==================== design 1
==> src/rtl/rca_wide_seq.sv <==
// rca_wide_seq: multi-word add/subtract sequencer driving a registered 32-bit ripple-carry adder wrapper.
module rca_wide_seq #(
    parameter int WORDS   = 4,
    parameter int ADD_LAT = 2
) (
    input  logic                  CLK,
    input  logic                  RST,
    input  logic                  START,
    input  logic                  SUB,
    input  logic                  CIN,
    input  logic [32*WORDS-1:0]   OP_A,
    input  logic [32*WORDS-1:0]   OP_B,
    output logic                  BUSY,
    output logic                  DONE,
    output logic [32*WORDS-1:0]   RESULT,
    output logic                  COUT,
    output logic                  OVF,
    output logic                  ZERO,
    output logic [31:0]           ADD_A,
    output logic [31:0]           ADD_B,
    output logic                  ADD_C_IN,
    output logic                  ADD_FLAG,
    input  logic [31:0]           ADD_S,
    input  logic                  ADD_C_OUT
);
    localparam int W  = 32*WORDS;
    localparam int IW = WORDS > 1 ? $clog2(WORDS) : 1;
    localparam int CW = ADD_LAT > 0 ? $clog2(ADD_LAT+1) : 1;

    typedef enum logic {IDLE, RUN} state_t;

    state_t          state_q, state_d;
    logic [W-1:0]    a_q, a_d, b_q, b_d, result_q, result_d;
    logic            sub_q, sub_d, cout_q, cout_d, ovf_q, ovf_d, zero_q, zero_d, done_q, done_d;
    logic [IW-1:0]   idx_q, idx_d, nidx;
    logic [CW-1:0]   cnt_q, cnt_d;
    logic [31:0]     add_a_q, add_a_d, add_b_q, add_b_d;
    logic            add_cin_q, add_cin_d, add_flag_q, add_flag_d;

    assign nidx = idx_q + 1'b1;

    always_comb begin
        state_d    = state_q;
        a_d        = a_q;
        b_d        = b_q;
        sub_d      = sub_q;
        idx_d      = idx_q;
        cnt_d      = cnt_q;
        result_d   = result_q;
        cout_d     = cout_q;
        ovf_d      = ovf_q;
        zero_d     = zero_q;
        done_d     = 1'b0;
        add_a_d    = add_a_q;
        add_b_d    = add_b_q;
        add_cin_d  = add_cin_q;
        add_flag_d = add_flag_q;
        if (state_q == IDLE) begin
            if (START) begin
                a_d        = OP_A;
                b_d        = OP_B;
                sub_d      = SUB;
                add_a_d    = OP_A[31:0];
                add_b_d    = OP_B[31:0];
                add_flag_d = SUB;
                add_cin_d  = SUB | CIN;
                idx_d      = '0;
                cnt_d      = '0;
                state_d    = RUN;
            end
        end else if (cnt_q != CW'(ADD_LAT)) begin
            cnt_d = cnt_q + 1'b1;
        end else begin
            result_d[32*idx_q +: 32] = ADD_S;
            cnt_d = '0;
            if (idx_q != IW'(WORDS-1)) begin
                add_a_d   = a_q[32*nidx +: 32];
                add_b_d   = b_q[32*nidx +: 32];
                add_cin_d = ADD_C_OUT;
                idx_d     = nidx;
            end else begin
                // overflow uses the effective (post-inversion) sign of B
                cout_d     = ADD_C_OUT;
                ovf_d      = (a_q[W-1] == (b_q[W-1] ^ sub_q)) && (ADD_S[31] != a_q[W-1]);
                zero_d     = result_d == '0;
                done_d     = 1'b1;
                add_a_d    = '0;
                add_b_d    = '0;
                add_cin_d  = 1'b0;
                add_flag_d = 1'b0;
                idx_d      = '0;
                state_d    = IDLE;
            end
        end
    end

    always_ff @(posedge CLK or posedge RST) begin
        if (RST) begin
            state_q    <= IDLE;
            a_q        <= '0;
            b_q        <= '0;
            sub_q      <= 1'b0;
            idx_q      <= '0;
            cnt_q      <= '0;
            result_q   <= '0;
            cout_q     <= 1'b0;
            ovf_q      <= 1'b0;
            zero_q     <= 1'b0;
            done_q     <= 1'b0;
            add_a_q    <= '0;
            add_b_q    <= '0;
            add_cin_q  <= 1'b0;
            add_flag_q <= 1'b0;
        end else begin
            state_q    <= state_d;
            a_q        <= a_d;
            b_q        <= b_d;
            sub_q      <= sub_d;
            idx_q      <= idx_d;
            cnt_q      <= cnt_d;
            result_q   <= result_d;
            cout_q     <= cout_d;
            ovf_q      <= ovf_d;
            zero_q     <= zero_d;
            done_q     <= done_d;
            add_a_q    <= add_a_d;
            add_b_q    <= add_b_d;
            add_cin_q  <= add_cin_d;
            add_flag_q <= add_flag_d;
        end
    end

    assign BUSY     = state_q == RUN;
    assign DONE     = done_q;
    assign RESULT   = result_q;
    assign COUT     = cout_q;
    assign OVF      = ovf_q;
    assign ZERO     = zero_q;
    assign ADD_A    = add_a_q;
    assign ADD_B    = add_b_q;
    assign ADD_C_IN = add_cin_q;
    assign ADD_FLAG = add_flag_q;
endmodule

==> config.mk <==
export PLATFORM = sky130hd
export DESIGN_NAME = rca_wide_seq
export DESIGN_NICKNAME = d
export VERILOG_FILES = /design/src/rtl/rca_wide_seq.sv
export SDC_FILE = /design/constraint.sdc
export NUM_CORES = 1
export LEC_CHECK = 0
export ABC_AREA = 0
export CAP_MARGIN = 5
export CORE_MARGIN = 8
export CORE_UTILIZATION = 50
export CTS_CLUSTER_SIZE = 24
export DETAILED_ROUTE_END_ITERATION = 16
export GPL_ROUTABILITY_DRIVEN = 1
export PLACE_DENSITY = 0.78
export SETUP_SLACK_MARGIN = 0.2
export SYNTH_ARGS = -nofsm -noshare
export SYNTH_HDL_FRONTEND = slang
export SYNTH_SLANG_ARGS = --single-unit
==> constraint.sdc <==
create_clock -name CLK -period 22.6 [get_ports CLK]
set_input_delay 4.52 -clock CLK [delete_from_list [all_inputs] [get_ports CLK]]
set_output_delay 4.52 -clock CLK [all_outputs]
set_load 0.02 [all_outputs]
**Design 1: supply network**

Drawn at 1.5 px/um. Pins as bars on the die edge.
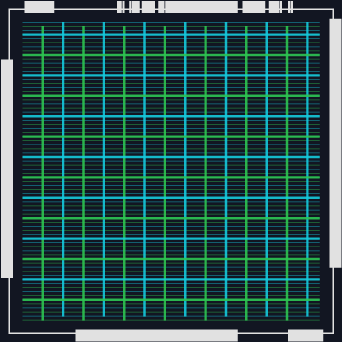
Green is VSS. Cyan is VDD.
74 met1 rails follow the rows. The core has 73 rows. 493 signal pins sit on the boundary. 14 straps on met4. 14 straps on met5.
Core ar.: 39,400 um^2
horizontal die size: 215 um
maximum vdd drop: 76.4 uV
die extent in y: 215 um

==> results.env <==
RUN_STATUS='completed'
CELL_TYPES_OCCUPYING_THE_MOST_AREA_AFTER_SYNTHESIS='dfrtp_1 (58%), nand2_1 (16%), mux4_2 (7.3%), a22o_1 (5.5%), nor2b_1 (2.1%)'
TAP_CELLS=525
INITCOREUTIL=0.503
ARRIVAL_NS=7.52
NETLIST.AREA_LEADER.SHARE=0.582
STAGE_LOG_WARNINGS=37
MAX_SLEW_MARGIN=0.146
CELL_TYPE_WITH_THE_LARGEST_TOTAL_AREA_AFTER_SYNTHESIS='dfrtp_1'
FINAL.SIGNAL_BUFFER_COUNT=506
TRITONCTS='yes'
TIGHTEST_SLEW_NS=1.28
FINALNONFILLERCELLS=2967
DETAIL_ROUTE.ITER0.VIOLATIONS=1566
SKEW_NS=0.0103
POWER.COMBINATIONAL.FRACTION=0.421
TIMING.FINAL.CRIT_PERIOD_NS=7.04
DESIGN.SEQ.COUNT=460
CP_TOP_FAMILY='buffers and inverters'
YS_CELLS=1977
GR-USAGE-MET1=0.349
DESIGN.PORTCOUNT=493
FF_TYPE='dfrtp_1'
POST_DRT_WL_PER_CELL_UM=22.3
MULTI_INPUT_COMB_AREA_UM2=7790
NET-SWITCHING-POWER_mW=1.46
ACHIEVABLE-FREQUENCY_MHz=142
ROUTER_ITERATIONS_BEFORE_ANTENNA_REPAIR=7
GRT.OVERFLOW.TOTAL=0
FINAL_LAYOUT_TOP_LOGIC_CELLS='nand2_1 (853), clkdlybuf4s50_1 (492), dfrtp_1 (458)'
TIMING.CRITICAL_PATH.SLOWEST_STAGE_CELL='buf_4'
SEQCELLAREA_UM2=11500
MAXIMUM_CLOCK_INSERTION_BUFFER_COUNT=3
DESIGN_POWER_TOTAL_mW=3.98
ROOT_BUFFER='clkbuf_16'
WORST-PATH-BUF-INV=4
COUNT_OF_FLIP_FLOPS_WITH_A_BUILT_IN_ENABLE_AFTER_SYNTHESIS=0
SEQ_AREA_FRAC=0.431
-- metal layers --
metal,routed length [um],vias to the layer above,part of all wire
li1,-,7490,-
met5,91,-,0.0014
met1,25300,8287,0.38
met2,31500,867,0.48
met4,3210,14,0.048
met3,6090,215,0.092
-- power by group through the flow --
stage	Sequential [mW]	Combinational [mW]	Clock, mW
6_report	1.46	1.68	0.840
5_1_grt	1.50	1.82	0.882
4_1_cts	1.46	1.69	0.850
3_5_place_dp	1.47	1.68	0
3_3_place_gp	1.45	1.64	0
2_1_floorplan	1.55	0.916	0
-- final timing paths --
kind,startpoint,endpoint,slack [ns],cells past startpoint
worst min register to register,a_q[17],a_q[17],0.47,2
worst max register to register,BUSY,ADD_B[9],18.77,5
min in group asynchronous,RST,ADD_A[21],4.55,2
max in group CLK,START,ADD_B[9],15.71,5
worst min-delay path,a_q[17],a_q[17],0.47,2
worst max-delay path,RST,idx_q[0],15.56,4
-- registers in the layout, indices dropped and copies added, names as in the netlist, 2 cells and up --
register / count
ADD_A: 32
ADD_B: 32
RESULT: 128
a_q: 128
b_q: 128
cnt_q: 2
idx_q: 2

==================== design 2
===== config.mk =====
export PLATFORM = sky130hd
export DESIGN_NAME = core_dmem_ctrl
export DESIGN_NICKNAME = d
export VERILOG_FILES = /design/src/rtl/core_pkg.sv /design/src/rtl/core_dmem_lane.sv /design/src/rtl/core_dmem_ctrl.sv
export SDC_FILE = /design/constraint.sdc
export NUM_CORES = 1
export LEC_CHECK = 0
export CAP_MARGIN = 20
export CORE_MARGIN = 1.5
export CORE_UTILIZATION = 35
export CTS_BUF_LIST = sky130_fd_sc_hd__clkbuf_16
export DETAILED_ROUTE_END_ITERATION = 10
export HOLD_SLACK_MARGIN = 0.1
export MAX_ROUTING_LAYER = met4
export PLACE_DENSITY_LB_ADDON = 0.12
export SLEW_MARGIN = 20
export SYNTH_ARGS = -nofsm -noshare
export SYNTH_HDL_FRONTEND = slang
export SYNTH_HIERARCHICAL = 1
export SYNTH_SLANG_ARGS = --single-unit

===== constraint.sdc =====
create_clock -name i_clk -period 5.18 [get_ports i_clk]
set_input_delay 1.554 -clock i_clk [delete_from_list [all_inputs] [get_ports i_clk]]
set_output_delay 1.554 -clock i_clk [all_outputs]
set_load 0.02 [all_outputs]

===== src/rtl/core_pkg.sv =====
// Shared definitions for the core data-memory controller: access size
// encodings, the controller state enum and the default bus timeout.
package core_pkg;

  // Access size as carried on i_data_mask (2'b11 is handled as a word)
  localparam logic [1:0] SIZE_B = 2'b00;
  localparam logic [1:0] SIZE_H = 2'b01;
  localparam logic [1:0] SIZE_W = 2'b10;

  // Cycles a transaction may spend in ISSUE or WAIT_R before a bus error
  localparam int DMEM_TIMEOUT = 16;

  typedef enum logic [2:0] {
    IDLE   = 3'd0,
    ISSUE  = 3'd1,
    WAIT_R = 3'd2,
    DONE   = 3'd3,
    MIS    = 3'd4
  } dmem_state_e;

endpackage


===== src/rtl/core_dmem_lane.sv =====
// Lane steering for a data access: byte enables, store data replicated
// across every lane the access may land in, and the alignment check.
module core_dmem_lane
  import core_pkg::*;
(
  input  logic [1:0]  addr_lo,
  input  logic [1:0]  size,
  input  logic [31:0] data,
  output logic [3:0]  be,
  output logic [31:0] wdata,
  output logic        misaligned
);

  // Decode size and low address bits into lanes and alignment
  always_comb begin
    be         = 4'b0000;
    wdata      = data;
    misaligned = 1'b0;
    case (size)
      SIZE_B: begin
        be    = 4'b0001 << addr_lo;
        wdata = {4{data[7:0]}};
      end
      SIZE_H: begin
        be         = addr_lo[1] ? 4'b1100 : 4'b0011;
        wdata      = {2{data[15:0]}};
        misaligned = addr_lo[0];
      end
      default: begin
        be         = 4'b1111;
        wdata      = data;
        misaligned = |addr_lo;
      end
    endcase
  end

endmodule


===== src/rtl/core_dmem_ctrl.sv =====
// Data-memory controller between the core EX stage and the memory bus.
// Converts a single-cycle core request into a valid/ready bus request,
// waits for load data, traps misaligned accesses and times out a silent bus.
//
// Bus handshake: o_mem_valid is held high in ISSUE with address, byte
// enables, write data and write strobe frozen until a cycle where
// i_mem_ready is also high; that cycle transfers the request. Load data is
// taken on any cycle with i_mem_rvalid while waiting for it (including the
// accepting cycle itself); rvalid at any other time is dropped.
module core_dmem_ctrl
  import core_pkg::*;
#(
  parameter int XLEN    = 32,
  parameter int TIMEOUT = DMEM_TIMEOUT
) (
  input  logic            i_clk,
  input  logic            i_rst_n,
  input  logic            i_data_req,
  input  logic            i_data_rd_en,
  input  logic            i_data_wr_en,
  input  logic [XLEN-1:0] i_data_addr,
  input  logic [XLEN-1:0] i_data_wr_data,
  input  logic [1:0]      i_data_mask,
  output logic [XLEN-1:0] o_data_rd_data,
  output logic            o_data_ack,
  output logic            o_stall,
  output logic            o_misaligned,
  output logic            o_bus_err,
  output logic [XLEN-1:0] o_mem_addr,
  output logic [3:0]      o_mem_be,
  output logic [XLEN-1:0] o_mem_wdata,
  output logic            o_mem_we,
  output logic            o_mem_valid,
  input  logic            i_mem_ready,
  input  logic [XLEN-1:0] i_mem_rdata,
  input  logic            i_mem_rvalid
);

  localparam int CW = $clog2(TIMEOUT + 1);
  // Count value seen during the last allowed waiting cycle; the counter
  // steps to TIMEOUT on the same edge that abandons the transaction.
  localparam logic [CW-1:0] TMO_LAST = CW'(TIMEOUT - 1);

  dmem_state_e     state;
  dmem_state_e     state_n;
  logic [XLEN-1:0] addr_q;
  logic [XLEN-1:0] wdata_q;
  logic [XLEN-1:0] rd_q;
  logic [XLEN-1:0] rd_n;
  logic [3:0]      be_q;
  logic            we_q;
  logic            err_q;
  logic            err_n;
  logic [CW-1:0]   cnt;

  logic [3:0]      lane_be;
  logic [XLEN-1:0] lane_wdata;
  logic            lane_mis;
  logic            start;
  logic            tmo;

  core_dmem_lane u_lane (
    .addr_lo    (i_data_addr[1:0]),
    .size       (i_data_mask),
    .data       (i_data_wr_data),
    .be         (lane_be),
    .wdata      (lane_wdata),
    .misaligned (lane_mis)
  );

  assign start = i_data_req && (i_data_rd_en || i_data_wr_en);
  assign tmo   = (cnt == TMO_LAST);

  // Next-state logic plus the value/error flag latched when entering DONE
  always_comb begin
    state_n = state;
    rd_n    = '0;
    err_n   = 1'b0;
    case (state)
      IDLE: begin
        if (start) state_n = lane_mis ? MIS : ISSUE;
      end
      ISSUE: begin
        if (i_mem_ready) begin
          if (we_q) begin
            state_n = DONE;
          end else if (i_mem_rvalid) begin
            state_n = DONE;
            rd_n    = i_mem_rdata;
          end else begin
            state_n = WAIT_R;
          end
        end else if (tmo) begin
          state_n = DONE;
          err_n   = 1'b1;
        end
      end
      WAIT_R: begin
        if (i_mem_rvalid) begin
          state_n = DONE;
          rd_n    = i_mem_rdata;
        end else if (tmo) begin
          state_n = DONE;
          err_n   = 1'b1;
        end
      end
      DONE:    state_n = IDLE;
      MIS:     state_n = IDLE;
      default: state_n = IDLE;
    endcase
  end

  // State register
  always_ff @(posedge i_clk or negedge i_rst_n) begin
    if (!i_rst_n) state <= IDLE;
    else          state <= state_n;
  end

  // Request capture, load-return capture and wait-state counter
  always_ff @(posedge i_clk or negedge i_rst_n) begin
    if (!i_rst_n) begin
      addr_q  <= '0;
      wdata_q <= '0;
      be_q    <= 4'b0000;
      we_q    <= 1'b0;
      rd_q    <= '0;
      err_q   <= 1'b0;
      cnt     <= '0;
    end else begin
      if (state == IDLE && start) begin
        addr_q  <= {i_data_addr[XLEN-1:2], 2'b00};
        wdata_q <= lane_wdata;
        be_q    <= lane_be;
        we_q    <= i_data_wr_en;
      end
      if (state != DONE && state_n == DONE) begin
        rd_q  <= rd_n;
        err_q <= err_n;
      end
      if ((state_n == ISSUE && state != ISSUE) ||
          (state_n == WAIT_R && state != WAIT_R)) begin
        cnt <= '0;
      end else if (state == ISSUE || state == WAIT_R) begin
        cnt <= cnt + 1'b1;
      end
    end
  end

  // Stall is gated by reset so a request held during reset is not seen
  assign o_stall        = i_rst_n && ((state == IDLE && start) ||
                                      state == ISSUE || state == WAIT_R);
  assign o_mem_valid    = (state == ISSUE);
  assign o_mem_we       = we_q && (state == ISSUE);
  assign o_mem_addr     = addr_q;
  assign o_mem_be       = be_q;
  assign o_mem_wdata    = wdata_q;
  assign o_data_ack     = (state == DONE) || (state == MIS);
  assign o_misaligned   = (state == MIS);
  assign o_bus_err      = (state == DONE) && err_q;
  assign o_data_rd_data = rd_q;

endmodule


**Design 2: supply network**

Drawn at 3 px/um. Pins as bars on the die edge.
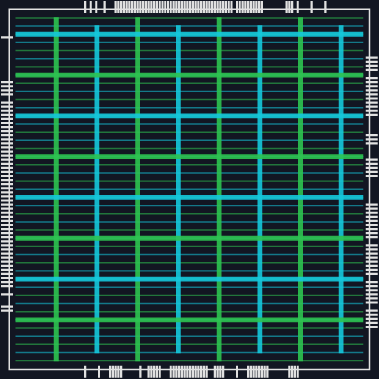
Green is VSS. Cyan is VDD.
The core has 42 rows. 43 met1 rails follow the rows.
maximum vdd drop: 324 uV
horizontal die size: 120 um
die extent in y: 120 um
Core ar.: 13,200 um^2

**Design 2: cell classes on the final placement**

Drawn at 2 px/um. Fill, decap, tap and diode cells in gray.
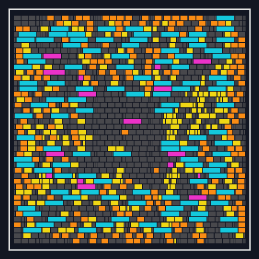
Magenta is clock drivers and dummy loads, cells 16. Cyan is flip-flops, cells 108. Yellow is all other logic, cells 203. Orange is other buffers and delay cells, cells 213.
cell area after layout: 7160 um^2
share of cell area taken by flip-flops and latches: 0.377
fin util: 0.541

[metal layers]
metal	GRT usage	share of wire
met5	-	0
met3	0.0551	0.070
met2	0.278	0.49
met4	0.0677	0.022
met1	0.203	0.42
[cells in the final DEF (no fill, tap or decap), types with 2 or more instances in the layout]
master           instances
inv_1                    3
mux2_1                  19
o21ai_1                  2
nand2b_1                 2
clkinv_4                 3
o21ai_0                  3
nand2_1                 11
a22o_1                  32
xnor2_1                  4
clkdlybuf4s50_1        207
nor2_1                  11
mux2i_1                  8
dfrtp_1                108
nor3b_1                  2
ha_1                     2
a21oi_1                  2
conb_1                   2
o21bai_1                 5
o21ai_2                  6
clkbuf_16                9
buf_4                    6
nor3_1                   2
o21a_1                   2
mux2_2                  64
and3_1                   2
[power by group through the flow]
stage                     clock [mW]  sequential, mW  combinational (mW)
after floorplan                    0            1.95               0.707
after global placement             0            1.49                2.17
after detailed placement           0            1.51                2.19
after CTS                      0.727            1.50                2.20
after global routing           0.754            1.55                2.29
final                          0.696            1.49                2.17
==> results.env <==
RUN_STATUS='completed'
CP_COMMON_CELL='clkdlybuf4s50_1'
HTREEDEPTH=3
FA_HA_AREA_FRAC=0.00526
POWER_PER_CELL_AREA_nW_PER_UM2=608
REG2REGPATHDEPTH=4
NUMPORTBUFFERS=208
SEQPWRFRAC=0.343
DETAILEDPLACEMENTHPWL_UM=8300
SYNTH_ASYNC_SR_FLOP_SHARE=1.00
HOLDCRITPATHCLASS='reg2reg'
AO_OA_AREA_SHARE=0.102
SYNTHCELLS=342
CTS_POST_SETUP_BUFFERS_INSERTED=0
DRIVE_GT1_FRAC=0.185
WORST-ENDPOINT-REQUIRED_NS=3.63
FINALWIRELENGTH_UM=11900
CP_TOP_FAMILY='buffers and inverters'
WORST_SETUP_PATH_STARTPOINT='i_data_wr_en'
SYNTH.LIB_CELLS_USED.DISTINCT=42
POST_DRT_WL_PER_CELL_UM=16.6
GLOBALROUTETOTALUTIL=0.173
FINALNONFILLERCELLS=716
DIE-AREA_UM2=14300
MULTI_INPUT_COMB_AREA_UM2=1810
CELL_TYPE_WITH_THE_LARGEST_TOTAL_AREA_AFTER_SYNTHESIS='dfrtp_1'
FINAL-SETUP-VIOL-COUNT=0
DESIGN.SEQ.COUNT=108
REG2REG_FROM='state[2]'

==================== design 3
<file path="src/rtl/vga_rx_monitor.sv">
// Receive-side VGA monitor: locks to hs/vs, recovers column/row, checks sync timing and
// blanking, and reports a per-frame pixel checksum plus a captured probe pixel.
module vga_rx_monitor #(
    parameter int H_SYNC   = 96,
    parameter int H_BACK   = 48,
    parameter int H_ACTIVE = 640,
    parameter int H_TOTAL  = 800,
    parameter int V_SYNC   = 2,
    parameter int V_BACK   = 33,
    parameter int V_ACTIVE = 480,
    parameter int V_TOTAL  = 525
) (
    input  logic        vga_clk,
    input  logic        rst,
    input  logic        hs,
    input  logic        vs,
    input  logic [3:0]  r,
    input  logic [3:0]  g,
    input  logic [3:0]  b,
    input  logic [9:0]  probe_x,
    input  logic [8:0]  probe_y,
    input  logic        clr_err,
    output logic        locked,
    output logic        pix_valid,
    output logic [9:0]  col,
    output logic [8:0]  row,
    output logic [11:0] pix,
    output logic [15:0] frame_sum,
    output logic        sum_valid,
    output logic [15:0] frame_count,
    output logic [11:0] probe_pix,
    output logic [2:0]  err
);
    localparam logic [9:0] H_LAST      = 10'(H_TOTAL - 1);
    localparam logic [9:0] H_OVER      = 10'(H_TOTAL);
    localparam logic [9:0] H_SYNC_LAST = 10'(H_SYNC - 1);
    localparam logic [9:0] H_START     = 10'(H_SYNC + H_BACK);
    localparam logic [9:0] H_END       = 10'(H_SYNC + H_BACK + H_ACTIVE);
    localparam logic [9:0] V_LAST      = 10'(V_TOTAL - 1);
    localparam logic [9:0] V_SYNC_LAST = 10'(V_SYNC - 1);
    localparam logic [9:0] V_START     = 10'(V_SYNC + V_BACK);
    localparam logic [9:0] V_END       = 10'(V_SYNC + V_BACK + V_ACTIVE);

    typedef enum logic [1:0] {S_SEARCH, S_MEASURE, S_LOCKED} state_t;

    state_t      state_reg;
    logic        hs_d1_reg, hs_d2_reg, vs_d1_reg, vs_d2_reg;
    logic [11:0] rgb_d1_reg, rgb_d2_reg;
    logic [9:0]  h_cnt_reg, v_cnt_reg;
    logic [15:0] acc_reg;
    logic        frame_err_reg;
    logic [2:0]  err_reg, err_next, err_new;

    logic       hs_fall, hs_rise, vs_fall, vs_rise;
    logic       visible, checks_on, hs_bad, vs_bad, blank_bad;
    logic       timing_bad, frame_bad, probe_hit;
    logic [9:0] col_now;
    logic [8:0] row_now;

    // Stage 1 samples the pins; stage 2 is the edge reference and holds the pixel
    // that h_cnt/v_cnt currently describe.
    always_ff @(posedge vga_clk) begin
        if (rst) begin
            hs_d1_reg  <= 1'b1;
            hs_d2_reg  <= 1'b1;
            vs_d1_reg  <= 1'b1;
            vs_d2_reg  <= 1'b1;
            rgb_d1_reg <= 12'h000;
            rgb_d2_reg <= 12'h000;
        end else begin
            hs_d1_reg  <= hs;
            hs_d2_reg  <= hs_d1_reg;
            vs_d1_reg  <= vs;
            vs_d2_reg  <= vs_d1_reg;
            rgb_d1_reg <= {b, g, r};
            rgb_d2_reg <= rgb_d1_reg;
        end
    end

    assign hs_fall = hs_d2_reg & ~hs_d1_reg;
    assign hs_rise = ~hs_d2_reg & hs_d1_reg;
    assign vs_fall = vs_d2_reg & ~vs_d1_reg;
    assign vs_rise = ~vs_d2_reg & vs_d1_reg;

    always_ff @(posedge vga_clk) begin
        if (rst) begin
            h_cnt_reg <= 10'd0;
            v_cnt_reg <= 10'd0;
        end else begin
            h_cnt_reg <= hs_fall ? 10'd0 : h_cnt_reg + 10'd1;
            if (vs_fall)
                v_cnt_reg <= 10'd0;
            else if (hs_fall)
                v_cnt_reg <= v_cnt_reg + 10'd1;
        end
    end

    assign visible = (h_cnt_reg >= H_START) && (h_cnt_reg < H_END) &&
                     (v_cnt_reg >= V_START) && (v_cnt_reg < V_END);
    assign col_now = h_cnt_reg - H_START;
    assign row_now = 9'(v_cnt_reg - V_START);

    assign checks_on = (state_reg != S_SEARCH);
    // The overflow term fires once, exactly when the count steps past the last column.
    assign hs_bad = (hs_fall && (h_cnt_reg != H_LAST)) ||
                    (hs_rise && (h_cnt_reg != H_SYNC_LAST)) ||
                    (!hs_fall && (h_cnt_reg == H_OVER));
    assign vs_bad = (vs_fall && (v_cnt_reg != V_LAST)) ||
                    (vs_rise && (v_cnt_reg != V_SYNC_LAST)) ||
                    ((vs_fall || vs_rise) && !hs_fall);
    assign blank_bad = (state_reg == S_LOCKED) && !visible && (rgb_d2_reg != 12'h000);

    assign err_new    = {blank_bad, vs_bad & checks_on, hs_bad & checks_on};
    assign timing_bad = |err_new[1:0];
    assign frame_bad  = |err_new;
    assign probe_hit  = (state_reg == S_LOCKED) && visible &&
                        (col_now == probe_x) && (row_now == probe_y);

    // A new error outranks a simultaneous clear.
    genvar gi;
    generate
        for (gi = 0; gi < 3; gi++) begin : g_err
            assign err_next[gi] = err_new[gi] | (err_reg[gi] & ~clr_err);
        end
    endgenerate

    always_ff @(posedge vga_clk) begin
        if (rst)
            err_reg <= 3'b000;
        else
            err_reg <= err_next;
    end
    assign err = err_reg;

    always_ff @(posedge vga_clk) begin
        if (rst) begin
            state_reg     <= S_SEARCH;
            locked        <= 1'b0;
            frame_err_reg <= 1'b0;
            acc_reg       <= 16'h0000;
            frame_sum     <= 16'h0000;
            sum_valid     <= 1'b0;
            frame_count   <= 16'h0000;
            probe_pix     <= 12'h000;
        end else begin
            sum_valid <= 1'b0;
            if (visible)
                acc_reg <= acc_reg + {4'h0, rgb_d2_reg};
            if (frame_bad)
                frame_err_reg <= 1'b1;
            if (probe_hit)
                probe_pix <= rgb_d2_reg;
            if (vs_fall) begin
                acc_reg       <= 16'h0000;
                frame_err_reg <= 1'b0;
                if (state_reg != S_SEARCH) begin
                    frame_sum <= acc_reg;
                    sum_valid <= 1'b1;
                end
                if ((state_reg == S_LOCKED) && !frame_err_reg && !frame_bad)
                    frame_count <= frame_count + 16'd1;
            end
            case (state_reg)
                S_SEARCH: begin
                    if (vs_fall)
                        state_reg <= S_MEASURE;
                end
                S_MEASURE: begin
                    if (vs_fall && !frame_err_reg && !frame_bad) begin
                        state_reg <= S_LOCKED;
                        locked    <= 1'b1;
                    end
                end
                S_LOCKED: begin
                    if (timing_bad) begin
                        state_reg <= S_SEARCH;
                        locked    <= 1'b0;
                    end
                end
                default: begin
                    state_reg <= S_SEARCH;
                    locked    <= 1'b0;
                end
            endcase
        end
    end

    always_ff @(posedge vga_clk) begin
        if (rst) begin
            pix_valid <= 1'b0;
            col       <= 10'd0;
            row       <= 9'd0;
            pix       <= 12'h000;
        end else begin
            pix_valid <= visible;
            if (visible) begin
                col <= col_now;
                row <= row_now;
                pix <= rgb_d2_reg;
            end
        end
    end
endmodule

</file>
<file path="config.mk">
export PLATFORM = sky130hd
export DESIGN_NAME = vga_rx_monitor
export DESIGN_NICKNAME = d
export VERILOG_FILES = /design/src/rtl/vga_rx_monitor.sv
export SDC_FILE = /design/constraint.sdc
export NUM_CORES = 1
export LEC_CHECK = 0
export CAP_MARGIN = 5
export CORE_MARGIN = 10
export CORE_UTILIZATION = 55
export DETAILED_ROUTE_END_ITERATION = 12
export GPL_TIMING_DRIVEN = 0
export PLACE_DENSITY = 0.87
export RECOVER_POWER = 25
export SETUP_SLACK_MARGIN = 0.2
export SLEW_MARGIN = 20
export SYNTH_ARGS = -nofsm -noshare
export SYNTH_HDL_FRONTEND = slang
export SYNTH_SLANG_ARGS = --single-unit
</file>
<file path="constraint.sdc">
create_clock -name vga_clk -period 4.82 [get_ports vga_clk]
set_clock_uncertainty 0.15 [all_clocks]
set_input_delay 0.964 -clock vga_clk [delete_from_list [all_inputs] [get_ports vga_clk]]
set_output_delay 0.964 -clock vga_clk [all_outputs]
set_load 0.02 [all_outputs]
</file>
**Design 3: supply network**

Drawn at 3 px/um. Pins as bars on the die edge.
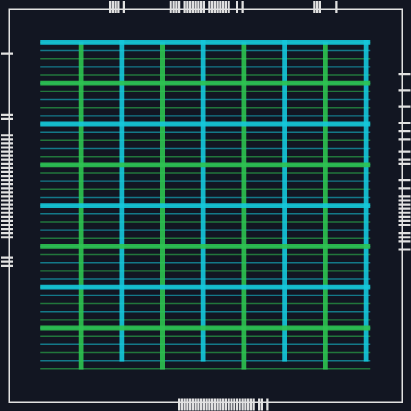
Green is VSS. Cyan is VDD.
The core has 40 rows. 8 straps on met4. 41 met1 rails follow the rows. 117 signal pins sit on the boundary. 8 straps on met5.
die extent in y: 130 um
Core ar.: 12,000 um^2
maximum vdd drop: 230 uV

==> results.env <==
RUN_STATUS='completed'
CTS_MADE_BUFFERS=17
REG2REGPATHDEPTH=10
FINAL-SETUP-VIOL-COUNT=0
CLOCK_TREE_AREA_FRACTION=0.0685
FINAL_LAYOUT_TOP_LOGIC_CELL='dfxtp_1'
FILLER_CELL_COUNT=851
ROOT_BUFFER='clkbuf_16'
CP_CELL_SEQUENCE='ha_1 > clkbuf_1 > o41ai_1 > a21oi_1 > a31oi_1 > or2_2 > clkbuf_1 > buf_1 > nand2_1 > a21oi_1'
WORST-ENDPOINT-REQUIRED_NS=5.03
N_CLOCK_BUFFER=17
ACHIEVABLE-FREQUENCY_MHz=260
CP-ENDPOINT='acc_reg[6]'
HTREEDEPTH=4
FINALWIRELENGTH_UM=18400
MET1WIRELENGTH_UM=7480
SYNTHCELLS=789
POSTLAYOUTSETUPSLACKWORST_NS=0.968
PLACE_CONGESTION=0.915
YOSYSWARNINGCOUNT=0
CP_TOP_FAMILY='AND-OR/OR-AND gates'
NON_CLOCK_BUFFER_AREA_SHARE=0.157
TRITONCTS='yes'
SUM_OF_NEGATIVE_SETUP_SLACK_NS=0
SEQUENTIAL_ELEMENT_SHARE_OF_THE_SYNTHESIZED_AREA=0.441
SYN-MEAN-INSTANCE-AREA_UM2=8.51
PRE_CTS_WS_NS=1.11
FINAL.SIGNAL_BUFFER_COUNT=166
CRITICAL_PATH.MAX_STAGE_DELAY_NS=0.80
POWER_PER_CELL_AREA_nW_PER_UM2=315
TIGHTEST_SLEW_NS=1.08
STAGE_LOG_WARNINGS=33
DETAILED_PLACE.AREA_UM2=8050
MULTI_INPUT_COMB_AREA_UM2=3470
CTS.SINK_COUNT=148
**Design 3: cell classes on the final placement**

Drawn at 2 px/um. Fill, decap, tap and diode cells in gray.
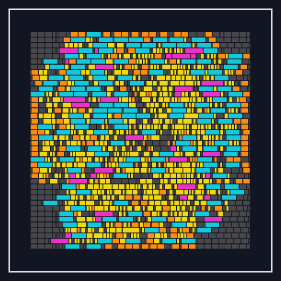
Cyan is flip-flops, cells 148. Magenta is clock drivers and dummy loads, cells 32. Orange is other buffers and delay cells, cells 166. Yellow is all other logic, cells 590.
Placement Rows: 40
share of cell area taken by flip-flops and latches: 0.343
cell area after layout: 8640 um^2
fin util: 0.722

[logic make-up after synthesis]
group                    Yosys count
AND-OR/OR-AND                    132
XOR/XNOR                          54
adder cells (fa/ha/maj)           25
buffers and inverters             69
flip-flops                       148
multiplexers                      22
AND/OR/NAND/NOR                  339
[Yosys cell counts (all sizes together), types with 2 or more instances]
library cell,instances,area [um^2]
or4b,3,33.8
and4,2,17.5
nor2,94,360
o31ai,3,22.5
xor2,23,201
a31oi,3,18.8
mux2,9,101
nand2b,14,87.6
nand2,109,409
nor3,10,55.1
o31a,2,17.5
inv,18,67.6
xnor2,30,263
dfxtp,148,2960
o21bai,4,30.0
or3,6,42.5
or4,3,26.3
ha,24,300
o21ai,15,75.1
o21a,5,37.5
buf,13,70.1
nand4,18,113
nand3b,2,15.0
and3,5,31.3
nand3,15,75.1
o41ai,3,26.3
mux2i,13,130
nor2b,37,231
or2,7,43.8
a211oi,10,75.1
a21o,2,15.0
a21oi,70,350
clkbuf,38,143
a31o,5,43.8
nor4,12,75.1
[report_power, final]
part | internal [mW] | switching [mW]
clock network | 0.775 | 0.556
logic | 0.0630 | 0.0755
registers | 1.24 | 0.0136

==================== design 4
**Design 4: supply network**

Drawn at 3 px/um. Pins as bars on the die edge.
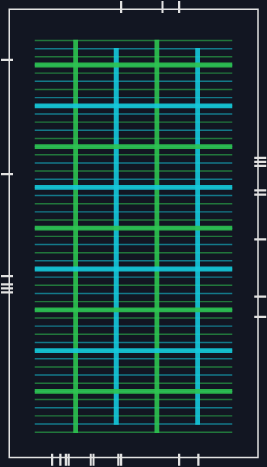
$ cat src/rtl/filter_pkg.sv
// Shared types and constants for the moving-average filter front end.
// Holds the feeder state enum, sample width and underflow counter width.
package filter_pkg;

  localparam int SAMPLE_W    = 8;
  localparam int UFLOW_CNT_W = 16;

  typedef enum logic [1:0] {
    IDLE,
    PRIME,
    RUN
  } feed_state_e;

endpackage

$ cat src/rtl/filter_sample_feeder_fifo.sv
// sync_fifo: single-clock FIFO with registered storage and a
// first-word-visible head; push when full and pop when empty are ignored.
module sync_fifo
  import filter_pkg::*;
#(
  parameter int DATA_W = SAMPLE_W,
  parameter int DEPTH  = 8
) (
  input  logic                   CLK,
  input  logic                   RST,
  input  logic                   push,
  input  logic                   pop,
  input  logic [DATA_W-1:0]      din,
  output logic [DATA_W-1:0]      dout,
  output logic [$clog2(DEPTH):0] count,
  output logic                   full,
  output logic                   empty
);

  localparam int AW = $clog2(DEPTH);

  logic [DATA_W-1:0] mem [DEPTH];
  logic [AW-1:0]     wr_ptr;
  logic [AW-1:0]     rd_ptr;
  logic              do_push;
  logic              do_pop;

  assign full    = (count == (AW+1)'(DEPTH));
  assign empty   = (count == '0);
  assign do_push = push && !full;
  assign do_pop  = pop && !empty;
  assign dout    = mem[rd_ptr];

  // Storage carries no reset; emptiness is tracked by count alone.
  always_ff @(posedge CLK) begin
    if (do_push) begin
      mem[wr_ptr] <= din;
    end
  end

  always_ff @(posedge CLK or negedge RST) begin
    if (!RST) begin
      wr_ptr <= '0;
      rd_ptr <= '0;
      count  <= '0;
    end else begin
      if (do_push) begin
        wr_ptr <= wr_ptr + AW'(1);
      end
      if (do_pop) begin
        rd_ptr <= rd_ptr + AW'(1);
      end
      unique case ({do_push, do_pop})
        2'b10:   count <= count + (AW+1)'(1);
        2'b01:   count <= count - (AW+1)'(1);
        default: count <= count;
      endcase
    end
  end

endmodule

$ cat src/rtl/filter_sample_feeder.sv
// Paced sample feeder ahead of the filter Xn input: FIFO, prime/run FSM, tick.
// Define FEEDER_UFLOW_CNT_EN to add the saturating uflow_cnt port.
module filter_sample_feeder
  import filter_pkg::*;
#(
  parameter int DATA_W    = SAMPLE_W,
  parameter int DEPTH     = 8,
  parameter int PRIME_LVL = 4,
  parameter int DIV       = 1
) (
  input  logic                   CLK,
  input  logic                   RST,
  input  logic                   en,
  input  logic [DATA_W-1:0]      in_data,
  input  logic                   in_valid,
  output logic                   in_ready,
  output logic [DATA_W-1:0]      xn,
  output logic                   xn_strobe,
  output logic [$clog2(DEPTH):0] fill,
  output logic                   underflow
`ifdef FEEDER_UFLOW_CNT_EN
  ,
  output logic [UFLOW_CNT_W-1:0] uflow_cnt
`endif
);

  localparam int FW = $clog2(DEPTH) + 1;
  localparam int CW = (DIV > 1) ? $clog2(DIV) : 1;

  feed_state_e       state;
  feed_state_e       nxt;
  logic [CW-1:0]     cnt;
  logic [DATA_W-1:0] head;
  logic              full;
  logic              empty;
  logic              tick;
  logic              pop;
  logic              uf_evt;

  sync_fifo #(
    .DATA_W (DATA_W),
    .DEPTH  (DEPTH)
  ) u_fifo (
    .CLK   (CLK),
    .RST   (RST),
    .push  (in_valid),
    .pop   (pop),
    .din   (in_data),
    .dout  (head),
    .count (fill),
    .full  (full),
    .empty (empty)
  );

  assign in_ready = !full;

  // A dropping enable suppresses the tick so nothing is popped on exit.
  assign tick   = (state == RUN) && en && (cnt == CW'(DIV - 1));
  assign pop    = tick && !empty;
  assign uf_evt = tick && empty;

  always_comb begin
    nxt = state;
    if (!en) begin
      nxt = IDLE;
    end else begin
      unique case (state)
        IDLE:    nxt = PRIME;
        PRIME:   if (fill >= FW'(PRIME_LVL)) nxt = RUN;
        RUN:     if (uf_evt) nxt = PRIME;
        default: nxt = IDLE;
      endcase
    end
  end

  always_ff @(posedge CLK or negedge RST) begin
    if (!RST) begin
      state <= IDLE;
    end else begin
      state <= nxt;
    end
  end

  always_ff @(posedge CLK or negedge RST) begin
    if (!RST) begin
      cnt <= '0;
    end else if (state != RUN || nxt != RUN) begin
      cnt <= '0;
    end else if (cnt == CW'(DIV - 1)) begin
      cnt <= '0;
    end else begin
      cnt <= cnt + CW'(1);
    end
  end

  always_ff @(posedge CLK or negedge RST) begin
    if (!RST) begin
      xn        <= '0;
      xn_strobe <= 1'b0;
      underflow <= 1'b0;
    end else begin
      xn_strobe <= pop;
      underflow <= uf_evt;
      if (!en || uf_evt) begin
        xn <= '0;
      end else if (pop) begin
        xn <= head;
      end
    end
  end

`ifdef FEEDER_UFLOW_CNT_EN
  always_ff @(posedge CLK or negedge RST) begin
    if (!RST) begin
      uflow_cnt <= '0;
    end else if (uf_evt && uflow_cnt != '1) begin
      uflow_cnt <= uflow_cnt + UFLOW_CNT_W'(1);
    end
  end
`endif

endmodule
$ cat config.mk
export PLATFORM = sky130hd
export DESIGN_NAME = filter_sample_feeder
export DESIGN_NICKNAME = d
export VERILOG_FILES = /design/src/rtl/filter_pkg.sv /design/src/rtl/filter_sample_feeder_fifo.sv /design/src/rtl/filter_sample_feeder.sv
export SDC_FILE = /design/constraint.sdc
export NUM_CORES = 1
export LEC_CHECK = 0
export CAP_MARGIN = 20
export CELL_PAD_IN_SITES_DETAIL_PLACEMENT = 0
export CELL_PAD_IN_SITES_GLOBAL_PLACEMENT = 1
export CORE_ASPECT_RATIO = 2
export CORE_MARGIN = 8
export CORE_UTILIZATION = 40
export DETAILED_ROUTE_END_ITERATION = 12
export PLACE_DENSITY = 0.7
export SYNTH_ARGS = -nofsm -noshare
export SYNTH_HDL_FRONTEND = slang
export SYNTH_SLANG_ARGS = --single-unit
$ cat constraint.sdc
create_clock -name CLK -period 7.85 [get_ports CLK]
set_clock_uncertainty 0.15 [all_clocks]
set_input_delay 1.57 -clock CLK [delete_from_list [all_inputs] [get_ports CLK]]
set_output_delay 1.57 -clock CLK [all_outputs]
set_load 0.01 [all_outputs]
==> results.env <==
RSZ_0062_RAISED_AFTER_GLOBAL_ROUTING='false'
CELL_TYPES_OCCUPYING_THE_MOST_AREA_AFTER_SYNTHESIS='edfxtp_1 (54%), dfrtp_1 (16%), mux2_2 (5.4%), mux4_2 (5.1%), ha_1 (1.8%)'
CLK_TRANSITION_REPORTED_PATHS_NS=0.06
GRT_BUSIEST_LAYER='met2'
NET-SWITCHING-POWER_mW=0.416
RUN_STATUS='completed'
ROUTED_MET2_LENGTH_UM=3710
AO_OA_AREA_SHARE=0.0425
HTREEDEPTH=3
TIMING.CRITICAL_PATH.SLOWEST_STAGE_CELL='or4b_1'
YS_TOP_LOGIC_FAMILY='multiplexers'
PLACE_CONGESTION=0.682
FINAL_NET_COUNT=261
GRT_UTIL_MET2=0.212
CRITICAL_PATH.MAX_STAGE_DELAY_NS=0.71
FINAL_ANTENNA_NET_COUNT=0
POST-SYNTH-TOP-COUNT-CELL='edfxtp_1'
## Picture notes: 'supply network' of design 4
Cyan is VDD. Green is VSS.
49 met1 rails follow the rows. 9 straps on met5.
horizontal die size: 82.4 um
maximum vdd drop: 190 uV
die extent in y: 149 um
Core ar.: 8590 um^2

flip-flops by register name, indices dropped and copies added, names as in the netlist:
register       cells
underflow          1
state              2
u_fifo.mem        64
u_fifo.count       4
xn_strobe          1
u_fifo.wr_ptr      3
u_fifo.rd_ptr      3
xn                 8
worst max path at each step:
stage                                from              end  slack (ns)
final                     u_fifo.count[0]         in_ready        4.06
after global routing                   en  u_fifo.count[3]        3.92
after CTS                 u_fifo.count[0]         in_ready        4.03
after detailed placement               en  u_fifo.count[2]        3.75
after global placement                 en  u_fifo.count[2]        3.80
after floorplan                        en  u_fifo.count[2]        4.66
per-stage QoR:
stage                      util  std cells  total power [mW]  instance area, um^2
after floorplan               -        212             0.930                 3530
after global placement    0.452        332              1.05                 3880
after detailed placement  0.455        333              1.05                 3910
after CTS                 0.494        349              1.51                 4250
after global routing      0.494        349              1.58                 4250
final                     0.494        349              1.50                 4250
layout make-up:
class | count | area, um^2
flip-flops and latches | 86 | 2470
clock buffers | 12 | 267
multi-input cells | 114 | 988
well taps | 100 | 125
repair buffers | 31 | 318
fillers | 742 | 4340
clock inverters | 4 | 67.6
inverters | 2 | 7.51

==================== design 5
**Design 5: supply network**

Drawn at 10 px/um. Pins as bars on the die edge.
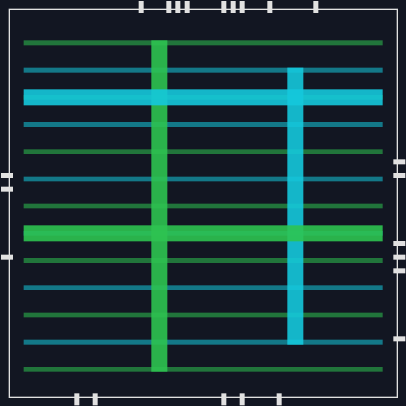
===== src/rtl/xor_key_assembler_pkg.sv =====
// Shared types and constants for the XOR key assembler (package xor_pkg).
// Optional parity feature is selected with the XOR_KEY_PARITY_EN macro.
package xor_pkg;

  typedef enum logic [1:0] {
    ST_IDLE   = 2'd0,
    ST_LOAD   = 2'd1,
    ST_READY  = 2'd2,
    ST_PARITY = 2'd3
  } state_t;

  localparam int DEFAULT_MSG_SIZE = 8;
  localparam int DEFAULT_CHUNK_W  = 4;

  // One extra bit so the count can hold NCHUNK itself.
  function automatic int chunkCntWidth(input int msgSize, input int chunkW);
    return $clog2(msgSize / chunkW) + 1;
  endfunction

endpackage


===== src/rtl/xor_key_assembler_if.sv =====
// Handshake/bus bundle between the key source and the XOR key assembler.
// Used unchanged with or without XOR_KEY_PARITY_EN.
interface xor_key_assembler_if
  import xor_pkg::*;
#(
  parameter int MSG_SIZE = DEFAULT_MSG_SIZE,
  parameter int CHUNK_W  = DEFAULT_CHUNK_W
) ();

  localparam int CNT_W = chunkCntWidth(MSG_SIZE, CHUNK_W);

  logic                iEn;
  logic                iStart;
  logic [CHUNK_W-1:0]  iData;
  logic                iData_Valid;
  logic                iConsume;
  logic [MSG_SIZE-1:0] oKey_Assembled;
  logic                oKey_Valid;
  logic                oBusy;
  logic [CNT_W-1:0]    oChunk_Cnt;
  logic                oKey_Err;

  modport master (
    output iEn, iStart, iData, iData_Valid, iConsume,
    input  oKey_Assembled, oKey_Valid, oBusy, oChunk_Cnt, oKey_Err
  );

  modport slave (
    input  iEn, iStart, iData, iData_Valid, iConsume,
    output oKey_Assembled, oKey_Valid, oBusy, oChunk_Cnt, oKey_Err
  );

endinterface


===== src/rtl/xor_key_assembler_shreg.sv =====
// Enable-gated CHUNK_W-step shift register with saturating chunk counter.
// Independent of XOR_KEY_PARITY_EN; the FSM in the top decides when to shift.
module xor_key_shreg
  import xor_pkg::*;
#(
  parameter int MSG_SIZE = DEFAULT_MSG_SIZE,
  parameter int CHUNK_W  = DEFAULT_CHUNK_W,
  parameter int CNT_W    = chunkCntWidth(MSG_SIZE, CHUNK_W)
) (
  input  logic                i_clk,
  input  logic                i_rst,
  input  logic                i_en,
  input  logic                i_clear,
  input  logic                i_shift,
  input  logic [CHUNK_W-1:0]  i_data,
  output logic [MSG_SIZE-1:0] o_key,
  output logic [CNT_W-1:0]    o_cnt
);

  localparam logic [CNT_W-1:0] MAX_CNT = CNT_W'(MSG_SIZE / CHUNK_W);

  logic [MSG_SIZE-1:0] r_key;
  logic [CNT_W-1:0]    r_cnt;
  logic [MSG_SIZE-1:0] w_nextKey;

  generate
    if (CHUNK_W == MSG_SIZE) begin : g_whole
      assign w_nextKey = i_data;
    end else begin : g_shift
      assign w_nextKey = {r_key[MSG_SIZE-CHUNK_W-1:0], i_data};
    end
  endgenerate

  // Clearing only resets the count; the old key stays visible until a new chunk lands.
  always_ff @(posedge i_clk) begin
    if (i_rst) begin
      r_key <= '0;
      r_cnt <= '0;
    end else if (i_en) begin
      if (i_clear) begin
        r_cnt <= '0;
      end else if (i_shift) begin
        r_key <= w_nextKey;
        if (r_cnt != MAX_CNT) r_cnt <= r_cnt + CNT_W'(1);
      end
    end
  end

  assign o_key = r_key;
  assign o_cnt = r_cnt;

endmodule


===== src/rtl/xor_key_assembler.sv =====
// Assembles a MSG_SIZE-bit key from CHUNK_W-bit beats and holds it until consumed.
// Define XOR_KEY_PARITY_EN to require a trailing even-parity beat before READY.
module xor_key_assembler
  import xor_pkg::*;
#(
  parameter int MSG_SIZE = DEFAULT_MSG_SIZE,
  parameter int CHUNK_W  = DEFAULT_CHUNK_W
) (
  input logic              iClk,
  input logic              iRst,
  xor_key_assembler_if.slave bus
);

  localparam int NCHUNK = MSG_SIZE / CHUNK_W;
  localparam int CNT_W  = chunkCntWidth(MSG_SIZE, CHUNK_W);
  localparam logic [CNT_W-1:0] LAST_CNT = CNT_W'(NCHUNK - 1);

  state_t              r_state;
  logic                r_keyValid;
  logic                r_busy;
  logic                w_shift;
  logic                w_lastBeat;
  logic [MSG_SIZE-1:0] w_key;
  logic [CNT_W-1:0]    w_cnt;

  // iStart has priority, so a beat arriving with it never reaches the shifter.
  assign w_shift    = (r_state == ST_LOAD) && bus.iData_Valid && !bus.iStart;
  assign w_lastBeat = bus.iEn && w_shift && (w_cnt == LAST_CNT);

  xor_key_shreg #(
    .MSG_SIZE (MSG_SIZE),
    .CHUNK_W  (CHUNK_W),
    .CNT_W    (CNT_W)
  ) u_shreg (
    .i_clk   (iClk),
    .i_rst   (iRst),
    .i_en    (bus.iEn),
    .i_clear (bus.iStart),
    .i_shift (w_shift),
    .i_data  (bus.iData),
    .o_key   (w_key),
    .o_cnt   (w_cnt)
  );

`ifdef XOR_KEY_PARITY_EN
  logic r_keyErr;
`endif

  always_ff @(posedge iClk) begin
    if (iRst) begin
      r_state    <= ST_IDLE;
      r_keyValid <= 1'b0;
      r_busy     <= 1'b0;
`ifdef XOR_KEY_PARITY_EN
      r_keyErr   <= 1'b0;
`endif
    end else if (bus.iEn) begin
      if (bus.iStart) begin
        r_state    <= ST_LOAD;
        r_keyValid <= 1'b0;
        r_busy     <= 1'b1;
`ifdef XOR_KEY_PARITY_EN
        r_keyErr   <= 1'b0;
`endif
      end else begin
        case (r_state)
          ST_LOAD: begin
            if (w_lastBeat) begin
`ifdef XOR_KEY_PARITY_EN
              r_state    <= ST_PARITY;
`else
              r_state    <= ST_READY;
              r_keyValid <= 1'b1;
              r_busy     <= 1'b0;
`endif
            end
          end
          ST_PARITY: begin
`ifdef XOR_KEY_PARITY_EN
            // The parity beat is judged against the fully assembled key.
            if (bus.iData_Valid) begin
              r_busy <= 1'b0;
              if (bus.iData[0] == ^w_key) begin
                r_state    <= ST_READY;
                r_keyValid <= 1'b1;
              end else begin
                r_state  <= ST_IDLE;
                r_keyErr <= 1'b1;
              end
            end
`else
            r_state <= ST_IDLE;
            r_busy  <= 1'b0;
`endif
          end
          ST_READY: begin
            if (bus.iConsume) begin
              r_state    <= ST_IDLE;
              r_keyValid <= 1'b0;
            end
          end
          default: begin
          end
        endcase
      end
    end
  end

  assign bus.oKey_Assembled = w_key;
  assign bus.oChunk_Cnt     = w_cnt;
  assign bus.oKey_Valid     = r_keyValid;
  assign bus.oBusy          = r_busy;
`ifdef XOR_KEY_PARITY_EN
  assign bus.oKey_Err       = r_keyErr;
`else
  assign bus.oKey_Err       = 1'b0;
`endif

endmodule


===== src/flat_wrapper.sv =====
// flat-port wrapper written by rule: the top's interface ports become plain ports
module xor_key_assembler_flat import xor_pkg::*;
#(
  parameter int MSG_SIZE = DEFAULT_MSG_SIZE,
  parameter int CHUNK_W  = DEFAULT_CHUNK_W
)
  (iClk, iRst, bus_iEn, bus_iStart, bus_iData, bus_iData_Valid, bus_iConsume, bus_oKey_Assembled, bus_oKey_Valid, bus_oBusy, bus_oChunk_Cnt, bus_oKey_Err);
  xor_key_assembler_if #(.MSG_SIZE(MSG_SIZE), .CHUNK_W(CHUNK_W)) bus_i ();
  input logic iClk;
  input logic iRst;
  input wire logic [$bits(bus_i.iEn)-1:0] bus_iEn;
  input wire logic [$bits(bus_i.iStart)-1:0] bus_iStart;
  input wire logic [$bits(bus_i.iData)-1:0] bus_iData;
  input wire logic [$bits(bus_i.iData_Valid)-1:0] bus_iData_Valid;
  input wire logic [$bits(bus_i.iConsume)-1:0] bus_iConsume;
  output wire logic [$bits(bus_i.oKey_Assembled)-1:0] bus_oKey_Assembled;
  output wire logic [$bits(bus_i.oKey_Valid)-1:0] bus_oKey_Valid;
  output wire logic [$bits(bus_i.oBusy)-1:0] bus_oBusy;
  output wire logic [$bits(bus_i.oChunk_Cnt)-1:0] bus_oChunk_Cnt;
  output wire logic [$bits(bus_i.oKey_Err)-1:0] bus_oKey_Err;
  assign bus_i.iEn = bus_iEn;
  assign bus_i.iStart = bus_iStart;
  assign bus_i.iData = bus_iData;
  assign bus_i.iData_Valid = bus_iData_Valid;
  assign bus_i.iConsume = bus_iConsume;
  assign bus_oKey_Assembled = bus_i.oKey_Assembled;
  assign bus_oKey_Valid = bus_i.oKey_Valid;
  assign bus_oBusy = bus_i.oBusy;
  assign bus_oChunk_Cnt = bus_i.oChunk_Cnt;
  assign bus_oKey_Err = bus_i.oKey_Err;
  xor_key_assembler #(.MSG_SIZE(MSG_SIZE), .CHUNK_W(CHUNK_W)) u_core (.iClk(iClk), .iRst(iRst), .bus(bus_i));
endmodule

===== config.mk =====
export PLATFORM = sky130hd
export DESIGN_NAME = xor_key_assembler_flat
export DESIGN_NICKNAME = d
export VERILOG_FILES = /design/src/rtl/xor_key_assembler_pkg.sv /design/src/rtl/xor_key_assembler_if.sv /design/src/rtl/xor_key_assembler_shreg.sv /design/src/rtl/xor_key_assembler.sv /design/src/flat_wrapper.sv
export SDC_FILE = /design/constraint.sdc
export NUM_CORES = 1
export LEC_CHECK = 0
export CAP_MARGIN = 5
export CORE_UTILIZATION = 49
export CTS_BUF_LIST = sky130_fd_sc_hd__clkbuf_8
export CTS_CLUSTER_DIAMETER = 60
export DETAILED_ROUTE_END_ITERATION = 8
export PLACE_DENSITY = 0.93
export SETUP_SLACK_MARGIN = 0.5
export SYNTH_ARGS = -nofsm -noshare
export SYNTH_HDL_FRONTEND = slang
export SYNTH_SLANG_ARGS = --single-unit

===== constraint.sdc =====
create_clock -name iClk -period 2.08 [get_ports iClk]
set_clock_uncertainty 0.2 [all_clocks]
set_input_delay 0.416 -clock iClk [delete_from_list [all_inputs] [get_ports iClk]]
set_output_delay 0.416 -clock iClk [all_outputs]
set_load 0.02 [all_outputs]

==> results.env <==
RUN_STATUS='completed'
SYNTH.NET_COUNT=78
CTS_HOLD_REPAIR.BUFFERS=0
ROUTED_MET2_LENGTH_UM=761
INITCOREUTIL=0.562
FINALHOLDVIOLATIONS=0
PERIOD_USED_SHARE=0.757
MAXIMUM_CLOCK_INSERTION_BUFFER_COUNT=2
COUNT_OF_FLIP_FLOPS_WITH_A_BUILT_IN_ENABLE_AFTER_SYNTHESIS=0
YOSYSWARNINGCOUNT=0
FINISH.UTILIZATION=0.782
PLACEMENTROWS=12
POST_DRT_WL_PER_CELL_UM=14.8
CRITICAL_PATH_DEPTH=1
NUMPORTBUFFERS=21
VIASPERCELL=5.36
PRE_CTS_WS_NS=0.134
CRITICAL_PATH.MAX_STAGE_DELAY_NS=0.39
PLACEDCELLCOUNT=98
## Picture notes: 'supply network' of design 5
Cyan is VDD. Green is VSS.
13 met1 rails follow the rows. 23 signal pins sit on the boundary. The core has 12 rows. 2 straps on met5. 2 straps on met4.
Core ar.: 1170 um^2
horizontal die size: 38.7 um

## layout make-up
cell class,instances,area share
multi-input cells,46,0.380
flip-flops and latches,14,0.306
clock buffers,3,0.0451
inverters,2,0.00820
repair buffers,25,0.242
well taps,14,0.0191
## final timing paths
kind / from / end / slack [ns]
max reg2reg: u_core.u_shreg.o_cnt[0] / u_core.u_shreg.o_cnt[1] / 0.60
min: u_core.u_shreg.o_key[5] / u_core.u_shreg.o_key[5] / 0.28
max: u_core.u_shreg.o_cnt[0] / bus_oChunk_Cnt[0] / 0.50
min reg2reg: u_core.u_shreg.o_key[5] / u_core.u_shreg.o_key[5] / 0.28
## timing repair
action | CTS | global route
gates resized | 16 | 3
pin swaps | 2 | 0
buffers inserted | 3 | 0
endpoints found under the setup margin | 25 | 3
## placed cells by master, fill, tap and decap left out, types with 2 or more instances in the layout
| cell | n |
|---|---|
| a21oi_1 | 6 |
| buf_4 | 4 |
| clkbuf_8 | 3 |
| clkdlybuf4s50_1 | 5 |
| dfxtp_1 | 14 |
| dlygate4sd2_1 | 13 |
| ha_1 | 2 |
| inv_1 | 2 |
| mux2i_1 | 8 |
| nand2b_1 | 13 |
| nor2_1 | 2 |
| o21ai_0 | 2 |
| or3_1 | 2 |

==================== design 6
==> config.mk <==
export PLATFORM = sky130hd
export DESIGN_NAME = intdiv_seq_ctrl
export DESIGN_NICKNAME = d
export VERILOG_FILES = /design/src/rtl/intdiv_seq_ctrl.sv
export SDC_FILE = /design/constraint.sdc
export NUM_CORES = 1
export LEC_CHECK = 0
export CORE_ASPECT_RATIO = 0.7
export CORE_MARGIN = 1
export CORE_UTILIZATION = 58
export CTS_CLUSTER_DIAMETER = 120
export CTS_CLUSTER_SIZE = 14
export DETAILED_ROUTE_END_ITERATION = 16
export GPL_ROUTABILITY_DRIVEN = 0
export PLACE_DENSITY_LB_ADDON = 0.2
export SETUP_SLACK_MARGIN = 0.15
export SKIP_LAST_GASP = 1
export SYNTH_ARGS = -nofsm -noshare
export SYNTH_HDL_FRONTEND = slang
export SYNTH_SLANG_ARGS = --single-unit
==> constraint.sdc <==
create_clock -name clk -period 4.9 [get_ports clk]
set_input_delay 0.98 -clock clk [delete_from_list [all_inputs] [get_ports clk]]
set_output_delay 0.98 -clock clk [all_outputs]
set_load 0.005 [all_outputs]
==> src/rtl/intdiv_seq_ctrl.sv <==
// Operand/digit sequencer for the digit-serial SD2 integer divider datapath.
// Optional abort input is compiled in when INTDIV_CTRL_ABORT_EN is defined.
module intdiv_seq_ctrl #(
  parameter int N     = 16,
  parameter int DELTA = 2
) (
  input  logic         clk,
  input  logic         rst_n,
  input  logic         in_valid,
  output logic         in_ready,
  input  logic [N-1:0] dividend,
  input  logic [N-1:0] divisor,
  input  logic         is_signed,
`ifdef INTDIV_CTRL_ABORT_EN
  input  logic         abort,
`endif
  output logic         dp_clr,
  output logic         dp_en,
  output logic [1:0]   x_digit,
  output logic [1:0]   d_digit,
  input  logic [1:0]   q_digit,
  output logic         out_valid,
  input  logic         out_ready,
  output logic [N-1:0] quotient,
  output logic         div_by_zero
);

  typedef enum logic [2:0] {IDLE, LOAD, FEED, DRAIN, DONE} state_t;

  localparam int CW = $clog2(N + DELTA + 1);
  localparam logic [CW-1:0] FEED_LAST  = CW'(N - 1);
  localparam logic [CW-1:0] DRAIN_LAST = CW'(N + DELTA - 1);
  localparam logic [CW-1:0] DELTA_C    = CW'(DELTA);

  state_t        state, next_state;
  logic [CW-1:0] cnt, it_q;
  logic [N-1:0]  x_sh, d_sh, q_acc, q_val;
  logic [N-1:0]  x_mag_in, d_mag_in;
  logic          x_sign, d_sign, dbz, fresh_dz;
  logic          abort_i, accept, div_zero_in;
  logic          dp_clr_d, dp_en_d, out_valid_d;
  logic [1:0]    x_digit_d, d_digit_d;

`ifdef INTDIV_CTRL_ABORT_EN
  assign abort_i = abort;
`else
  assign abort_i = 1'b0;
`endif

  function automatic logic [1:0] sd2(input logic mag_bit, input logic neg);
    return mag_bit ? (neg ? 2'b11 : 2'b01) : 2'b00;
  endfunction

  assign accept      = in_valid && (state == IDLE);
  assign div_zero_in = (divisor == '0);
  assign x_mag_in    = (is_signed && dividend[N-1]) ? -dividend : dividend;
  assign d_mag_in    = (is_signed && divisor[N-1])  ? -divisor  : divisor;
  assign quotient    = q_acc;
  assign div_by_zero = dbz;

  always_ff @(posedge clk or negedge rst_n) begin
    if (!rst_n) state <= IDLE;
    else        state <= next_state;
  end

  always_comb begin
    next_state = state;
    case (state)
      IDLE:    if (accept) next_state = div_zero_in ? DONE : LOAD;
      LOAD:    next_state = FEED;
      FEED:    if (cnt == FEED_LAST) next_state = DRAIN;
      DRAIN:   if (cnt == DRAIN_LAST) next_state = DONE;
      DONE:    if (out_valid && out_ready) next_state = IDLE;
      default: next_state = IDLE;
    endcase
    if (abort_i && (state == LOAD || state == FEED || state == DRAIN))
      next_state = IDLE;
  end

  // A divide-by-zero result waits one DONE cycle so it surfaces two cycles after accept.
  always_comb begin
    in_ready    = (state == IDLE);
    dp_clr_d    = (state == LOAD) && !abort_i;
    dp_en_d     = (state == FEED || state == DRAIN) && !abort_i;
    x_digit_d   = 2'b00;
    d_digit_d   = 2'b00;
    if (state == FEED && !abort_i) begin
      x_digit_d = sd2(x_sh[N-1], x_sign);
      d_digit_d = sd2(d_sh[N-1], d_sign);
    end
    out_valid_d = (state == DONE) && !fresh_dz && !(out_valid && out_ready);
  end

  always_ff @(posedge clk or negedge rst_n) begin
    if (!rst_n) begin
      dp_clr    <= 1'b0;
      dp_en     <= 1'b0;
      x_digit   <= 2'b00;
      d_digit   <= 2'b00;
      out_valid <= 1'b0;
    end else begin
      dp_clr    <= dp_clr_d;
      dp_en     <= dp_en_d;
      x_digit   <= x_digit_d;
      d_digit   <= d_digit_d;
      out_valid <= out_valid_d;
    end
  end

  always_comb begin
    case (q_digit)
      2'b01:   q_val = {{(N-1){1'b0}}, 1'b1};
      2'b11:   q_val = '1;
      default: q_val = '0;
    endcase
  end

  // it_q tracks the iteration that the registered dp_en/digits belong to.
  always_ff @(posedge clk or negedge rst_n) begin
    if (!rst_n) begin
      cnt      <= '0;
      it_q     <= '0;
      x_sh     <= '0;
      d_sh     <= '0;
      x_sign   <= 1'b0;
      d_sign   <= 1'b0;
      q_acc    <= '0;
      dbz      <= 1'b0;
      fresh_dz <= 1'b0;
    end else begin
      it_q <= cnt;
      if (accept) begin
        x_sh     <= x_mag_in;
        d_sh     <= d_mag_in;
        x_sign   <= is_signed & dividend[N-1];
        d_sign   <= is_signed & divisor[N-1];
        dbz      <= div_zero_in;
        fresh_dz <= div_zero_in;
        if (div_zero_in) q_acc <= '1;
      end else begin
        fresh_dz <= 1'b0;
      end
      if (state == LOAD) begin
        cnt   <= '0;
        q_acc <= '0;
      end else if (state == FEED || state == DRAIN) begin
        cnt <= cnt + 1'b1;
      end
      if (state == FEED) begin
        x_sh <= x_sh << 1;
        d_sh <= d_sh << 1;
      end
      if (dp_en && it_q >= DELTA_C)
        q_acc <= {q_acc[N-2:0], 1'b0} + q_val;
    end
  end

endmodule
==> results.env <==
RUN_STATUS='completed'
POWER.LARGEST_GROUP='combinational cells'
FIRST_GLOBAL_VIAS=3217
CTS_HOLD_REPAIR.BUFFERS=0
ROOT_BUFFER='clkbuf_8'
GRT_ANTENNA_BEFORE_REPAIR=0
DETAILED_ROUTE_DRC_ERROR_COUNT=0
VIASPERCELL=6.06
HTREEDEPTH=3
FINAL_NET_COUNT=531
CELL_TYPE_WITH_THE_LARGEST_TOTAL_AREA_AFTER_SYNTHESIS='dfrtp_1'
TIMING.CRITICAL_PATH.SLOWEST_STAGE_CELL='clkdlybuf4s50_1'
YOSYSWARNINGCOUNT=0
YS_CELLS=428
ROUTED-VIA-COUNT=3541
-- synthesized netlist by cell type, drive strengths merged (2+ instances only) --
| cell | number |
|---|---|
| a21o | 2 |
| a21oi | 11 |
| a221o | 2 |
| a221oi | 2 |
| a22o | 3 |
| a22oi | 25 |
| a311oi | 2 |
| a31oi | 5 |
| a41oi | 2 |
| and2 | 6 |
| and3 | 7 |
| and3b | 2 |
| buf | 11 |
| clkbuf | 11 |
| dfrtp | 71 |
| ha | 7 |
| inv | 12 |
| mux2i | 7 |
| nand2 | 35 |
| nand2b | 3 |
| nand3 | 12 |
| nand4 | 7 |
| nor2 | 41 |
| nor3 | 13 |
| nor3b | 5 |
| nor4 | 9 |
| o211ai | 5 |
| o21ai | 30 |
| o21bai | 2 |
| o22ai | 15 |
| o31ai | 7 |
| o32ai | 3 |
| o41ai | 2 |
| or2 | 5 |
| or3 | 5 |
| xnor2 | 23 |
| xor2 | 8 |
-- state kept, by name, indices dropped and copies added (netlist names), 2 cells and up --
signal and flops:
cnt 5, d_digit 2, d_sh 16, it_q 4
quotient 16, state 3, x_digit 2, x_sh 16
**Design 6: supply network**

Drawn at 4 px/um. Pins as bars on the die edge.
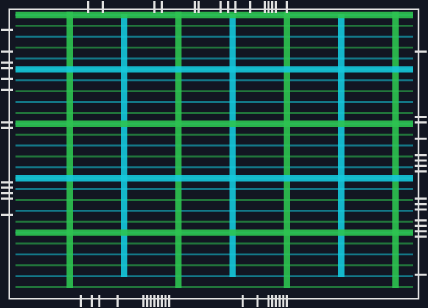
Cyan is VDD. Green is VSS.
7 straps on met4. 26 met1 rails follow the rows. 64 signal pins sit on the boundary. 5 straps on met5.
horizontal die size: 102 um
die extent in y: 72.0 um
Core ar.: 6760 um^2
maximum vdd drop: 258 uV

**Design 6: cell classes on the final placement**

Drawn at 3 px/um. Fill, decap, tap and diode cells in gray.
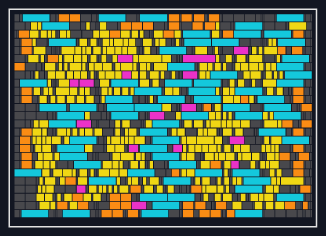
Orange is other buffers and delay cells, cells 68. Cyan is flip-flops, cells 71. Yellow is all other logic, cells 335. Magenta is clock drivers and dummy loads, cells 16.
Placement Rows: 25
cell area after layout: 4910 um^2
share of cell area taken by flip-flops and latches: 0.362

**Design 6: clock network drawn from the DEF**

Drawn at 6 px/um.
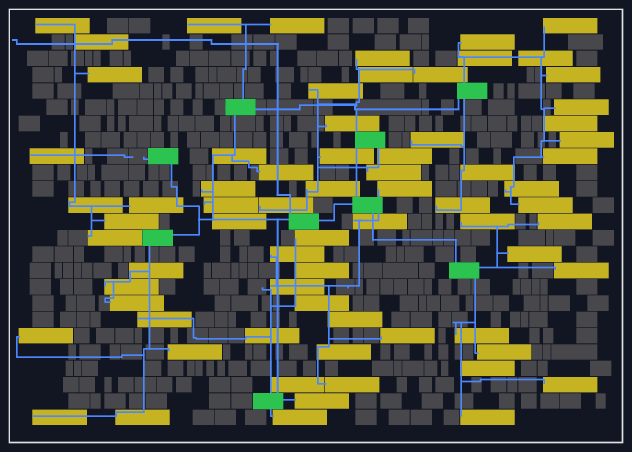
Blue is clock wires, length 911 um. Yellow is flip-flops, count 71. Green is cells driving clock nets, count 9.
Position of the flops: spread over the die.
clock-net power: 0.486 mW
setup clock skew after layout: 0.00966 ns
fraction of power consumed by the clock network: 0.180


==================== design 7
**Design 7: supply network**

Drawn at 2 px/um. Pins as bars on the die edge.
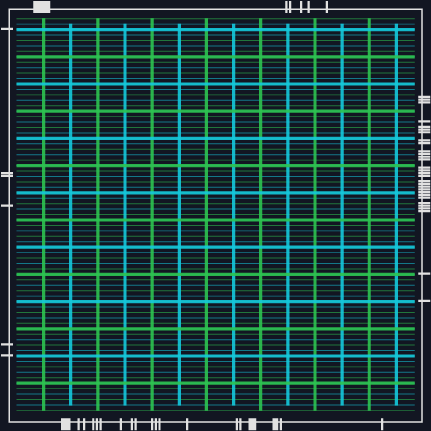
**Design 7: cell classes on the final placement**

Drawn at 1.5 px/um. Fill, decap, tap and diode cells in gray.
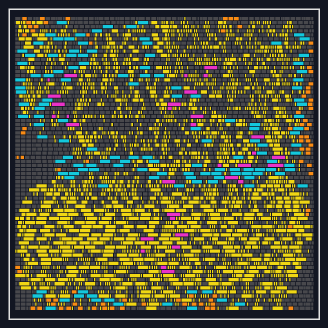
$ cat config.mk
export PLATFORM = sky130hd
export DESIGN_NAME = m_conv_mac_2
export DESIGN_NICKNAME = d
export VERILOG_FILES = /design/src/rtl/m_conv_mac_2.sv
export SDC_FILE = /design/constraint.sdc
export NUM_CORES = 1
export LEC_CHECK = 0
export ABC_AREA = 1
export CAP_MARGIN = 20
export CORE_MARGIN = 3
export CORE_UTILIZATION = 50
export DETAILED_ROUTE_END_ITERATION = 10
export PLACE_DENSITY_LB_ADDON = 0.2
export SYNTH_ARGS = -nofsm -noshare
export SYNTH_HDL_FRONTEND = slang
export SYNTH_SLANG_ARGS = --single-unit
export TNS_END_PERCENT = 100
$ cat constraint.sdc
create_clock -name clk_in -period 18.3 [get_ports clk_in]
set_input_delay 1.83 -clock clk_in [delete_from_list [all_inputs] [get_ports clk_in]]
set_output_delay 1.83 -clock clk_in [all_outputs]
set_load 0.005 [all_outputs]
$ cat src/rtl/m_conv_mac_2.sv
// m_conv_mac_2 -- layer-2 convolution multiply-accumulate stage.
//
// Takes the serial tap stream of the window-ordered input buffer (KERNEL_N
// taps per output point). For each tap it addresses the kernel ROM and
// multiplies the tap by the returned weight. The products are accumulated.
// On the last tap of a window it adds the bias, rescales, applies ReLU and
// saturates. The result is written out with a one-cycle strobe.
//
// Ports
//   clk_in    : clock, rising edge
//   rst_n     : synchronous active-low reset
//   map_in    : signed pixel tap
//   valid_in  : map_in valid this cycle
//   k_loop    : upstream loop-boundary pulse (window resync check)
//   w_addr    : kernel ROM address, loop_cnt*KERNEL_N + tap
//   weight    : signed ROM data, one cycle after w_addr
//   bias      : signed bias of the current loop, sampled at the output stage
//   map_out   : result, 0..32767, held between strobes
//   wr        : one-cycle strobe for map_out
//   done      : sticky, last output of the last loop has been written
//   err       : sticky, k_loop arrived in the middle of a window
module m_conv_mac_2 #(
    parameter int KERNEL_N  = 25,
    parameter int FRAC_BITS = 8,
    parameter int NUM_OUT   = 324,
    parameter int NUM_LOOP  = 4
) (
    input  logic               clk_in,
    input  logic               rst_n,
    input  logic signed [15:0] map_in,
    input  logic               valid_in,
    input  logic               k_loop,
    output logic [6:0]         w_addr,
    input  logic signed [15:0] weight,
    input  logic signed [15:0] bias,
    output logic signed [15:0] map_out,
    output logic               wr,
    output logic               done,
    output logic               err
);

    localparam int TW = (KERNEL_N > 1) ? $clog2(KERNEL_N) : 1;
    localparam int OW = (NUM_OUT  > 1) ? $clog2(NUM_OUT)  : 1;
    localparam int LW = (NUM_LOOP > 1) ? $clog2(NUM_LOOP) : 1;

    logic [TW-1:0] tap_cnt, tap_eff;
    logic [OW-1:0] out_cnt;
    logic [LW-1:0] loop_cnt;
    logic          halt;
    logic          accept, is_last, out_wrap, loop_wrap;

    logic signed [15:0] p1;
    logic               v1, first1, last1, fin1;
    logic signed [31:0] prod;
    logic               v2, first2, last2, fin2;
    logic signed [39:0] acc;
    logic               v3, fin3;
    logic signed [39:0] sum, r;
    logic signed [15:0] sat;

    // k_loop takes effect before a tap presented in the same cycle, so that
    // tap is addressed and tagged as tap 0.
    always_comb begin
        tap_eff   = k_loop ? '0 : tap_cnt;
        accept    = valid_in && !halt;
        is_last   = (tap_eff == TW'(KERNEL_N - 1));
        out_wrap  = (out_cnt == OW'(NUM_OUT - 1));
        loop_wrap = (loop_cnt == LW'(NUM_LOOP - 1));
        w_addr    = 7'(loop_cnt) * 7'(KERNEL_N) + 7'(tap_eff);
    end

    always_ff @(posedge clk_in) begin
        if (!rst_n) begin
            tap_cnt  <= '0;
            out_cnt  <= '0;
            loop_cnt <= '0;
            halt     <= 1'b0;
            err      <= 1'b0;
        end else begin
            if (k_loop && (tap_cnt != '0))
                err <= 1'b1;
            if (accept) begin
                if (is_last) begin
                    tap_cnt <= '0;
                    if (out_wrap) begin
                        out_cnt <= '0;
                        if (loop_wrap) begin
                            loop_cnt <= '0;
                            halt     <= 1'b1;
                        end else begin
                            loop_cnt <= loop_cnt + LW'(1);
                        end
                    end else begin
                        out_cnt <= out_cnt + OW'(1);
                    end
                end else begin
                    tap_cnt <= tap_eff + TW'(1);
                end
            end else if (k_loop) begin
                tap_cnt <= '0;
            end
        end
    end

    // Bias, rescale, ReLU and saturation on the finished accumulator.
    always_comb begin
        sum = acc + (40'(bias) <<< FRAC_BITS);
        r   = sum >>> FRAC_BITS;
        if (r[39])
            sat = 16'sd0;
        else if (r > 40'sd32767)
            sat = 16'sd32767;
        else
            sat = r[15:0];
    end

    // A window abandoned by k_loop never carries a last flag, and the next
    // window's first tap overwrites the accumulator, so its partial sum is
    // dropped without extra logic.
    always_ff @(posedge clk_in) begin
        if (!rst_n) begin
            p1 <= '0; v1 <= 1'b0; first1 <= 1'b0; last1 <= 1'b0; fin1 <= 1'b0;
            prod <= '0; v2 <= 1'b0; first2 <= 1'b0; last2 <= 1'b0; fin2 <= 1'b0;
            acc <= '0; v3 <= 1'b0; fin3 <= 1'b0;
            map_out <= '0;
            wr      <= 1'b0;
            done    <= 1'b0;
        end else begin
            p1     <= map_in;
            v1     <= accept;
            first1 <= accept && (tap_eff == '0);
            last1  <= accept && is_last;
            fin1   <= accept && is_last && out_wrap && loop_wrap;

            prod   <= p1 * weight;
            v2     <= v1;
            first2 <= first1;
            last2  <= last1;
            fin2   <= fin1;

            if (v2)
                acc <= first2 ? 40'(prod) : acc + 40'(prod);
            v3   <= v2 && last2;
            fin3 <= v2 && fin2;

            wr <= v3;
            if (v3)
                map_out <= sat;
            if (fin3)
                done <= 1'b1;
        end
    end

endmodule

==> results.env <==
POST_DRT_WL_PER_CELL_UM=15.7
GLOBALROUTETOTALUTIL=0.266
DESIGN.SEQ.COUNT=134
MET1WIRELENGTH_UM=24400
POST_CTS_RESIZED=0
TOP_REGISTER='acc'
GRT_UTIL_MET2=0.446
SYNTH.LIB_CELLS_USED.DISTINCT=52
DRIVE_GT1_FRAC=0.0293
WORST-ENDPOINT-REQUIRED_NS=18.63
ROUTE.MET3.WL_UM=3250
HTREEDEPTH=4
INITCOREUTIL=0.511
NON_CLOCK_BUFFER_AREA_SHARE=0.0375
SYNTHTOPCELLSBYCOUNT='nand2_1 (725), inv_1 (692), fa_1 (266)'
RUN_STATUS='completed'
PLACE_CONGESTION=0.974
GRT.OVERFLOW.TOTAL=0
FINAL_NET_COUNT=3339
CELL_TYPE_WITH_THE_LARGEST_TOTAL_AREA_AFTER_SYNTHESIS='fa_1'
CP_COMMON_CELL='fa_1'
GRT_PASS1_WL_UM=89500
SUM_OF_NEGATIVE_SETUP_SLACK_NS=0
DETAILED_PLACE.AREA_UM2=21000
CLK_LATENCY_NS=0.44
STAGE_LOG_WARNINGS=27
VIASPERCELL=5.18
N_CLOCK_BUFFER=17
SYNTHCELLS=2846
SYN-CELL-AREA_UM2=19900
ROOT_BUFFER='clkbuf_16'
SYNTH_CHIP_AREA_UM2=19900
YS_CELLS=2846
CTS_HOLD_REPAIR.BUFFERS=0
TAP_CELLS=518
WORST_HOLD_SLACK_NS=0.413
CLOCK_TREE_AREA_FRACTION=0.0272
## Picture notes: 'supply network' of design 7
Cyan is VDD. Green is VSS.
78 signal pins sit on the boundary. 14 straps on met5. The core has 72 rows.
maximum vdd drop: 144 uV
horizontal die size: 206 um
die extent in y: 206 um
Core ar.: 39,000 um^2

## Picture notes: 'cell classes on the final placement' of design 7
Magenta is clock drivers and dummy loads, cells 32. Orange is other buffers and delay cells, cells 83. Cyan is flip-flops, cells 134. Yellow is all other logic, cells 2,622.
share of cell area taken by flip-flops and latches: 0.124
Placement Rows: 72
fin util: 0.554

-- cell usage in the layout, fill, tap and decap left out, types with 19 or more instances in the layout --
cell type	instances
nor3_1	24
inv_1	691
dfxtp_1	134
clkdlybuf4s50_1	76
o21ai_0	88
a31oi_1	19
ha_1	163
nand3_1	68
nor2_1	183
nand4_1	22
nand2_1	725
xnor2_1	27
fa_1	266
a21oi_1	185
-- path summary, 6_finish.rpt --
path,start,to,slack [ns],depth (start not counted)
min,v1,v2,0.41,2
min reg2reg,v1,v2,0.41,2
max reg2reg,p1[15],prod[29],11.97,20
max,weight[1],prod[29],10.41,21
-- power breakdown --
group          switching (mW)  leakage (nW)  internal, mW
registers              0.0471          1.10         0.335
logic                    1.12          10.6         0.659
clock network           0.161         0.289         0.193
-- cells by family (layout without fill, tap and decap cells) --
logic type / after synthesis / in the layout / synth area share
fa+ha+maj: 429 / 429 / 0.370
flops: 134 / 134 / 0.135
xor+xnor: 46 / 46 / 0.0206
buf+inv: 785 / 810 / 0.149
simple gates: 1076 / 1076 / 0.220
compound gates: 376 / 376 / 0.106

==================== design 8
**Design 8: supply network**

Drawn at 6 px/um. Pins as bars on the die edge.
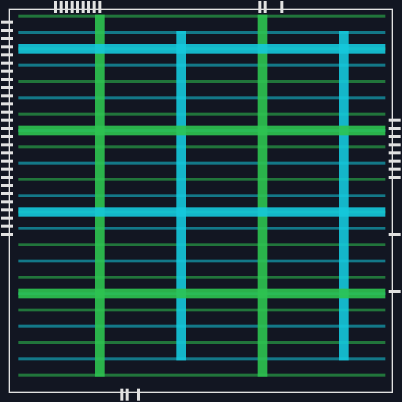
## src/rtl/noc_vc_pkg.sv

```systemverilog
// Shared types and width helpers for the VC plane scheduler and VC allocators.
package noc_vc_pkg;

    typedef enum logic {
        IDLE,
        SERVE
    } sched_state_t;

    // Selector carries one spare bit so the index type matches other VC-indexed buses.
    function automatic int unsigned sel_width(input int unsigned vc);
        return vc + 1;
    endfunction

    // Enough bits to hold 0..limit inclusive, so saturating counters never wrap.
    function automatic int unsigned cnt_width(input int unsigned limit);
        return $clog2(limit + 1);
    endfunction

endpackage

```

## src/rtl/vc_rr_picker.sv

```systemverilog
// Combinational round-robin picker: first pending index after cur_i, wrapping back to cur_i.
module vc_rr_picker
    import noc_vc_pkg::*;
#(
    parameter int unsigned VC = 4
) (
    input  logic [VC-1:0] pending_i,
    input  logic [VC:0]   cur_i,
    output logic [VC:0]   next_o,
    output logic          any_o
);

    localparam int unsigned SelW = sel_width(VC);

    always_comb begin
        int unsigned idx;
        idx    = 0;
        next_o = cur_i;
        // Scan farthest-first so the nearest pending plane is the last (winning) write.
        for (int unsigned k = VC; k >= 1; k--) begin
            idx = int'(cur_i) + k;
            if (idx >= VC) begin
                idx = idx - VC;
            end
            for (int unsigned v = 0; v < VC; v++) begin
                if (v == idx && pending_i[v]) begin
                    next_o = SelW'(v);
                end
            end
        end
    end

    assign any_o = |pending_i;

endmodule

```

## src/rtl/vc_plane_scheduler.sv

```systemverilog
// Round-robin time-slicing of the crossbar among VC planes with quantum and stall-based release.
module vc_plane_scheduler
    import noc_vc_pkg::*;
#(
    parameter int unsigned VC          = 4,
    parameter int unsigned INPUTS      = 4,
    parameter int unsigned QUANTUM     = 4,
    parameter int unsigned STALL_LIMIT = 8
) (
    input  logic                         clk,
    input  logic                         rst,
    input  logic [VC-1:0][INPUTS-1:0]    valid_out_portVC,
    input  logic [VC-1:0][INPUTS-1:0]    PortReservedVC,
    input  logic [INPUTS-1:0]            valid_in_switch,
    input  logic [INPUTS-1:0]            ready_in_switch,
    output logic [VC:0]                  VCPlaneSelector,
    output logic                         plane_switch,
    output logic [VC-1:0]                vc_pending
);

    localparam int unsigned SelW = sel_width(VC);
    localparam int unsigned QW   = cnt_width(QUANTUM);
    localparam int unsigned SW   = cnt_width(STALL_LIMIT);

    sched_state_t    state_q, state_d;
    logic [SelW-1:0] sel_q, sel_d;
    logic [QW-1:0]   qcnt_q, qcnt_d, qcnt_nxt;
    logic [SW-1:0]   scnt_q, scnt_d, scnt_nxt;
    logic            switch_q, switch_d;

    logic            fire, want, stall, sel_pend, release_now, any_pend;
    logic [SelW-1:0] next_rr;

    always_comb begin
        for (int unsigned v = 0; v < VC; v++) begin
            vc_pending[v] = (|valid_out_portVC[v]) | (|PortReservedVC[v]);
        end
    end

    always_comb begin
        sel_pend = 1'b0;
        for (int unsigned v = 0; v < VC; v++) begin
            if (sel_q == SelW'(v)) begin
                sel_pend = vc_pending[v];
            end
        end
    end

    assign fire  = |(valid_in_switch & ready_in_switch);
    assign want  = |valid_in_switch;
    assign stall = want & ~fire;

    always_comb begin
        qcnt_nxt = qcnt_q;
        if (fire && qcnt_q != QW'(QUANTUM)) begin
            qcnt_nxt = qcnt_q + QW'(1);
        end
        scnt_nxt = '0;
        if (stall) begin
            scnt_nxt = (scnt_q != SW'(STALL_LIMIT)) ? scnt_q + SW'(1) : scnt_q;
        end
    end

    // Quantum and stall hits collapse into one release, so rotation advances once.
    assign release_now = ~sel_pend | (qcnt_nxt == QW'(QUANTUM)) | (scnt_nxt == SW'(STALL_LIMIT));

    vc_rr_picker #(
        .VC (VC)
    ) u_picker (
        .pending_i (vc_pending),
        .cur_i     (sel_q),
        .next_o    (next_rr),
        .any_o     (any_pend)
    );

    always_comb begin
        state_d = state_q;
        sel_d   = sel_q;
        qcnt_d  = qcnt_q;
        scnt_d  = scnt_q;
        case (state_q)
            IDLE: begin
                if (any_pend) begin
                    sel_d   = next_rr;
                    state_d = SERVE;
                    qcnt_d  = '0;
                    scnt_d  = '0;
                end
            end
            SERVE: begin
                if (release_now) begin
                    qcnt_d = '0;
                    scnt_d = '0;
                    if (any_pend) begin
                        sel_d = next_rr;
                    end else begin
                        state_d = IDLE;
                    end
                end else begin
                    qcnt_d = qcnt_nxt;
                    scnt_d = scnt_nxt;
                end
            end
            default: state_d = IDLE;
        endcase
        switch_d = (sel_d != sel_q);
    end

    always_ff @(posedge clk or posedge rst) begin
        if (rst) begin
            state_q  <= IDLE;
            sel_q    <= '0;
            qcnt_q   <= '0;
            scnt_q   <= '0;
            switch_q <= 1'b0;
        end else begin
            state_q  <= state_d;
            sel_q    <= sel_d;
            qcnt_q   <= qcnt_d;
            scnt_q   <= scnt_d;
            switch_q <= switch_d;
        end
    end

    assign VCPlaneSelector = sel_q;
    assign plane_switch    = switch_q;

endmodule

```

## config.mk

```make
export PLATFORM = sky130hd
export DESIGN_NAME = vc_plane_scheduler
export DESIGN_NICKNAME = d
export VERILOG_FILES = /design/src/rtl/noc_vc_pkg.sv /design/src/rtl/vc_rr_picker.sv /design/src/rtl/vc_plane_scheduler.sv
export SDC_FILE = /design/constraint.sdc
export NUM_CORES = 1
export LEC_CHECK = 0
export CORE_UTILIZATION = 50
export DETAILED_ROUTE_END_ITERATION = 8
export GPL_TIMING_DRIVEN = 0
export PLACE_DENSITY_LB_ADDON = 0.12
export SLEW_MARGIN = 5
export SYNTH_ARGS = -nofsm -noshare
export SYNTH_HDL_FRONTEND = slang
export SYNTH_SLANG_ARGS = --single-unit
```

## constraint.sdc

```tcl
create_clock -name clk -period 9.4 [get_ports clk]
set_clock_uncertainty 0.05 [all_clocks]
set_input_delay 1.41 -clock clk [delete_from_list [all_inputs] [get_ports clk]]
set_output_delay 1.41 -clock clk [all_outputs]
set_load 0.005 [all_outputs]
```

==> results.env <==
WORST_HOLD_SLACK_NS=0.464
DETAILED_ROUTE_DRC_ERROR_COUNT=0
WORST-PATH-MAX-FANOUT=4
DIE-AREA_UM2=4040
LOGIC_GATES=202
FINAL_LAYOUT_TOP_LOGIC_CELL='clkdlybuf4s50_1'
WORST-SETUP-PATH-TYPE='in2out'
ROUTER_ITERATIONS_BEFORE_ANTENNA_REPAIR=4
CAP_VIOL_MAX_COUNT=0
TRITONCTS='yes'
SUM_OF_NEGATIVE_SETUP_SLACK_NS=0
RUN_STATUS='completed'
CP_COMMON_CELL='clkdlybuf4s50_1'
FINALWIRELENGTH_UM=4520
LAYOUT.AREA.TOP_CLASS='logic gates'
FINALHOLDVIOLATIONS=0
CTS.SINK_COUNT=14
DESIGN_POWER_TOTAL_mW=0.504
NETLIST.AREA_LEADER.SHARE=0.185
POWER_PER_CELL_AREA_nW_PER_UM2=200
SYNTH_ASYNC_SR_FLOP_SHARE=1.00
SYNTH.LIB_CELLS_USED.DISTINCT=63
PLACEDCELLCOUNT=342
CP_CELL_SEQUENCE='clkdlybuf4s50_1 > nor4_1 > nand2_1 > clkdlybuf4s50_1'
CELL_TYPE_WITH_THE_LARGEST_TOTAL_AREA_AFTER_SYNTHESIS='dfrtp_1'
FILLER_CELL_COUNT=330
SYNTHTOPCELLSBYCOUNT='nand2_1 (25), nor2_1 (20), ha_1 (19)'
SEQUENTIAL_ELEMENT_SHARE_OF_THE_SYNTHESIZED_AREA=0.185
About 'supply network' of design 8:
Cyan is VDD. Green is VSS.
The core has 22 rows. 23 met1 rails follow the rows. 4 straps on met5. 52 signal pins sit on the boundary. 4 straps on met4.
horizontal die size: 63.6 um
Core ar.: 3660 um^2
die extent in y: 63.6 um

worst max-delay path by stage:
stage	start	end	slack, ns	depth (start not counted)
6_report	PortReservedVC[8]	vc_pending[2]	4.92	4
3_3_place_gp	PortReservedVC[8]	vc_pending[2]	4.98	4
2_1_floorplan	PortReservedVC[9]	vc_pending[2]	5.99	2
4_1_cts	PortReservedVC[8]	vc_pending[2]	4.92	4
5_1_grt	PortReservedVC[8]	vc_pending[2]	4.75	4
3_5_place_dp	PortReservedVC[8]	vc_pending[2]	4.93	4
logic make-up after synthesis:
logic type | Yosys count | synth area share
XOR/XNOR | 9 | 0.0455
flip-flops | 14 | 0.185
AND-OR/OR-AND | 65 | 0.245
AND/OR/NAND/NOR | 106 | 0.321
multiplexers | 3 | 0.0158
buffers and inverters | 27 | 0.0627
adder cells (fa/ha/maj) | 19 | 0.125
routing by layer:
metal	global-route usage	part of all wire
met5	0	0
met4	0.0767	0.018
met3	0.0290	0.052
met2	0.434	0.47
met1	0.307	0.46
power breakdown:
part	switching [mW]	total, mW	internal (mW)
combinational	0.192	0.355	0.162
clock	0.0212	0.0583	0.0371
sequential	0.0165	0.0907	0.0742
total	0.230	0.504	0.274

==================== design 9
**Design 9: clock network drawn from the DEF**

Drawn at 4 px/um.
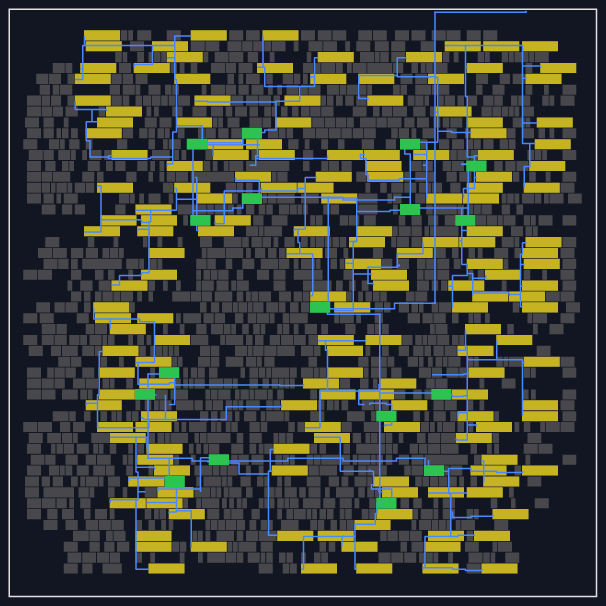
**Design 9: placed standard cells**

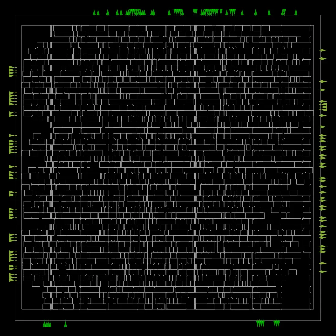
$ cat config.mk
export PLATFORM = sky130hd
export DESIGN_NAME = div_radix2
export DESIGN_NICKNAME = d
export VERILOG_FILES = /design/src/rtl/div_pkg.sv /design/src/rtl/div_step.sv /design/src/rtl/div_radix2.sv
export SDC_FILE = /design/constraint.sdc
export NUM_CORES = 1
export LEC_CHECK = 0
export CAP_MARGIN = 20
export CORE_MARGIN = 3
export CORE_UTILIZATION = 55
export CTS_BUF_LIST = sky130_fd_sc_hd__clkbuf_8
export DETAILED_ROUTE_END_ITERATION = 7
export PLACE_DENSITY_LB_ADDON = 0.25
export SLEW_MARGIN = 40
export SYNTH_ARGS = -nofsm -noshare
export SYNTH_HDL_FRONTEND = slang
export SYNTH_SLANG_ARGS = --single-unit
$ cat constraint.sdc
create_clock -name aclk -period 3.31 [get_ports aclk]
set_input_delay 0.4965 -clock aclk [delete_from_list [all_inputs] [get_ports aclk]]
set_output_delay 0.4965 -clock aclk [all_outputs]
set_load 0.05 [all_outputs]
$ cat src/rtl/div_pkg.sv
// Shared types and constants for the radix-2 restoring divider.
// Result layout: remainder in the upper half, quotient in the lower half.
package div_pkg;

  typedef enum logic [1:0] {
    IDLE = 2'd0,
    CALC = 2'd1,
    FIX  = 2'd2
  } div_state_e;

  localparam int DIV_ITERS   = 32;
  localparam int DIV_LATENCY = 34;
  localparam int REM_LSB     = 32;
  localparam int QUO_LSB     = 0;
  localparam int CNT_W       = $clog2(DIV_ITERS);

endpackage

$ cat src/rtl/div_step.sv
// One restoring-division iteration, purely combinational, no latency.
// No handshake: the caller decides when the step result is registered.
module div_step #(
  parameter int WIDTH = 32
) (
  input  logic [WIDTH-1:0] rem_i,
  input  logic [WIDTH-1:0] quo_i,
  input  logic [WIDTH-1:0] div_i,
  output logic [WIDTH-1:0] rem_o,
  output logic [WIDTH-1:0] quo_o
);

  logic [WIDTH:0]   rem_sh;
  logic [WIDTH-1:0] trial;
  logic             trial_neg;

  always_comb begin
    rem_sh    = {rem_i, quo_i[WIDTH-1]};
    trial_neg = rem_sh < {1'b0, div_i};
    // When the trial subtraction succeeds the difference is below the divisor,
    // so the low WIDTH bits of the modular difference are exact.
    trial     = rem_sh[WIDTH-1:0] - div_i;
    if (!trial_neg) begin
      rem_o = trial;
      quo_o = {quo_i[WIDTH-2:0], 1'b1};
    end else begin
      rem_o = rem_sh[WIDTH-1:0];
      quo_o = {quo_i[WIDTH-2:0], 1'b0};
    end
  end

endmodule

$ cat src/rtl/div_radix2.sv
// Iterative radix-2 restoring divider; result strobe 34 cycles after accept.
// Backpressure: s_axis_tready high only in IDLE; requests while busy are dropped.
module div_radix2
  import div_pkg::*;
#(
  parameter bit SIGNED = 1'b1,
  parameter int WIDTH  = 32
) (
  input  logic               aclk,
  input  logic               aresetn,
  input  logic               s_axis_dividend_tvalid,
  input  logic [WIDTH-1:0]   s_axis_dividend_tdata,
  input  logic               s_axis_divisor_tvalid,
  input  logic [WIDTH-1:0]   s_axis_divisor_tdata,
  output logic               s_axis_tready,
  output logic               m_axis_dout_tvalid,
  output logic [2*WIDTH-1:0] m_axis_dout_tdata
);

  div_state_e         state_q, state_d;
  logic [CNT_W-1:0]   cnt_q, cnt_d;
  logic [WIDTH-1:0]   rem_q, rem_d;
  logic [WIDTH-1:0]   quo_q, quo_d;
  logic [WIDTH-1:0]   dvs_q, dvs_d;
  logic               neg_a_q, neg_a_d;
  logic               neg_b_q, neg_b_d;
  logic [2*WIDTH-1:0] dout_q, dout_d;
  logic               dout_vld_q, dout_vld_d;

  logic               sgn_a, sgn_b;
  logic [WIDTH-1:0]   mag_a, mag_b;
  logic [WIDTH-1:0]   rem_nx, quo_nx;
  logic [WIDTH-1:0]   quo_fix, rem_fix;
  logic               accept;

  // Unsigned instances tie the sign flags low so abs/negate folds away.
  assign sgn_a = SIGNED && s_axis_dividend_tdata[WIDTH-1];
  assign sgn_b = SIGNED && s_axis_divisor_tdata[WIDTH-1];
  assign mag_a = sgn_a ? -s_axis_dividend_tdata : s_axis_dividend_tdata;
  assign mag_b = sgn_b ? -s_axis_divisor_tdata  : s_axis_divisor_tdata;

  assign quo_fix = (neg_a_q ^ neg_b_q) ? -quo_q : quo_q;
  assign rem_fix = neg_a_q ? -rem_q : rem_q;

  assign accept = s_axis_dividend_tvalid && s_axis_divisor_tvalid;

  div_step #(
    .WIDTH (WIDTH)
  ) u_step (
    .rem_i (rem_q),
    .quo_i (quo_q),
    .div_i (dvs_q),
    .rem_o (rem_nx),
    .quo_o (quo_nx)
  );

  always_comb begin
    state_d    = state_q;
    cnt_d      = cnt_q;
    rem_d      = rem_q;
    quo_d      = quo_q;
    dvs_d      = dvs_q;
    neg_a_d    = neg_a_q;
    neg_b_d    = neg_b_q;
    dout_d     = dout_q;
    dout_vld_d = 1'b0;
    case (state_q)
      IDLE: begin
        if (accept) begin
          quo_d   = mag_a;
          dvs_d   = mag_b;
          rem_d   = '0;
          neg_a_d = sgn_a;
          neg_b_d = sgn_b;
          cnt_d   = '0;
          state_d = CALC;
        end
      end
      CALC: begin
        rem_d = rem_nx;
        quo_d = quo_nx;
        cnt_d = cnt_q + 1'b1;
        if (cnt_q == CNT_W'(DIV_ITERS - 1)) begin
          state_d = FIX;
        end
      end
      FIX: begin
        dout_d[REM_LSB +: WIDTH] = rem_fix;
        dout_d[QUO_LSB +: WIDTH] = quo_fix;
        dout_vld_d               = 1'b1;
        state_d                  = IDLE;
      end
      default: state_d = IDLE;
    endcase
  end

  always_ff @(posedge aclk or negedge aresetn) begin
    if (!aresetn) begin
      state_q    <= IDLE;
      cnt_q      <= '0;
      rem_q      <= '0;
      quo_q      <= '0;
      dvs_q      <= '0;
      neg_a_q    <= 1'b0;
      neg_b_q    <= 1'b0;
      dout_q     <= '0;
      dout_vld_q <= 1'b0;
    end else begin
      state_q    <= state_d;
      cnt_q      <= cnt_d;
      rem_q      <= rem_d;
      quo_q      <= quo_d;
      dvs_q      <= dvs_d;
      neg_a_q    <= neg_a_d;
      neg_b_q    <= neg_b_d;
      dout_q     <= dout_d;
      dout_vld_q <= dout_vld_d;
    end
  end

  assign s_axis_tready      = (state_q == IDLE);
  assign m_axis_dout_tvalid = dout_vld_q;
  assign m_axis_dout_tdata  = dout_q;

endmodule

==> results.env <==
INTERNAL_POWER_mW=7.18
FINAL_LAYOUT_TOP_LOGIC_CELL='o21ai_0'
PLACEMENTROWS=50
INITCOREUTIL=0.570
MULTI_INPUT_COMB_AREA_UM2=6170
CELL_TYPE_WITH_THE_LARGEST_TOTAL_AREA_AFTER_SYNTHESIS='dfrtp_1'
SYN-MEAN-INSTANCE-AREA_UM2=8.43
DIE.SIZE.Y_UM=146
ROUTER_ITERATIONS_BEFORE_ANTENNA_REPAIR=7
SYNTH_ASYNC_SR_FLOP_SHARE=1.00
CP_CELL_SEQUENCE='clkdlybuf4s50_1 > nor4_1 > buf_4 > nand3_1 > or2_2 > or4_4 > or4_4 > o41ai_2 > xor2_1 > o21ai_0'
CRITICAL_PATH.MAX_STAGE_DELAY_NS=0.50
CAP_VIOL_MAX_COUNT=0
FF_TYPE='dfrtp_1'
CP_TOP_FAMILY='simple AND/OR/NAND/NOR gates'
TIMING.REG2REG.SETUP_SLACK_NS=0.19
DETAILED_ROUTE_DRC_ERROR_COUNT=0
POWER_PER_CELL_AREA_nW_PER_UM2=1030
RUN_STATUS='completed'
NUMPORTBUFFERS=133
GRT_START_MAX_NET_PINS=93
VDD_DROP_MAX_uV=630
CP_COMMON_CELL='or4_4'
NETLIST.AREA_LEADER.SHARE=0.392
USE_MET3=0.0453
FA_HA_AREA_FRAC=0.0457
CTS_HOLD_REPAIR.BUFFERS=0
## Picture notes: 'clock network drawn from the DEF' of design 9
Green is cells driving clock nets, count 17. Yellow is flip-flops, count 170. Blue is clock wires, length 2,060 um.
There are 18 routed clock nets.
clock-net power: 1.59 mW
clock latency at the later pin of the worst-skew pair: 0.47 ns
fraction of power consumed by the clock network: 0.116
setup clock skew after layout: 0.0130 ns

## Picture notes: 'placed standard cells' of design 9
fin util: 0.697
Non-Filler Instances: 1,705

[Yosys cell counts (2+ instances only)]
master    number
nand4_1        7
o21bai_1       2
o211ai_1       2
nor4_1        11
or3_1         10
o22ai_1        2
xnor2_1       45
o31ai_1       28
a311oi_1       2
a31oi_1       12
o41ai_1       12
or2_2          4
clkbuf_1      65
and3_1         9
o221ai_1       2
mux2i_1        7
buf_1          8
xor2_1       103
nor2_1        62
a32oi_1        2
o21ai_0      207
a21o_1        13
nor3_1        15
nand2b_1      15
or4_4          5
a21boi_0       2
a22oi_1       30
or4_1         17
o21a_1         2
nor2b_1        8
a31o_2         4
dfrtp_1      170
ha_1          38
inv_1         52
nand3_1       29
nand2_1      186
a21oi_1       70
a311o_1        2
a211oi_1       7
and2_1         3
o21ai_1        2
[state kept, by name, summed over array words and instances, names as in the netlist]
register,flops
m_axis_dout_tvalid,1
m_axis_dout_tdata,64
neg_b_q,1
cnt_q,5
state_q,2
quo_q,32
dvs_q,32
neg_a_q,1
rem_q,32
[area by class of cell]
cell class	count	area share
well taps	260	0.0245
flip-flops and latches	170	0.321
clock inverters	15	0.0141
repair buffers	200	0.142
multi-input cells	991	0.465
inverters	52	0.0147
clock buffers	17	0.0177

==================== design 10
**Design 10: placed standard cells**

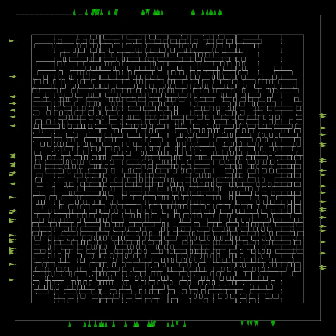
**Design 10: cell classes on the final placement**

Drawn at 1.5 px/um. Fill, decap, tap and diode cells in gray.
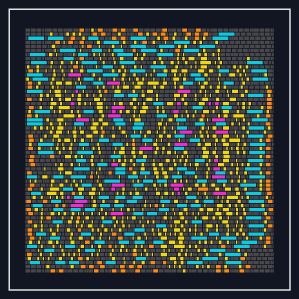
$ cat src/rtl/seg_pkg.sv
// Shared seven-segment constants and formatter state encoding.
// Bit order {a,b,c,d,e,f,g,dp}, active-high.
package seg_pkg;

  localparam int SEG_DP = 0;

  localparam logic [7:0] SEG_BLANK = 8'h00;

  localparam logic [7:0] SEG_DIGIT [0:9] = '{
    8'hFC, 8'h60, 8'hDA, 8'hF2, 8'h66,
    8'hB6, 8'hBE, 8'hE0, 8'hFE, 8'hF6
  };

  localparam int MAX_DISPLAY = 99_999_999;

  typedef enum logic [1:0] {
    IDLE,
    CONVERT,
    ENCODE
  } state_t;

endpackage

$ cat src/rtl/seg_digit_decoder.sv
// BCD nibble to seven-segment pattern, with forced blank.
// Non-decimal nibbles render blank.
module seg_digit_decoder
  import seg_pkg::*;
(
  input  logic [3:0] bcd,
  input  logic       blank,
  output logic [7:0] pattern
);

  // Table lookup, blank wins over the digit.
  always_comb begin
    pattern = SEG_BLANK;
    if (!blank && (bcd <= 4'd9))
      pattern = SEG_DIGIT[bcd];
  end

endmodule

$ cat src/rtl/countdown_segment_formatter.sv
// Binary value to eight seven-segment frames via double dabble,
// with leading-zero blanking, decimal points and blink gating.
module countdown_segment_formatter
  import seg_pkg::*;
#(
  parameter int BLINK_DIV = 25_000_000,
  parameter int VALUE_W   = 27
)(
  input  logic               clk,
  input  logic               reset,
  input  logic               load,
  input  logic [VALUE_W-1:0] value,
  input  logic               blank_zeros,
  input  logic               blink_en,
  input  logic [7:0]         dp_mask,
  output logic [7:0]         seg0,
  output logic [7:0]         seg1,
  output logic [7:0]         seg2,
  output logic [7:0]         seg3,
  output logic [7:0]         seg4,
  output logic [7:0]         seg5,
  output logic [7:0]         seg6,
  output logic [7:0]         seg7,
  output logic               busy,
  output logic               done,
  output logic               overflow
);

  localparam int XW = (VALUE_W > 27) ? VALUE_W : 27;
  localparam int CW = $clog2(VALUE_W + 1);
  localparam int BW = $clog2(BLINK_DIV);

  localparam logic [XW-1:0] MAXX = XW'(MAX_DISPLAY);
  localparam logic [CW-1:0] LAST = CW'(VALUE_W - 1);
  localparam logic [BW-1:0] WRAP = BW'(BLINK_DIV - 1);

  state_t             state;
  logic [VALUE_W-1:0] bin;
  logic [31:0]        bcd;
  logic [CW-1:0]      iter;
  logic               bz_r;
  logic               blink_r;
  logic [7:0]         dp_r;
  logic [7:0]         pat [8];
  logic [BW-1:0]      bcnt;
  logic               phase;

  logic [XW-1:0]      vx;
  logic               sat;
  logic [VALUE_W-1:0] vsat;
  logic [31:0]        adj;
  logic [3:0]         dig [8];
  logic [7:0]         lz;
  logic [7:0]         dec [8];
  logic [7:0]         nxt [8];
  logic               gate;

  assign vx   = XW'(value);
  assign sat  = vx > MAXX;
  assign vsat = sat ? VALUE_W'(MAXX) : value;

  // Double-dabble correction: +3 on every nibble >= 5.
  always_comb begin
    adj = bcd;
    for (int i = 0; i < 8; i++)
      if (bcd[4*i +: 4] >= 4'd5)
        adj[4*i +: 4] = bcd[4*i +: 4] + 4'd3;
  end

  // seg0 is the most significant nibble.
  for (genvar g = 0; g < 8; g++) begin : g_dig
    assign dig[g] = bcd[31-4*g -: 4];

    seg_digit_decoder u_dec (
      .bcd     (dig[g]),
      .blank   (lz[g]),
      .pattern (dec[g])
    );
  end

  // Blank zeros left of the first nonzero digit; seg7 always shows.
  always_comb begin
    logic run;
    run = bz_r;
    lz  = '0;
    for (int i = 0; i < 7; i++) begin
      run   = run && (dig[i] == 4'd0);
      lz[i] = run;
    end
  end

  // Decimal points are ORed in after blanking.
  always_comb begin
    for (int i = 0; i < 8; i++) begin
      nxt[i] = dec[i];
      nxt[i][SEG_DP] = dec[i][SEG_DP] | dp_r[i];
    end
  end

  // Control FSM with capture, iteration and encode datapath.
  always_ff @(posedge clk) begin
    if (reset) begin
      state    <= IDLE;
      bin      <= '0;
      bcd      <= '0;
      iter     <= '0;
      bz_r     <= 1'b0;
      blink_r  <= 1'b0;
      dp_r     <= '0;
      busy     <= 1'b0;
      done     <= 1'b0;
      overflow <= 1'b0;
      for (int i = 0; i < 8; i++)
        pat[i] <= SEG_BLANK;
    end else begin
      done <= 1'b0;
      unique case (state)
        IDLE: begin
          if (load) begin
            bin      <= vsat;
            overflow <= sat;
            bz_r     <= blank_zeros;
            blink_r  <= blink_en;
            dp_r     <= dp_mask;
            bcd      <= '0;
            iter     <= '0;
            busy     <= 1'b1;
            state    <= CONVERT;
          end
        end
        CONVERT: begin
          bcd  <= {adj[30:0], bin[VALUE_W-1]};
          bin  <= {bin[VALUE_W-2:0], 1'b0};
          iter <= iter + 1'b1;
          if (iter == LAST)
            state <= ENCODE;
        end
        ENCODE: begin
          for (int i = 0; i < 8; i++)
            pat[i] <= nxt[i];
          busy  <= 1'b0;
          done  <= 1'b1;
          state <= IDLE;
        end
        default: state <= IDLE;
      endcase
    end
  end

  // Free-running blink divider, independent of load.
  always_ff @(posedge clk) begin
    if (reset) begin
      bcnt  <= '0;
      phase <= 1'b0;
    end else if (bcnt == WRAP) begin
      bcnt  <= '0;
      phase <= ~phase;
    end else begin
      bcnt <= bcnt + 1'b1;
    end
  end

  assign gate = blink_r & phase;

  assign seg0 = gate ? SEG_BLANK : pat[0];
  assign seg1 = gate ? SEG_BLANK : pat[1];
  assign seg2 = gate ? SEG_BLANK : pat[2];
  assign seg3 = gate ? SEG_BLANK : pat[3];
  assign seg4 = gate ? SEG_BLANK : pat[4];
  assign seg5 = gate ? SEG_BLANK : pat[5];
  assign seg6 = gate ? SEG_BLANK : pat[6];
  assign seg7 = gate ? SEG_BLANK : pat[7];

endmodule

$ cat config.mk
export PLATFORM = sky130hd
export DESIGN_NAME = countdown_segment_formatter
export DESIGN_NICKNAME = d
export VERILOG_FILES = /design/src/rtl/seg_pkg.sv /design/src/rtl/seg_digit_decoder.sv /design/src/rtl/countdown_segment_formatter.sv
export SDC_FILE = /design/constraint.sdc
export NUM_CORES = 1
export LEC_CHECK = 0
export CELL_PAD_IN_SITES_DETAIL_PLACEMENT = 2
export CELL_PAD_IN_SITES_GLOBAL_PLACEMENT = 2
export CORE_MARGIN = 10
export CORE_UTILIZATION = 35
export DETAILED_ROUTE_END_ITERATION = 7
export GPL_ROUTABILITY_DRIVEN = 0
export PLACE_DENSITY_LB_ADDON = 0.1
export SETUP_SLACK_MARGIN = 0.05
export SLEW_MARGIN = 20
export SYNTH_ARGS = -nofsm -noshare
export SYNTH_HDL_FRONTEND = slang
export SYNTH_HIERARCHICAL = 1
export SYNTH_SLANG_ARGS = --single-unit
$ cat constraint.sdc
create_clock -name clk -period 3.3 [get_ports clk]
set_input_delay 0.66 -clock clk [delete_from_list [all_inputs] [get_ports clk]]
set_output_delay 0.66 -clock clk [all_outputs]
set_load 0.05 [all_outputs]
==> results.env <==
N_CLOCK_BUFFER=20
RUN_STATUS='completed'
CAP_VIOL_MAX_COUNT=0
COMB_AREA_SHARE=0.448
FINALWIRELENGTH_UM=26300
COMBINATIONALPOWER_mW=0.586
SYNTHTOPCELLSBYCOUNT='and2_1 (109), dfxtp_1 (105), nor2_1 (102)'
DESIGN.SEQ.COUNT=169
POSTLAYOUTSETUPSLACKWORST_NS=0.300
DRIVE_GT1_FRAC=0.0698
GRT_BUSIEST_LAYER='met2'
POST_CTS_RESIZED=0
SYNTH_CHIP_AREA_UM2=9660
SW_FRAC_OF_TOTAL=0.276
DIE_W_UM=186
SYNTH_ASYNC_SR_FLOP_SHARE=0
About 'placed standard cells' of design 10:
tap cell instance count: 341
Non-Filler Instances: 1,515

About 'cell classes on the final placement' of design 10:
Magenta is clock drivers and dummy loads, cells 32. Cyan is flip-flops, cells 169. Orange is other buffers and delay cells, cells 122. Yellow is all other logic, cells 851.
fin util: 0.431
Placement Rows: 60
share of cell area taken by flip-flops and latches: 0.346
Core ar.: 27,000 um^2

==> worst paths after layout <==
| check | start | to | slack [ns] |
|---|---|---|---|
| hold reg to reg | dp_r[3] | dp_r[3] | 0.46 |
| setup reg to reg | bcd[28] | pat[1][19] | 0.58 |
| setup / recovery | blink_r | seg2[0] | 0.30 |
| hold / removal | dp_r[3] | dp_r[3] | 0.46 |
==> stage by stage <==
| stage | total power [mW] | cells | cell area [um^2] | util |
|---|---|---|---|---|
| after floorplan | 2.70 | 1074 | 9660 | - |
| after global placement | 2.91 | 1483 | 11100 | 0.409 |
| after detailed placement | 2.92 | 1483 | 11100 | 0.409 |
| after CTS | 4.96 | 1515 | 11600 | 0.431 |
| after global routing | 5.10 | 1515 | 11600 | 0.431 |
| final | 4.88 | 1515 | 11600 | 0.431 |
==> kinds of logic (layout without fill, tap and decap cells) <==
family          Yosys count  count (layout)
simple gates            473             473
compound gates          200             200
flops                   169             169
buf+inv                 108             208
fa+ha+maj                74              74
xor+xnor                 40              40
other cells               9               9
mux                       1               1
==> worst reg2reg max path, delay by kind of cell, from the launching register on <==
kind	cells	cell delay, ns
simple gates	6	1.25
flops	1	0.54
compound gates	3	0.47
fa+ha+maj	1	0.21
buf+inv	1	0.12

==================== design 11
**Design 11: supply network**

Drawn at 2 px/um. Pins as bars on the die edge.
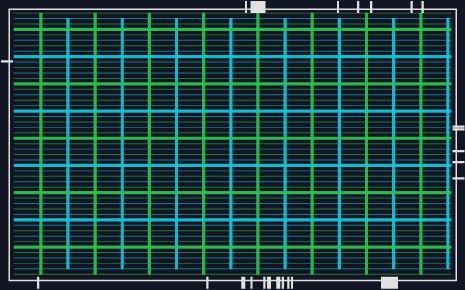
**Design 11: cell classes on the final placement**

Drawn at 1.5 px/um. Fill, decap, tap and diode cells in gray.
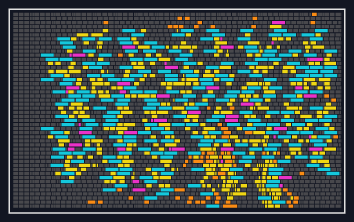
==> src/rtl/adda_pkg.sv <==
// rtl/adda_pkg.sv - shared sample width default and signed sample type
package adda_pkg;

  localparam int ADDA_DATA_WIDTH = 14;

  typedef logic signed [ADDA_DATA_WIDTH-1:0] sample_t;

endpackage : adda_pkg

==> src/rtl/adc_sample_fifo_if.sv <==
// rtl/adc_sample_fifo_if.sv - write/read/status bundle of the sample FIFO
interface adc_sample_fifo_if
  import adda_pkg::*;
#(
  parameter int DATA_WIDTH = ADDA_DATA_WIDTH,
  parameter int ADDR_WIDTH = 4
);

  logic                         wr_en;
  logic signed [DATA_WIDTH-1:0] din;
  logic                         rd_en;
  logic signed [DATA_WIDTH-1:0] dout;
  logic                         full;
  logic                         empty;
  logic                         above_half;
  logic [ADDR_WIDTH:0]          count;
  logic                         overflow;
  logic                         underflow;

  // Producer/consumer side: drives the requests, observes head word and status
  modport master (
    output wr_en, din, rd_en,
    input  dout, full, empty, above_half, count, overflow, underflow
  );

  // FIFO side
  modport slave (
    input  wr_en, din, rd_en,
    output dout, full, empty, above_half, count, overflow, underflow
  );

endinterface : adc_sample_fifo_if

==> src/rtl/adc_sample_fifo.sv <==
// rtl/adc_sample_fifo.sv - first-word-fall-through signed sample FIFO with half-level flag
module adc_sample_fifo
  import adda_pkg::*;
#(
  parameter int DATA_WIDTH = ADDA_DATA_WIDTH,
  parameter int ADDR_WIDTH = 4
) (
  input  logic                clk,
  input  logic                rst_n,
  adc_sample_fifo_if.slave    bus
);

  localparam int                  DEPTH     = 2 ** ADDR_WIDTH;
  localparam logic [ADDR_WIDTH:0] DEPTH_CNT = (ADDR_WIDTH + 1)'(DEPTH);
  localparam logic [ADDR_WIDTH:0] HALF_CNT  = (ADDR_WIDTH + 1)'(DEPTH / 2);

  logic signed [DATA_WIDTH-1:0] mem_q [DEPTH];
  logic [ADDR_WIDTH-1:0]        wr_ptr_q, wr_ptr_d;
  logic [ADDR_WIDTH-1:0]        rd_ptr_q, rd_ptr_d;
  logic [ADDR_WIDTH:0]          count_q, count_d;
  logic                         overflow_q, overflow_d;
  logic                         underflow_q, underflow_d;

  logic full_w;
  logic empty_w;
  logic rd_ok;
  logic wr_ok;

  // Status decoded from the registered count only, so flags never glitch
  assign full_w  = (count_q == DEPTH_CNT);
  assign empty_w = (count_q == '0);

  // A read needs a stored word; a write into a full FIFO is fine when a read frees a slot
  // in the same cycle. A write into an empty FIFO never satisfies a same-cycle read.
  assign rd_ok = bus.rd_en && !empty_w;
  assign wr_ok = bus.wr_en && (!full_w || rd_ok);

  // Next-state for pointers, fill level and sticky error flags
  always_comb begin
    wr_ptr_d    = wr_ptr_q;
    rd_ptr_d    = rd_ptr_q;
    count_d     = count_q;
    overflow_d  = overflow_q  | (bus.wr_en && !wr_ok);
    underflow_d = underflow_q | (bus.rd_en && empty_w);
    if (wr_ok) begin
      wr_ptr_d = wr_ptr_q + 1'b1;
    end
    if (rd_ok) begin
      rd_ptr_d = rd_ptr_q + 1'b1;
    end
    if (wr_ok && !rd_ok) begin
      count_d = count_q + 1'b1;
    end else if (rd_ok && !wr_ok) begin
      count_d = count_q - 1'b1;
    end
  end

  // Sample storage; cleared on reset so the head word reads 0 rather than X
  always_ff @(posedge clk or negedge rst_n) begin
    if (!rst_n) begin
      for (int i = 0; i < DEPTH; i++) begin
        mem_q[i] <= '0;
      end
    end else if (wr_ok) begin
      mem_q[wr_ptr_q] <= bus.din;
    end
  end

  // Pointer, level and error-flag registers
  always_ff @(posedge clk or negedge rst_n) begin
    if (!rst_n) begin
      wr_ptr_q    <= '0;
      rd_ptr_q    <= '0;
      count_q     <= '0;
      overflow_q  <= 1'b0;
      underflow_q <= 1'b0;
    end else begin
      wr_ptr_q    <= wr_ptr_d;
      rd_ptr_q    <= rd_ptr_d;
      count_q     <= count_d;
      overflow_q  <= overflow_d;
      underflow_q <= underflow_d;
    end
  end

  assign bus.dout       = mem_q[rd_ptr_q];
  assign bus.full       = full_w;
  assign bus.empty      = empty_w;
  assign bus.above_half = (count_q >= HALF_CNT);
  assign bus.count      = count_q;
  assign bus.overflow   = overflow_q;
  assign bus.underflow  = underflow_q;

endmodule : adc_sample_fifo

==> src/flat_wrapper.sv <==
// flat-port wrapper written by rule: the top's interface ports become plain ports
module adc_sample_fifo_flat import adda_pkg::*;
#(
  parameter int DATA_WIDTH = ADDA_DATA_WIDTH,
  parameter int ADDR_WIDTH = 4
)
  (clk, rst_n, bus_wr_en, bus_din, bus_rd_en, bus_dout, bus_full, bus_empty, bus_above_half, bus_count, bus_overflow, bus_underflow);
  adc_sample_fifo_if #(.DATA_WIDTH(DATA_WIDTH), .ADDR_WIDTH(ADDR_WIDTH)) bus_i ();
  input  logic clk;
  input  logic rst_n;
  input wire logic [$bits(bus_i.wr_en)-1:0] bus_wr_en;
  input wire logic [$bits(bus_i.din)-1:0] bus_din;
  input wire logic [$bits(bus_i.rd_en)-1:0] bus_rd_en;
  output wire logic [$bits(bus_i.dout)-1:0] bus_dout;
  output wire logic [$bits(bus_i.full)-1:0] bus_full;
  output wire logic [$bits(bus_i.empty)-1:0] bus_empty;
  output wire logic [$bits(bus_i.above_half)-1:0] bus_above_half;
  output wire logic [$bits(bus_i.count)-1:0] bus_count;
  output wire logic [$bits(bus_i.overflow)-1:0] bus_overflow;
  output wire logic [$bits(bus_i.underflow)-1:0] bus_underflow;
  assign bus_i.wr_en = bus_wr_en;
  assign bus_i.din = bus_din;
  assign bus_i.rd_en = bus_rd_en;
  assign bus_dout = bus_i.dout;
  assign bus_full = bus_i.full;
  assign bus_empty = bus_i.empty;
  assign bus_above_half = bus_i.above_half;
  assign bus_count = bus_i.count;
  assign bus_overflow = bus_i.overflow;
  assign bus_underflow = bus_i.underflow;
  adc_sample_fifo #(.DATA_WIDTH(DATA_WIDTH), .ADDR_WIDTH(ADDR_WIDTH)) u_core (.clk(clk), .rst_n(rst_n), .bus(bus_i));
endmodule
==> config.mk <==
export PLATFORM = sky130hd
export DESIGN_NAME = adc_sample_fifo_flat
export DESIGN_NICKNAME = d
export VERILOG_FILES = /design/src/rtl/adda_pkg.sv /design/src/rtl/adc_sample_fifo_if.sv /design/src/rtl/adc_sample_fifo.sv /design/src/flat_wrapper.sv
export SDC_FILE = /design/constraint.sdc
export NUM_CORES = 1
export LEC_CHECK = 0
export CAP_MARGIN = 30
export CORE_ASPECT_RATIO = 0.6
export CORE_MARGIN = 1.5
export CORE_UTILIZATION = 38
export DETAILED_ROUTE_END_ITERATION = 6
export SETUP_SLACK_MARGIN = 0.1
export SYNTH_ARGS = -nofsm -noshare
export SYNTH_HDL_FRONTEND = slang
export SYNTH_SLANG_ARGS = --single-unit
==> constraint.sdc <==
create_clock -name clk -period 4.95 [get_ports clk]
set_input_delay 0.495 -clock clk [delete_from_list [all_inputs] [get_ports clk]]
set_output_delay 0.495 -clock clk [all_outputs]
set_load 0.02 [all_outputs]
==> results.env <==
RUN_STATUS='completed'
COUNT_OF_FLIP_FLOPS_WITH_A_BUILT_IN_ENABLE_AFTER_SYNTHESIS=0
YOSYSWARNINGCOUNT=0
DESIGN_POWER_TOTAL_mW=8.98
CLK_LATENCY_NS=0.51
TIGHTEST_SLEW_NS=1.08
SYNTHCELLS=698
POST_SYNTHESIS_SIMPLE_GATE_AREA_FRACTION=0.0336
R2R_END='u_core.bus.count[4]'
FINAL_ANTENNA_NET_COUNT=0
FINAL_LAYOUT_TOP_LOGIC_CELL='dfrtp_1'
YS_CELLS=698
SYNTH_ASYNC_SR_FLOP_SHARE=1.00
TIMING.CRITICAL_PATH.SLOWEST_STAGE_CELL='dfrtp_4'
MULTI_INPUT_COMB_AREA_UM2=4750
FINAL.SIGNAL_BUFFER_COUNT=68
LOGIC_GATES=403
LAYOUT.AREA.TOP_CLASS='sequential cells'
HOLDCRITPATHCLASS='in2async'
## Picture notes: 'supply network' of design 11
Cyan is VDD. Green is VSS.
9 straps on met5. 42 signal pins sit on the boundary.
maximum vdd drop: 268 uV
Core ar.: 28,600 um^2
die extent in y: 135 um
horizontal die size: 223 um

## Picture notes: 'cell classes on the final placement' of design 11
Cyan is flip-flops, cells 239. Yellow is all other logic, cells 408. Orange is other buffers and delay cells, cells 68. Magenta is clock drivers and dummy loads, cells 43.
cell area after layout: 12,700 um^2
fin util: 0.445

-- cells in the mapped netlist, types with 3 or more instances --
library cell	instances	area share
dfrtp_1	239	0.54
mux2_2	226	0.23
mux4_2	56	0.11
a22oi_1	28	0.019
clkbuf_1	27	0.0092
nand2_1	26	0.0089
buf_6	10	0.010
buf_2	9	0.0041
ha_1	9	0.010
nor3_4	8	0.012
nor2_1	7	0.0024
xnor2_1	7	0.0056
nor3_1	6	0.0027
inv_1	5	0.0017
a21o_1	4	0.0027
nor2b_1	3	0.0017
nor4_1	3	0.0017
o21ai_0	3	0.0014
-- flip-flops by register name, summed over array words and instances, names as in the netlist --
signal and count:
u_core.bus.count 5, u_core.bus.overflow 1, u_core.bus.underflow 1, u_core.mem_q 224, u_core.rd_ptr_q 4, u_core.wr_ptr_q 4
-- power by group through the flow --
| stage | sequential, mW | clock [mW] | combinational [mW] |
|---|---|---|---|
| floorplan | 3.29 | 0 | 2.68 |
| global placement | 3.46 | 0 | 3.57 |
| detailed placement | 3.56 | 0 | 3.74 |
| CTS | 3.53 | 1.80 | 3.75 |
| global route | 3.67 | 1.89 | 3.96 |
| finish | 3.52 | 1.76 | 3.70 |

==================== design 12
File: src/rtl/upsample_line_buffer.sv
// One-row pixel store for the 2x upsampler: registered write, combinational read.
// The top only writes while accepting in PASS and only reads in REPLAY.
module upsample_line_buffer #(
  parameter int DATA_WIDHT = 32,
  parameter int IMG_WIDHT  = 22,
  localparam int AW = (IMG_WIDHT > 1) ? $clog2(IMG_WIDHT) : 1
) (
  input  logic                  clk,
  input  logic                  wr_en,
  input  logic [AW-1:0]         wr_addr,
  input  logic [DATA_WIDHT-1:0] wr_data,
  input  logic [AW-1:0]         rd_addr,
  output logic [DATA_WIDHT-1:0] rd_data
);

  logic [DATA_WIDHT-1:0] mem [IMG_WIDHT];

  always_ff @(posedge clk) begin
    if (wr_en) mem[wr_addr] <= wr_data;
  end

  assign rd_data = mem[rd_addr];

endmodule

File: src/rtl/upsample_nearest_2x_stream.sv
// Streaming 2x nearest-neighbour upsampler: each pixel is emitted twice on the
// way in (PASS), then the whole row is replayed once from the line buffer (REPLAY).
module upsample_nearest_2x_stream #(
  parameter int DATA_WIDHT = 32,
  parameter int IMG_WIDHT  = 22,
  parameter int IMG_HEIGHT = 22
) (
  input  logic                  clk,
  input  logic                  rst,
  input  logic [DATA_WIDHT-1:0] Data_In,
  input  logic                  Valid_In,
  output logic                  Ready_Out,
  output logic [DATA_WIDHT-1:0] Data_Out,
  output logic                  Valid_Out
);

  localparam int CW = (IMG_WIDHT  > 1) ? $clog2(IMG_WIDHT)  : 1;
  localparam int RW = (IMG_HEIGHT > 1) ? $clog2(IMG_HEIGHT) : 1;

  typedef enum logic {PASS = 1'b0, REPLAY = 1'b1} state_t;

  state_t                state;
  logic                  phase;
  logic [CW-1:0]         col;
  logic [RW-1:0]         row;
  logic [DATA_WIDHT-1:0] rd_data;
  logic                  accept;
  logic                  last_col;
  logic                  last_row;

  assign Ready_Out = (state == PASS) && !phase;
  assign accept    = Valid_In && Ready_Out;
  assign last_col  = (col == CW'(IMG_WIDHT - 1));
  assign last_row  = (row == RW'(IMG_HEIGHT - 1));

  upsample_line_buffer #(
    .DATA_WIDHT(DATA_WIDHT),
    .IMG_WIDHT (IMG_WIDHT)
  ) u_linebuf (
    .clk    (clk),
    .wr_en  (accept),
    .wr_addr(col),
    .wr_data(Data_In),
    .rd_addr(col),
    .rd_data(rd_data)
  );

  always_ff @(posedge clk) begin
    if (rst) begin
      state     <= PASS;
      phase     <= 1'b0;
      col       <= '0;
      row       <= '0;
      Data_Out  <= '0;
      Valid_Out <= 1'b0;
    end else begin
      case (state)
        PASS: begin
          if (!phase) begin
            if (Valid_In) begin
              Data_Out  <= Data_In;
              Valid_Out <= 1'b1;
              phase     <= 1'b1;
            end else begin
              Valid_Out <= 1'b0;
            end
          end else begin
            // repeat cycle: Data_Out holds the pixel for its second copy
            Valid_Out <= 1'b1;
            phase     <= 1'b0;
            if (last_col) begin
              col   <= '0;
              state <= REPLAY;
            end else begin
              col <= col + CW'(1);
            end
          end
        end
        REPLAY: begin
          Data_Out  <= rd_data;
          Valid_Out <= 1'b1;
          phase     <= ~phase;
          if (phase) begin
            if (last_col) begin
              col   <= '0;
              state <= PASS;
              row   <= last_row ? '0 : row + RW'(1);
            end else begin
              col <= col + CW'(1);
            end
          end
        end
        default: state <= PASS;
      endcase
    end
  end

endmodule
File: config.mk
export PLATFORM = sky130hd
export DESIGN_NAME = upsample_nearest_2x_stream
export DESIGN_NICKNAME = d
export VERILOG_FILES = /design/src/rtl/upsample_line_buffer.sv /design/src/rtl/upsample_nearest_2x_stream.sv
export SDC_FILE = /design/constraint.sdc
export NUM_CORES = 1
export LEC_CHECK = 0
export CAP_MARGIN = 20
export CORE_ASPECT_RATIO = 2
export CORE_UTILIZATION = 45
export CTS_BUF_LIST = sky130_fd_sc_hd__clkbuf_16
export DETAILED_ROUTE_END_ITERATION = 8
export SYNTH_ARGS = -nofsm -noshare
export SYNTH_HDL_FRONTEND = slang
export SYNTH_SLANG_ARGS = --single-unit
File: constraint.sdc
create_clock -name clk -period 5.71 [get_ports clk]
set_input_delay 1.713 -clock clk [delete_from_list [all_inputs] [get_ports clk]]
set_output_delay 1.713 -clock clk [all_outputs]
set_load 0.05 [all_outputs]
**Design 12: supply network**

Drawn at 1.5 px/um. Pins as bars on the die edge.
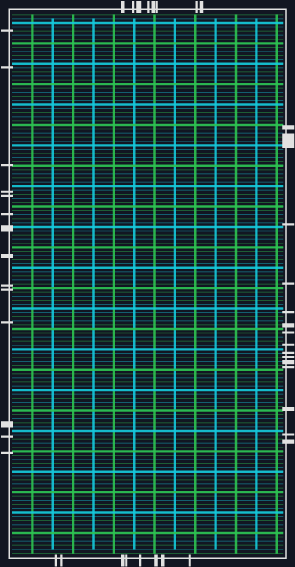
Green is VSS. Cyan is VDD.
The core has 132 rows. 133 met1 rails follow the rows. 26 straps on met5. 13 straps on met4. 69 signal pins sit on the boundary.
die extent in y: 365 um
Core ar.: 64,900 um^2

==> results.env <==
YOSYSWARNINGCOUNT=0
SYNTHTOPCELLSBYCOUNT='edfxtp_1 (704), mux2i_1 (107), mux4_2 (92)'
POWER_PER_CELL_AREA_nW_PER_UM2=329
HOLDCRITPATHCLASS='reg2reg'
RUN_STATUS='completed'
VDD_DROP_MAX_uV=275
DETAILED_PLACE.AREA_UM2=31500
CRITICAL_PATH_DEPTH=3
GRT.OVERFLOW.TOTAL=0
CLK_LATENCY_NS=0.64
DESIGN_POWER_TOTAL_mW=11.1
WORST-PATH-MAX-FANOUT=29
ROUTER_ITERATIONS_BEFORE_ANTENNA_REPAIR=4
MIN_PATH_CELLS=2
POSTLAYOUTSETUPSLACKWORST_NS=1.59
CP-ENDPOINT='Ready_Out'
DRIVE_GT1_FRAC=0.215
SYNTH.MUX.AREA_FRACTION=0.139
TIMING.CRITICAL_PATH.SLOWEST_STAGE_CELL='clkdlybuf4s50_1'
WORST-ENDPOINT-REQUIRED_NS=4.00
SYN-CELL-AREA_UM2=29600
STAGE_LOG_WARNINGS=31
FINALWIRELENGTH_UM=78000
FINALNONFILLERCELLS=2567
TIMING.FINAL.MAX_SLEW_VIOLATIONS=0
WORST_HOLD_SLACK_NS=0.542
SYNTH_CHIP_AREA_UM2=29600
FF_TYPE='edfxtp_1'
CP_TOP_FAMILY='buffers and inverters'
SYNTH_ASYNC_SR_FLOP_SHARE=0
TIMING.FINAL.CRIT_PERIOD_NS=4.12
DIE_W_UM=183
VIASPERCELL=5.88
POST_SYNTHESIS_SIMPLE_GATE_AREA_FRACTION=0.0316
COUNT_OF_FLIP_FLOPS_WITH_A_BUILT_IN_ENABLE_AFTER_SYNTHESIS=704
-- sequential cells by signal, indices dropped and copies added, names as in the netlist, named ones only --
register	flops
u_linebuf.mem	704
Data_Out	32
col	5
Valid_Out	1
phase	1
state	1
-- cell usage in the layout, fill, tap and decap left out, types with 29 or more instances in the layout --
master and instances:
buf_4 56, a21oi_1 59, edfxtp_1 704, nand2_1 66, mux4_2 92, a31oi_1 29, dfxtp_1 40, clkbuf_16 63
mux2i_1 107, mux2_2 46, a22oi_1 32, clkdlybuf4s50_1 67, nor2_1 29
-- metal layers --
| metal | share of wire | track usage | vias to the layer above |
|---|---|---|---|
| met5 | 0 | 0 | - |
| met1 | 0.35 | 0.266 | 7931 |
| met2 | 0.55 | 0.447 | 505 |
| met3 | 0.036 | 0.0207 | 161 |
| li1 | - | - | 6503 |
| met4 | 0.061 | 0.137 | 0 |
-- report_power, final --
part,internal (mW),switching [mW]
Combinational,0.264,0.399
Sequential,6.05,0.0534
Clock,2.36,1.95
-- area by class of cell --
type                       count  area (um^2)
fill                        5088        31300
timing repair buffer         138         1390
inverter                       3         11.3
clock inverter                49          452
tap                          871         1090
sequential                   749        22100
multi-input combinational    694         7070
clock buffer                  63         1580


==> notes/layouts.md <==
Pictures saved along the way, in no particular order.

Metal layers overlaid.
shot_01.png
Drawn at 4 px/um. Only two layers are drawn.
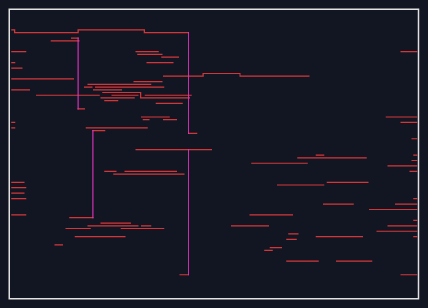
shot_02.png
Drawn at 3 px/um. Only two layers are drawn.
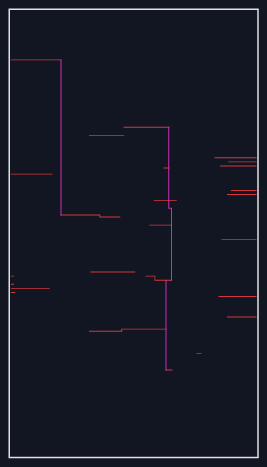
shot_03.png
Drawn at 2 px/um. Only two layers are drawn.
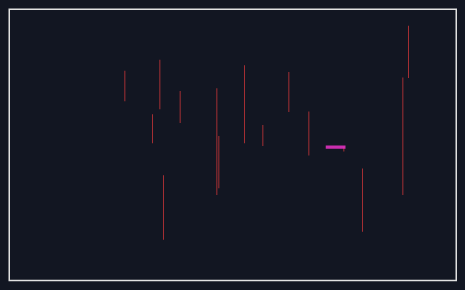
shot_04.png
Drawn at 3 px/um. Only two layers are drawn.
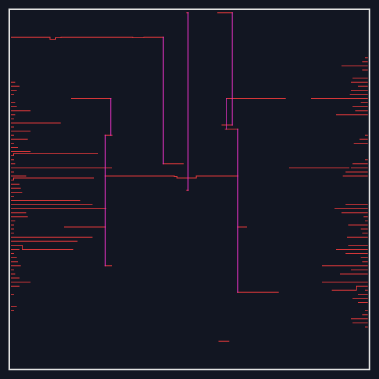
shot_05.png
Drawn at 6 px/um. Only two layers are drawn.
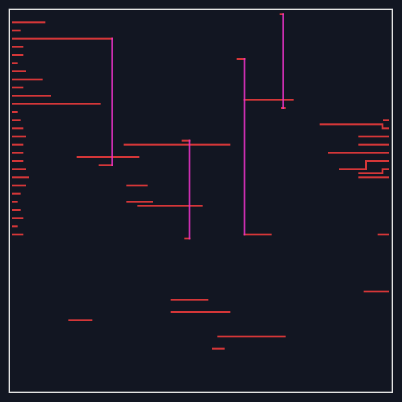
shot_06.png
Drawn at 1.5 px/um. Only two layers are drawn.
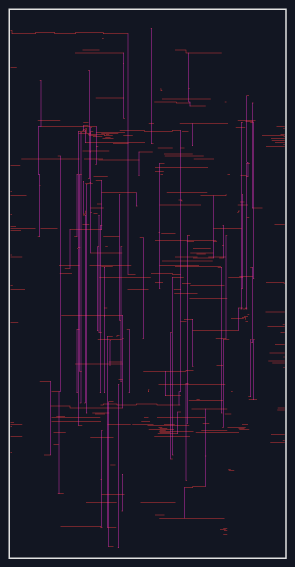
- largest die: shot_06.png
- least wire: shot_05.png
For design 11, see shot_03.png.
For design 8, see shot_05.png.
For design 2, see shot_04.png.
For design 4, see shot_02.png.
For design 6, see shot_01.png.
For design 12, see shot_06.png.


==> notes/layouts.md <==
Pictures saved along the way, in no particular order.

Cell classes on the final placement.
panel A
Drawn at 2 px/um. Fill, decap, tap and diode cells in gray.
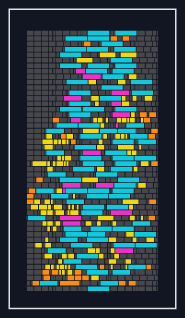
panel B
Drawn at 8 px/um. Fill, decap, tap and diode cells in gray.
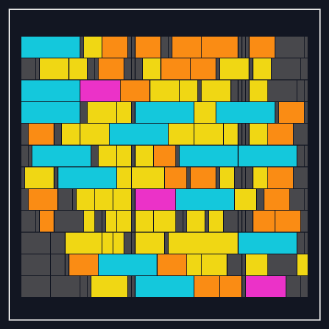
panel C
Drawn at 1 px/um. Fill, decap, tap and diode cells in gray.
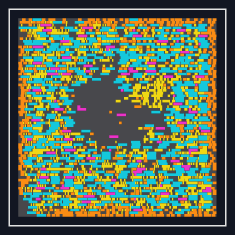
panel D
Drawn at 1 px/um. Fill, decap, tap and diode cells in gray.
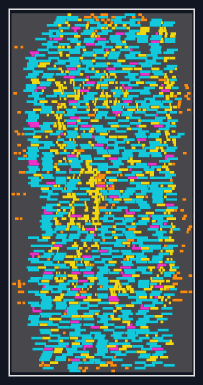
panel E
Drawn at 4 px/um. Fill, decap, tap and diode cells in gray.
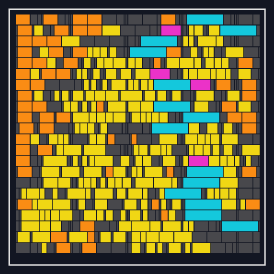
panel F
Drawn at 2 px/um. Fill, decap, tap and diode cells in gray.
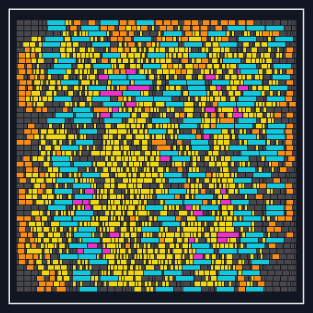
- panel A = design 4
- panel B = design 5
- panel C = design 1
- panel F = design 9
- panel D = design 12
- panel E = design 8
The one with the smallest die is panel B.
The one with the largest die is panel D.

Key to panel D:
Cyan is flip-flops, cells 749. Yellow is all other logic, cells 697. Orange is other buffers and delay cells, cells 138. Magenta is clock drivers and dummy loads, cells 112.

Power figures rest on the tool's default switching activity, not on a simulated workload.
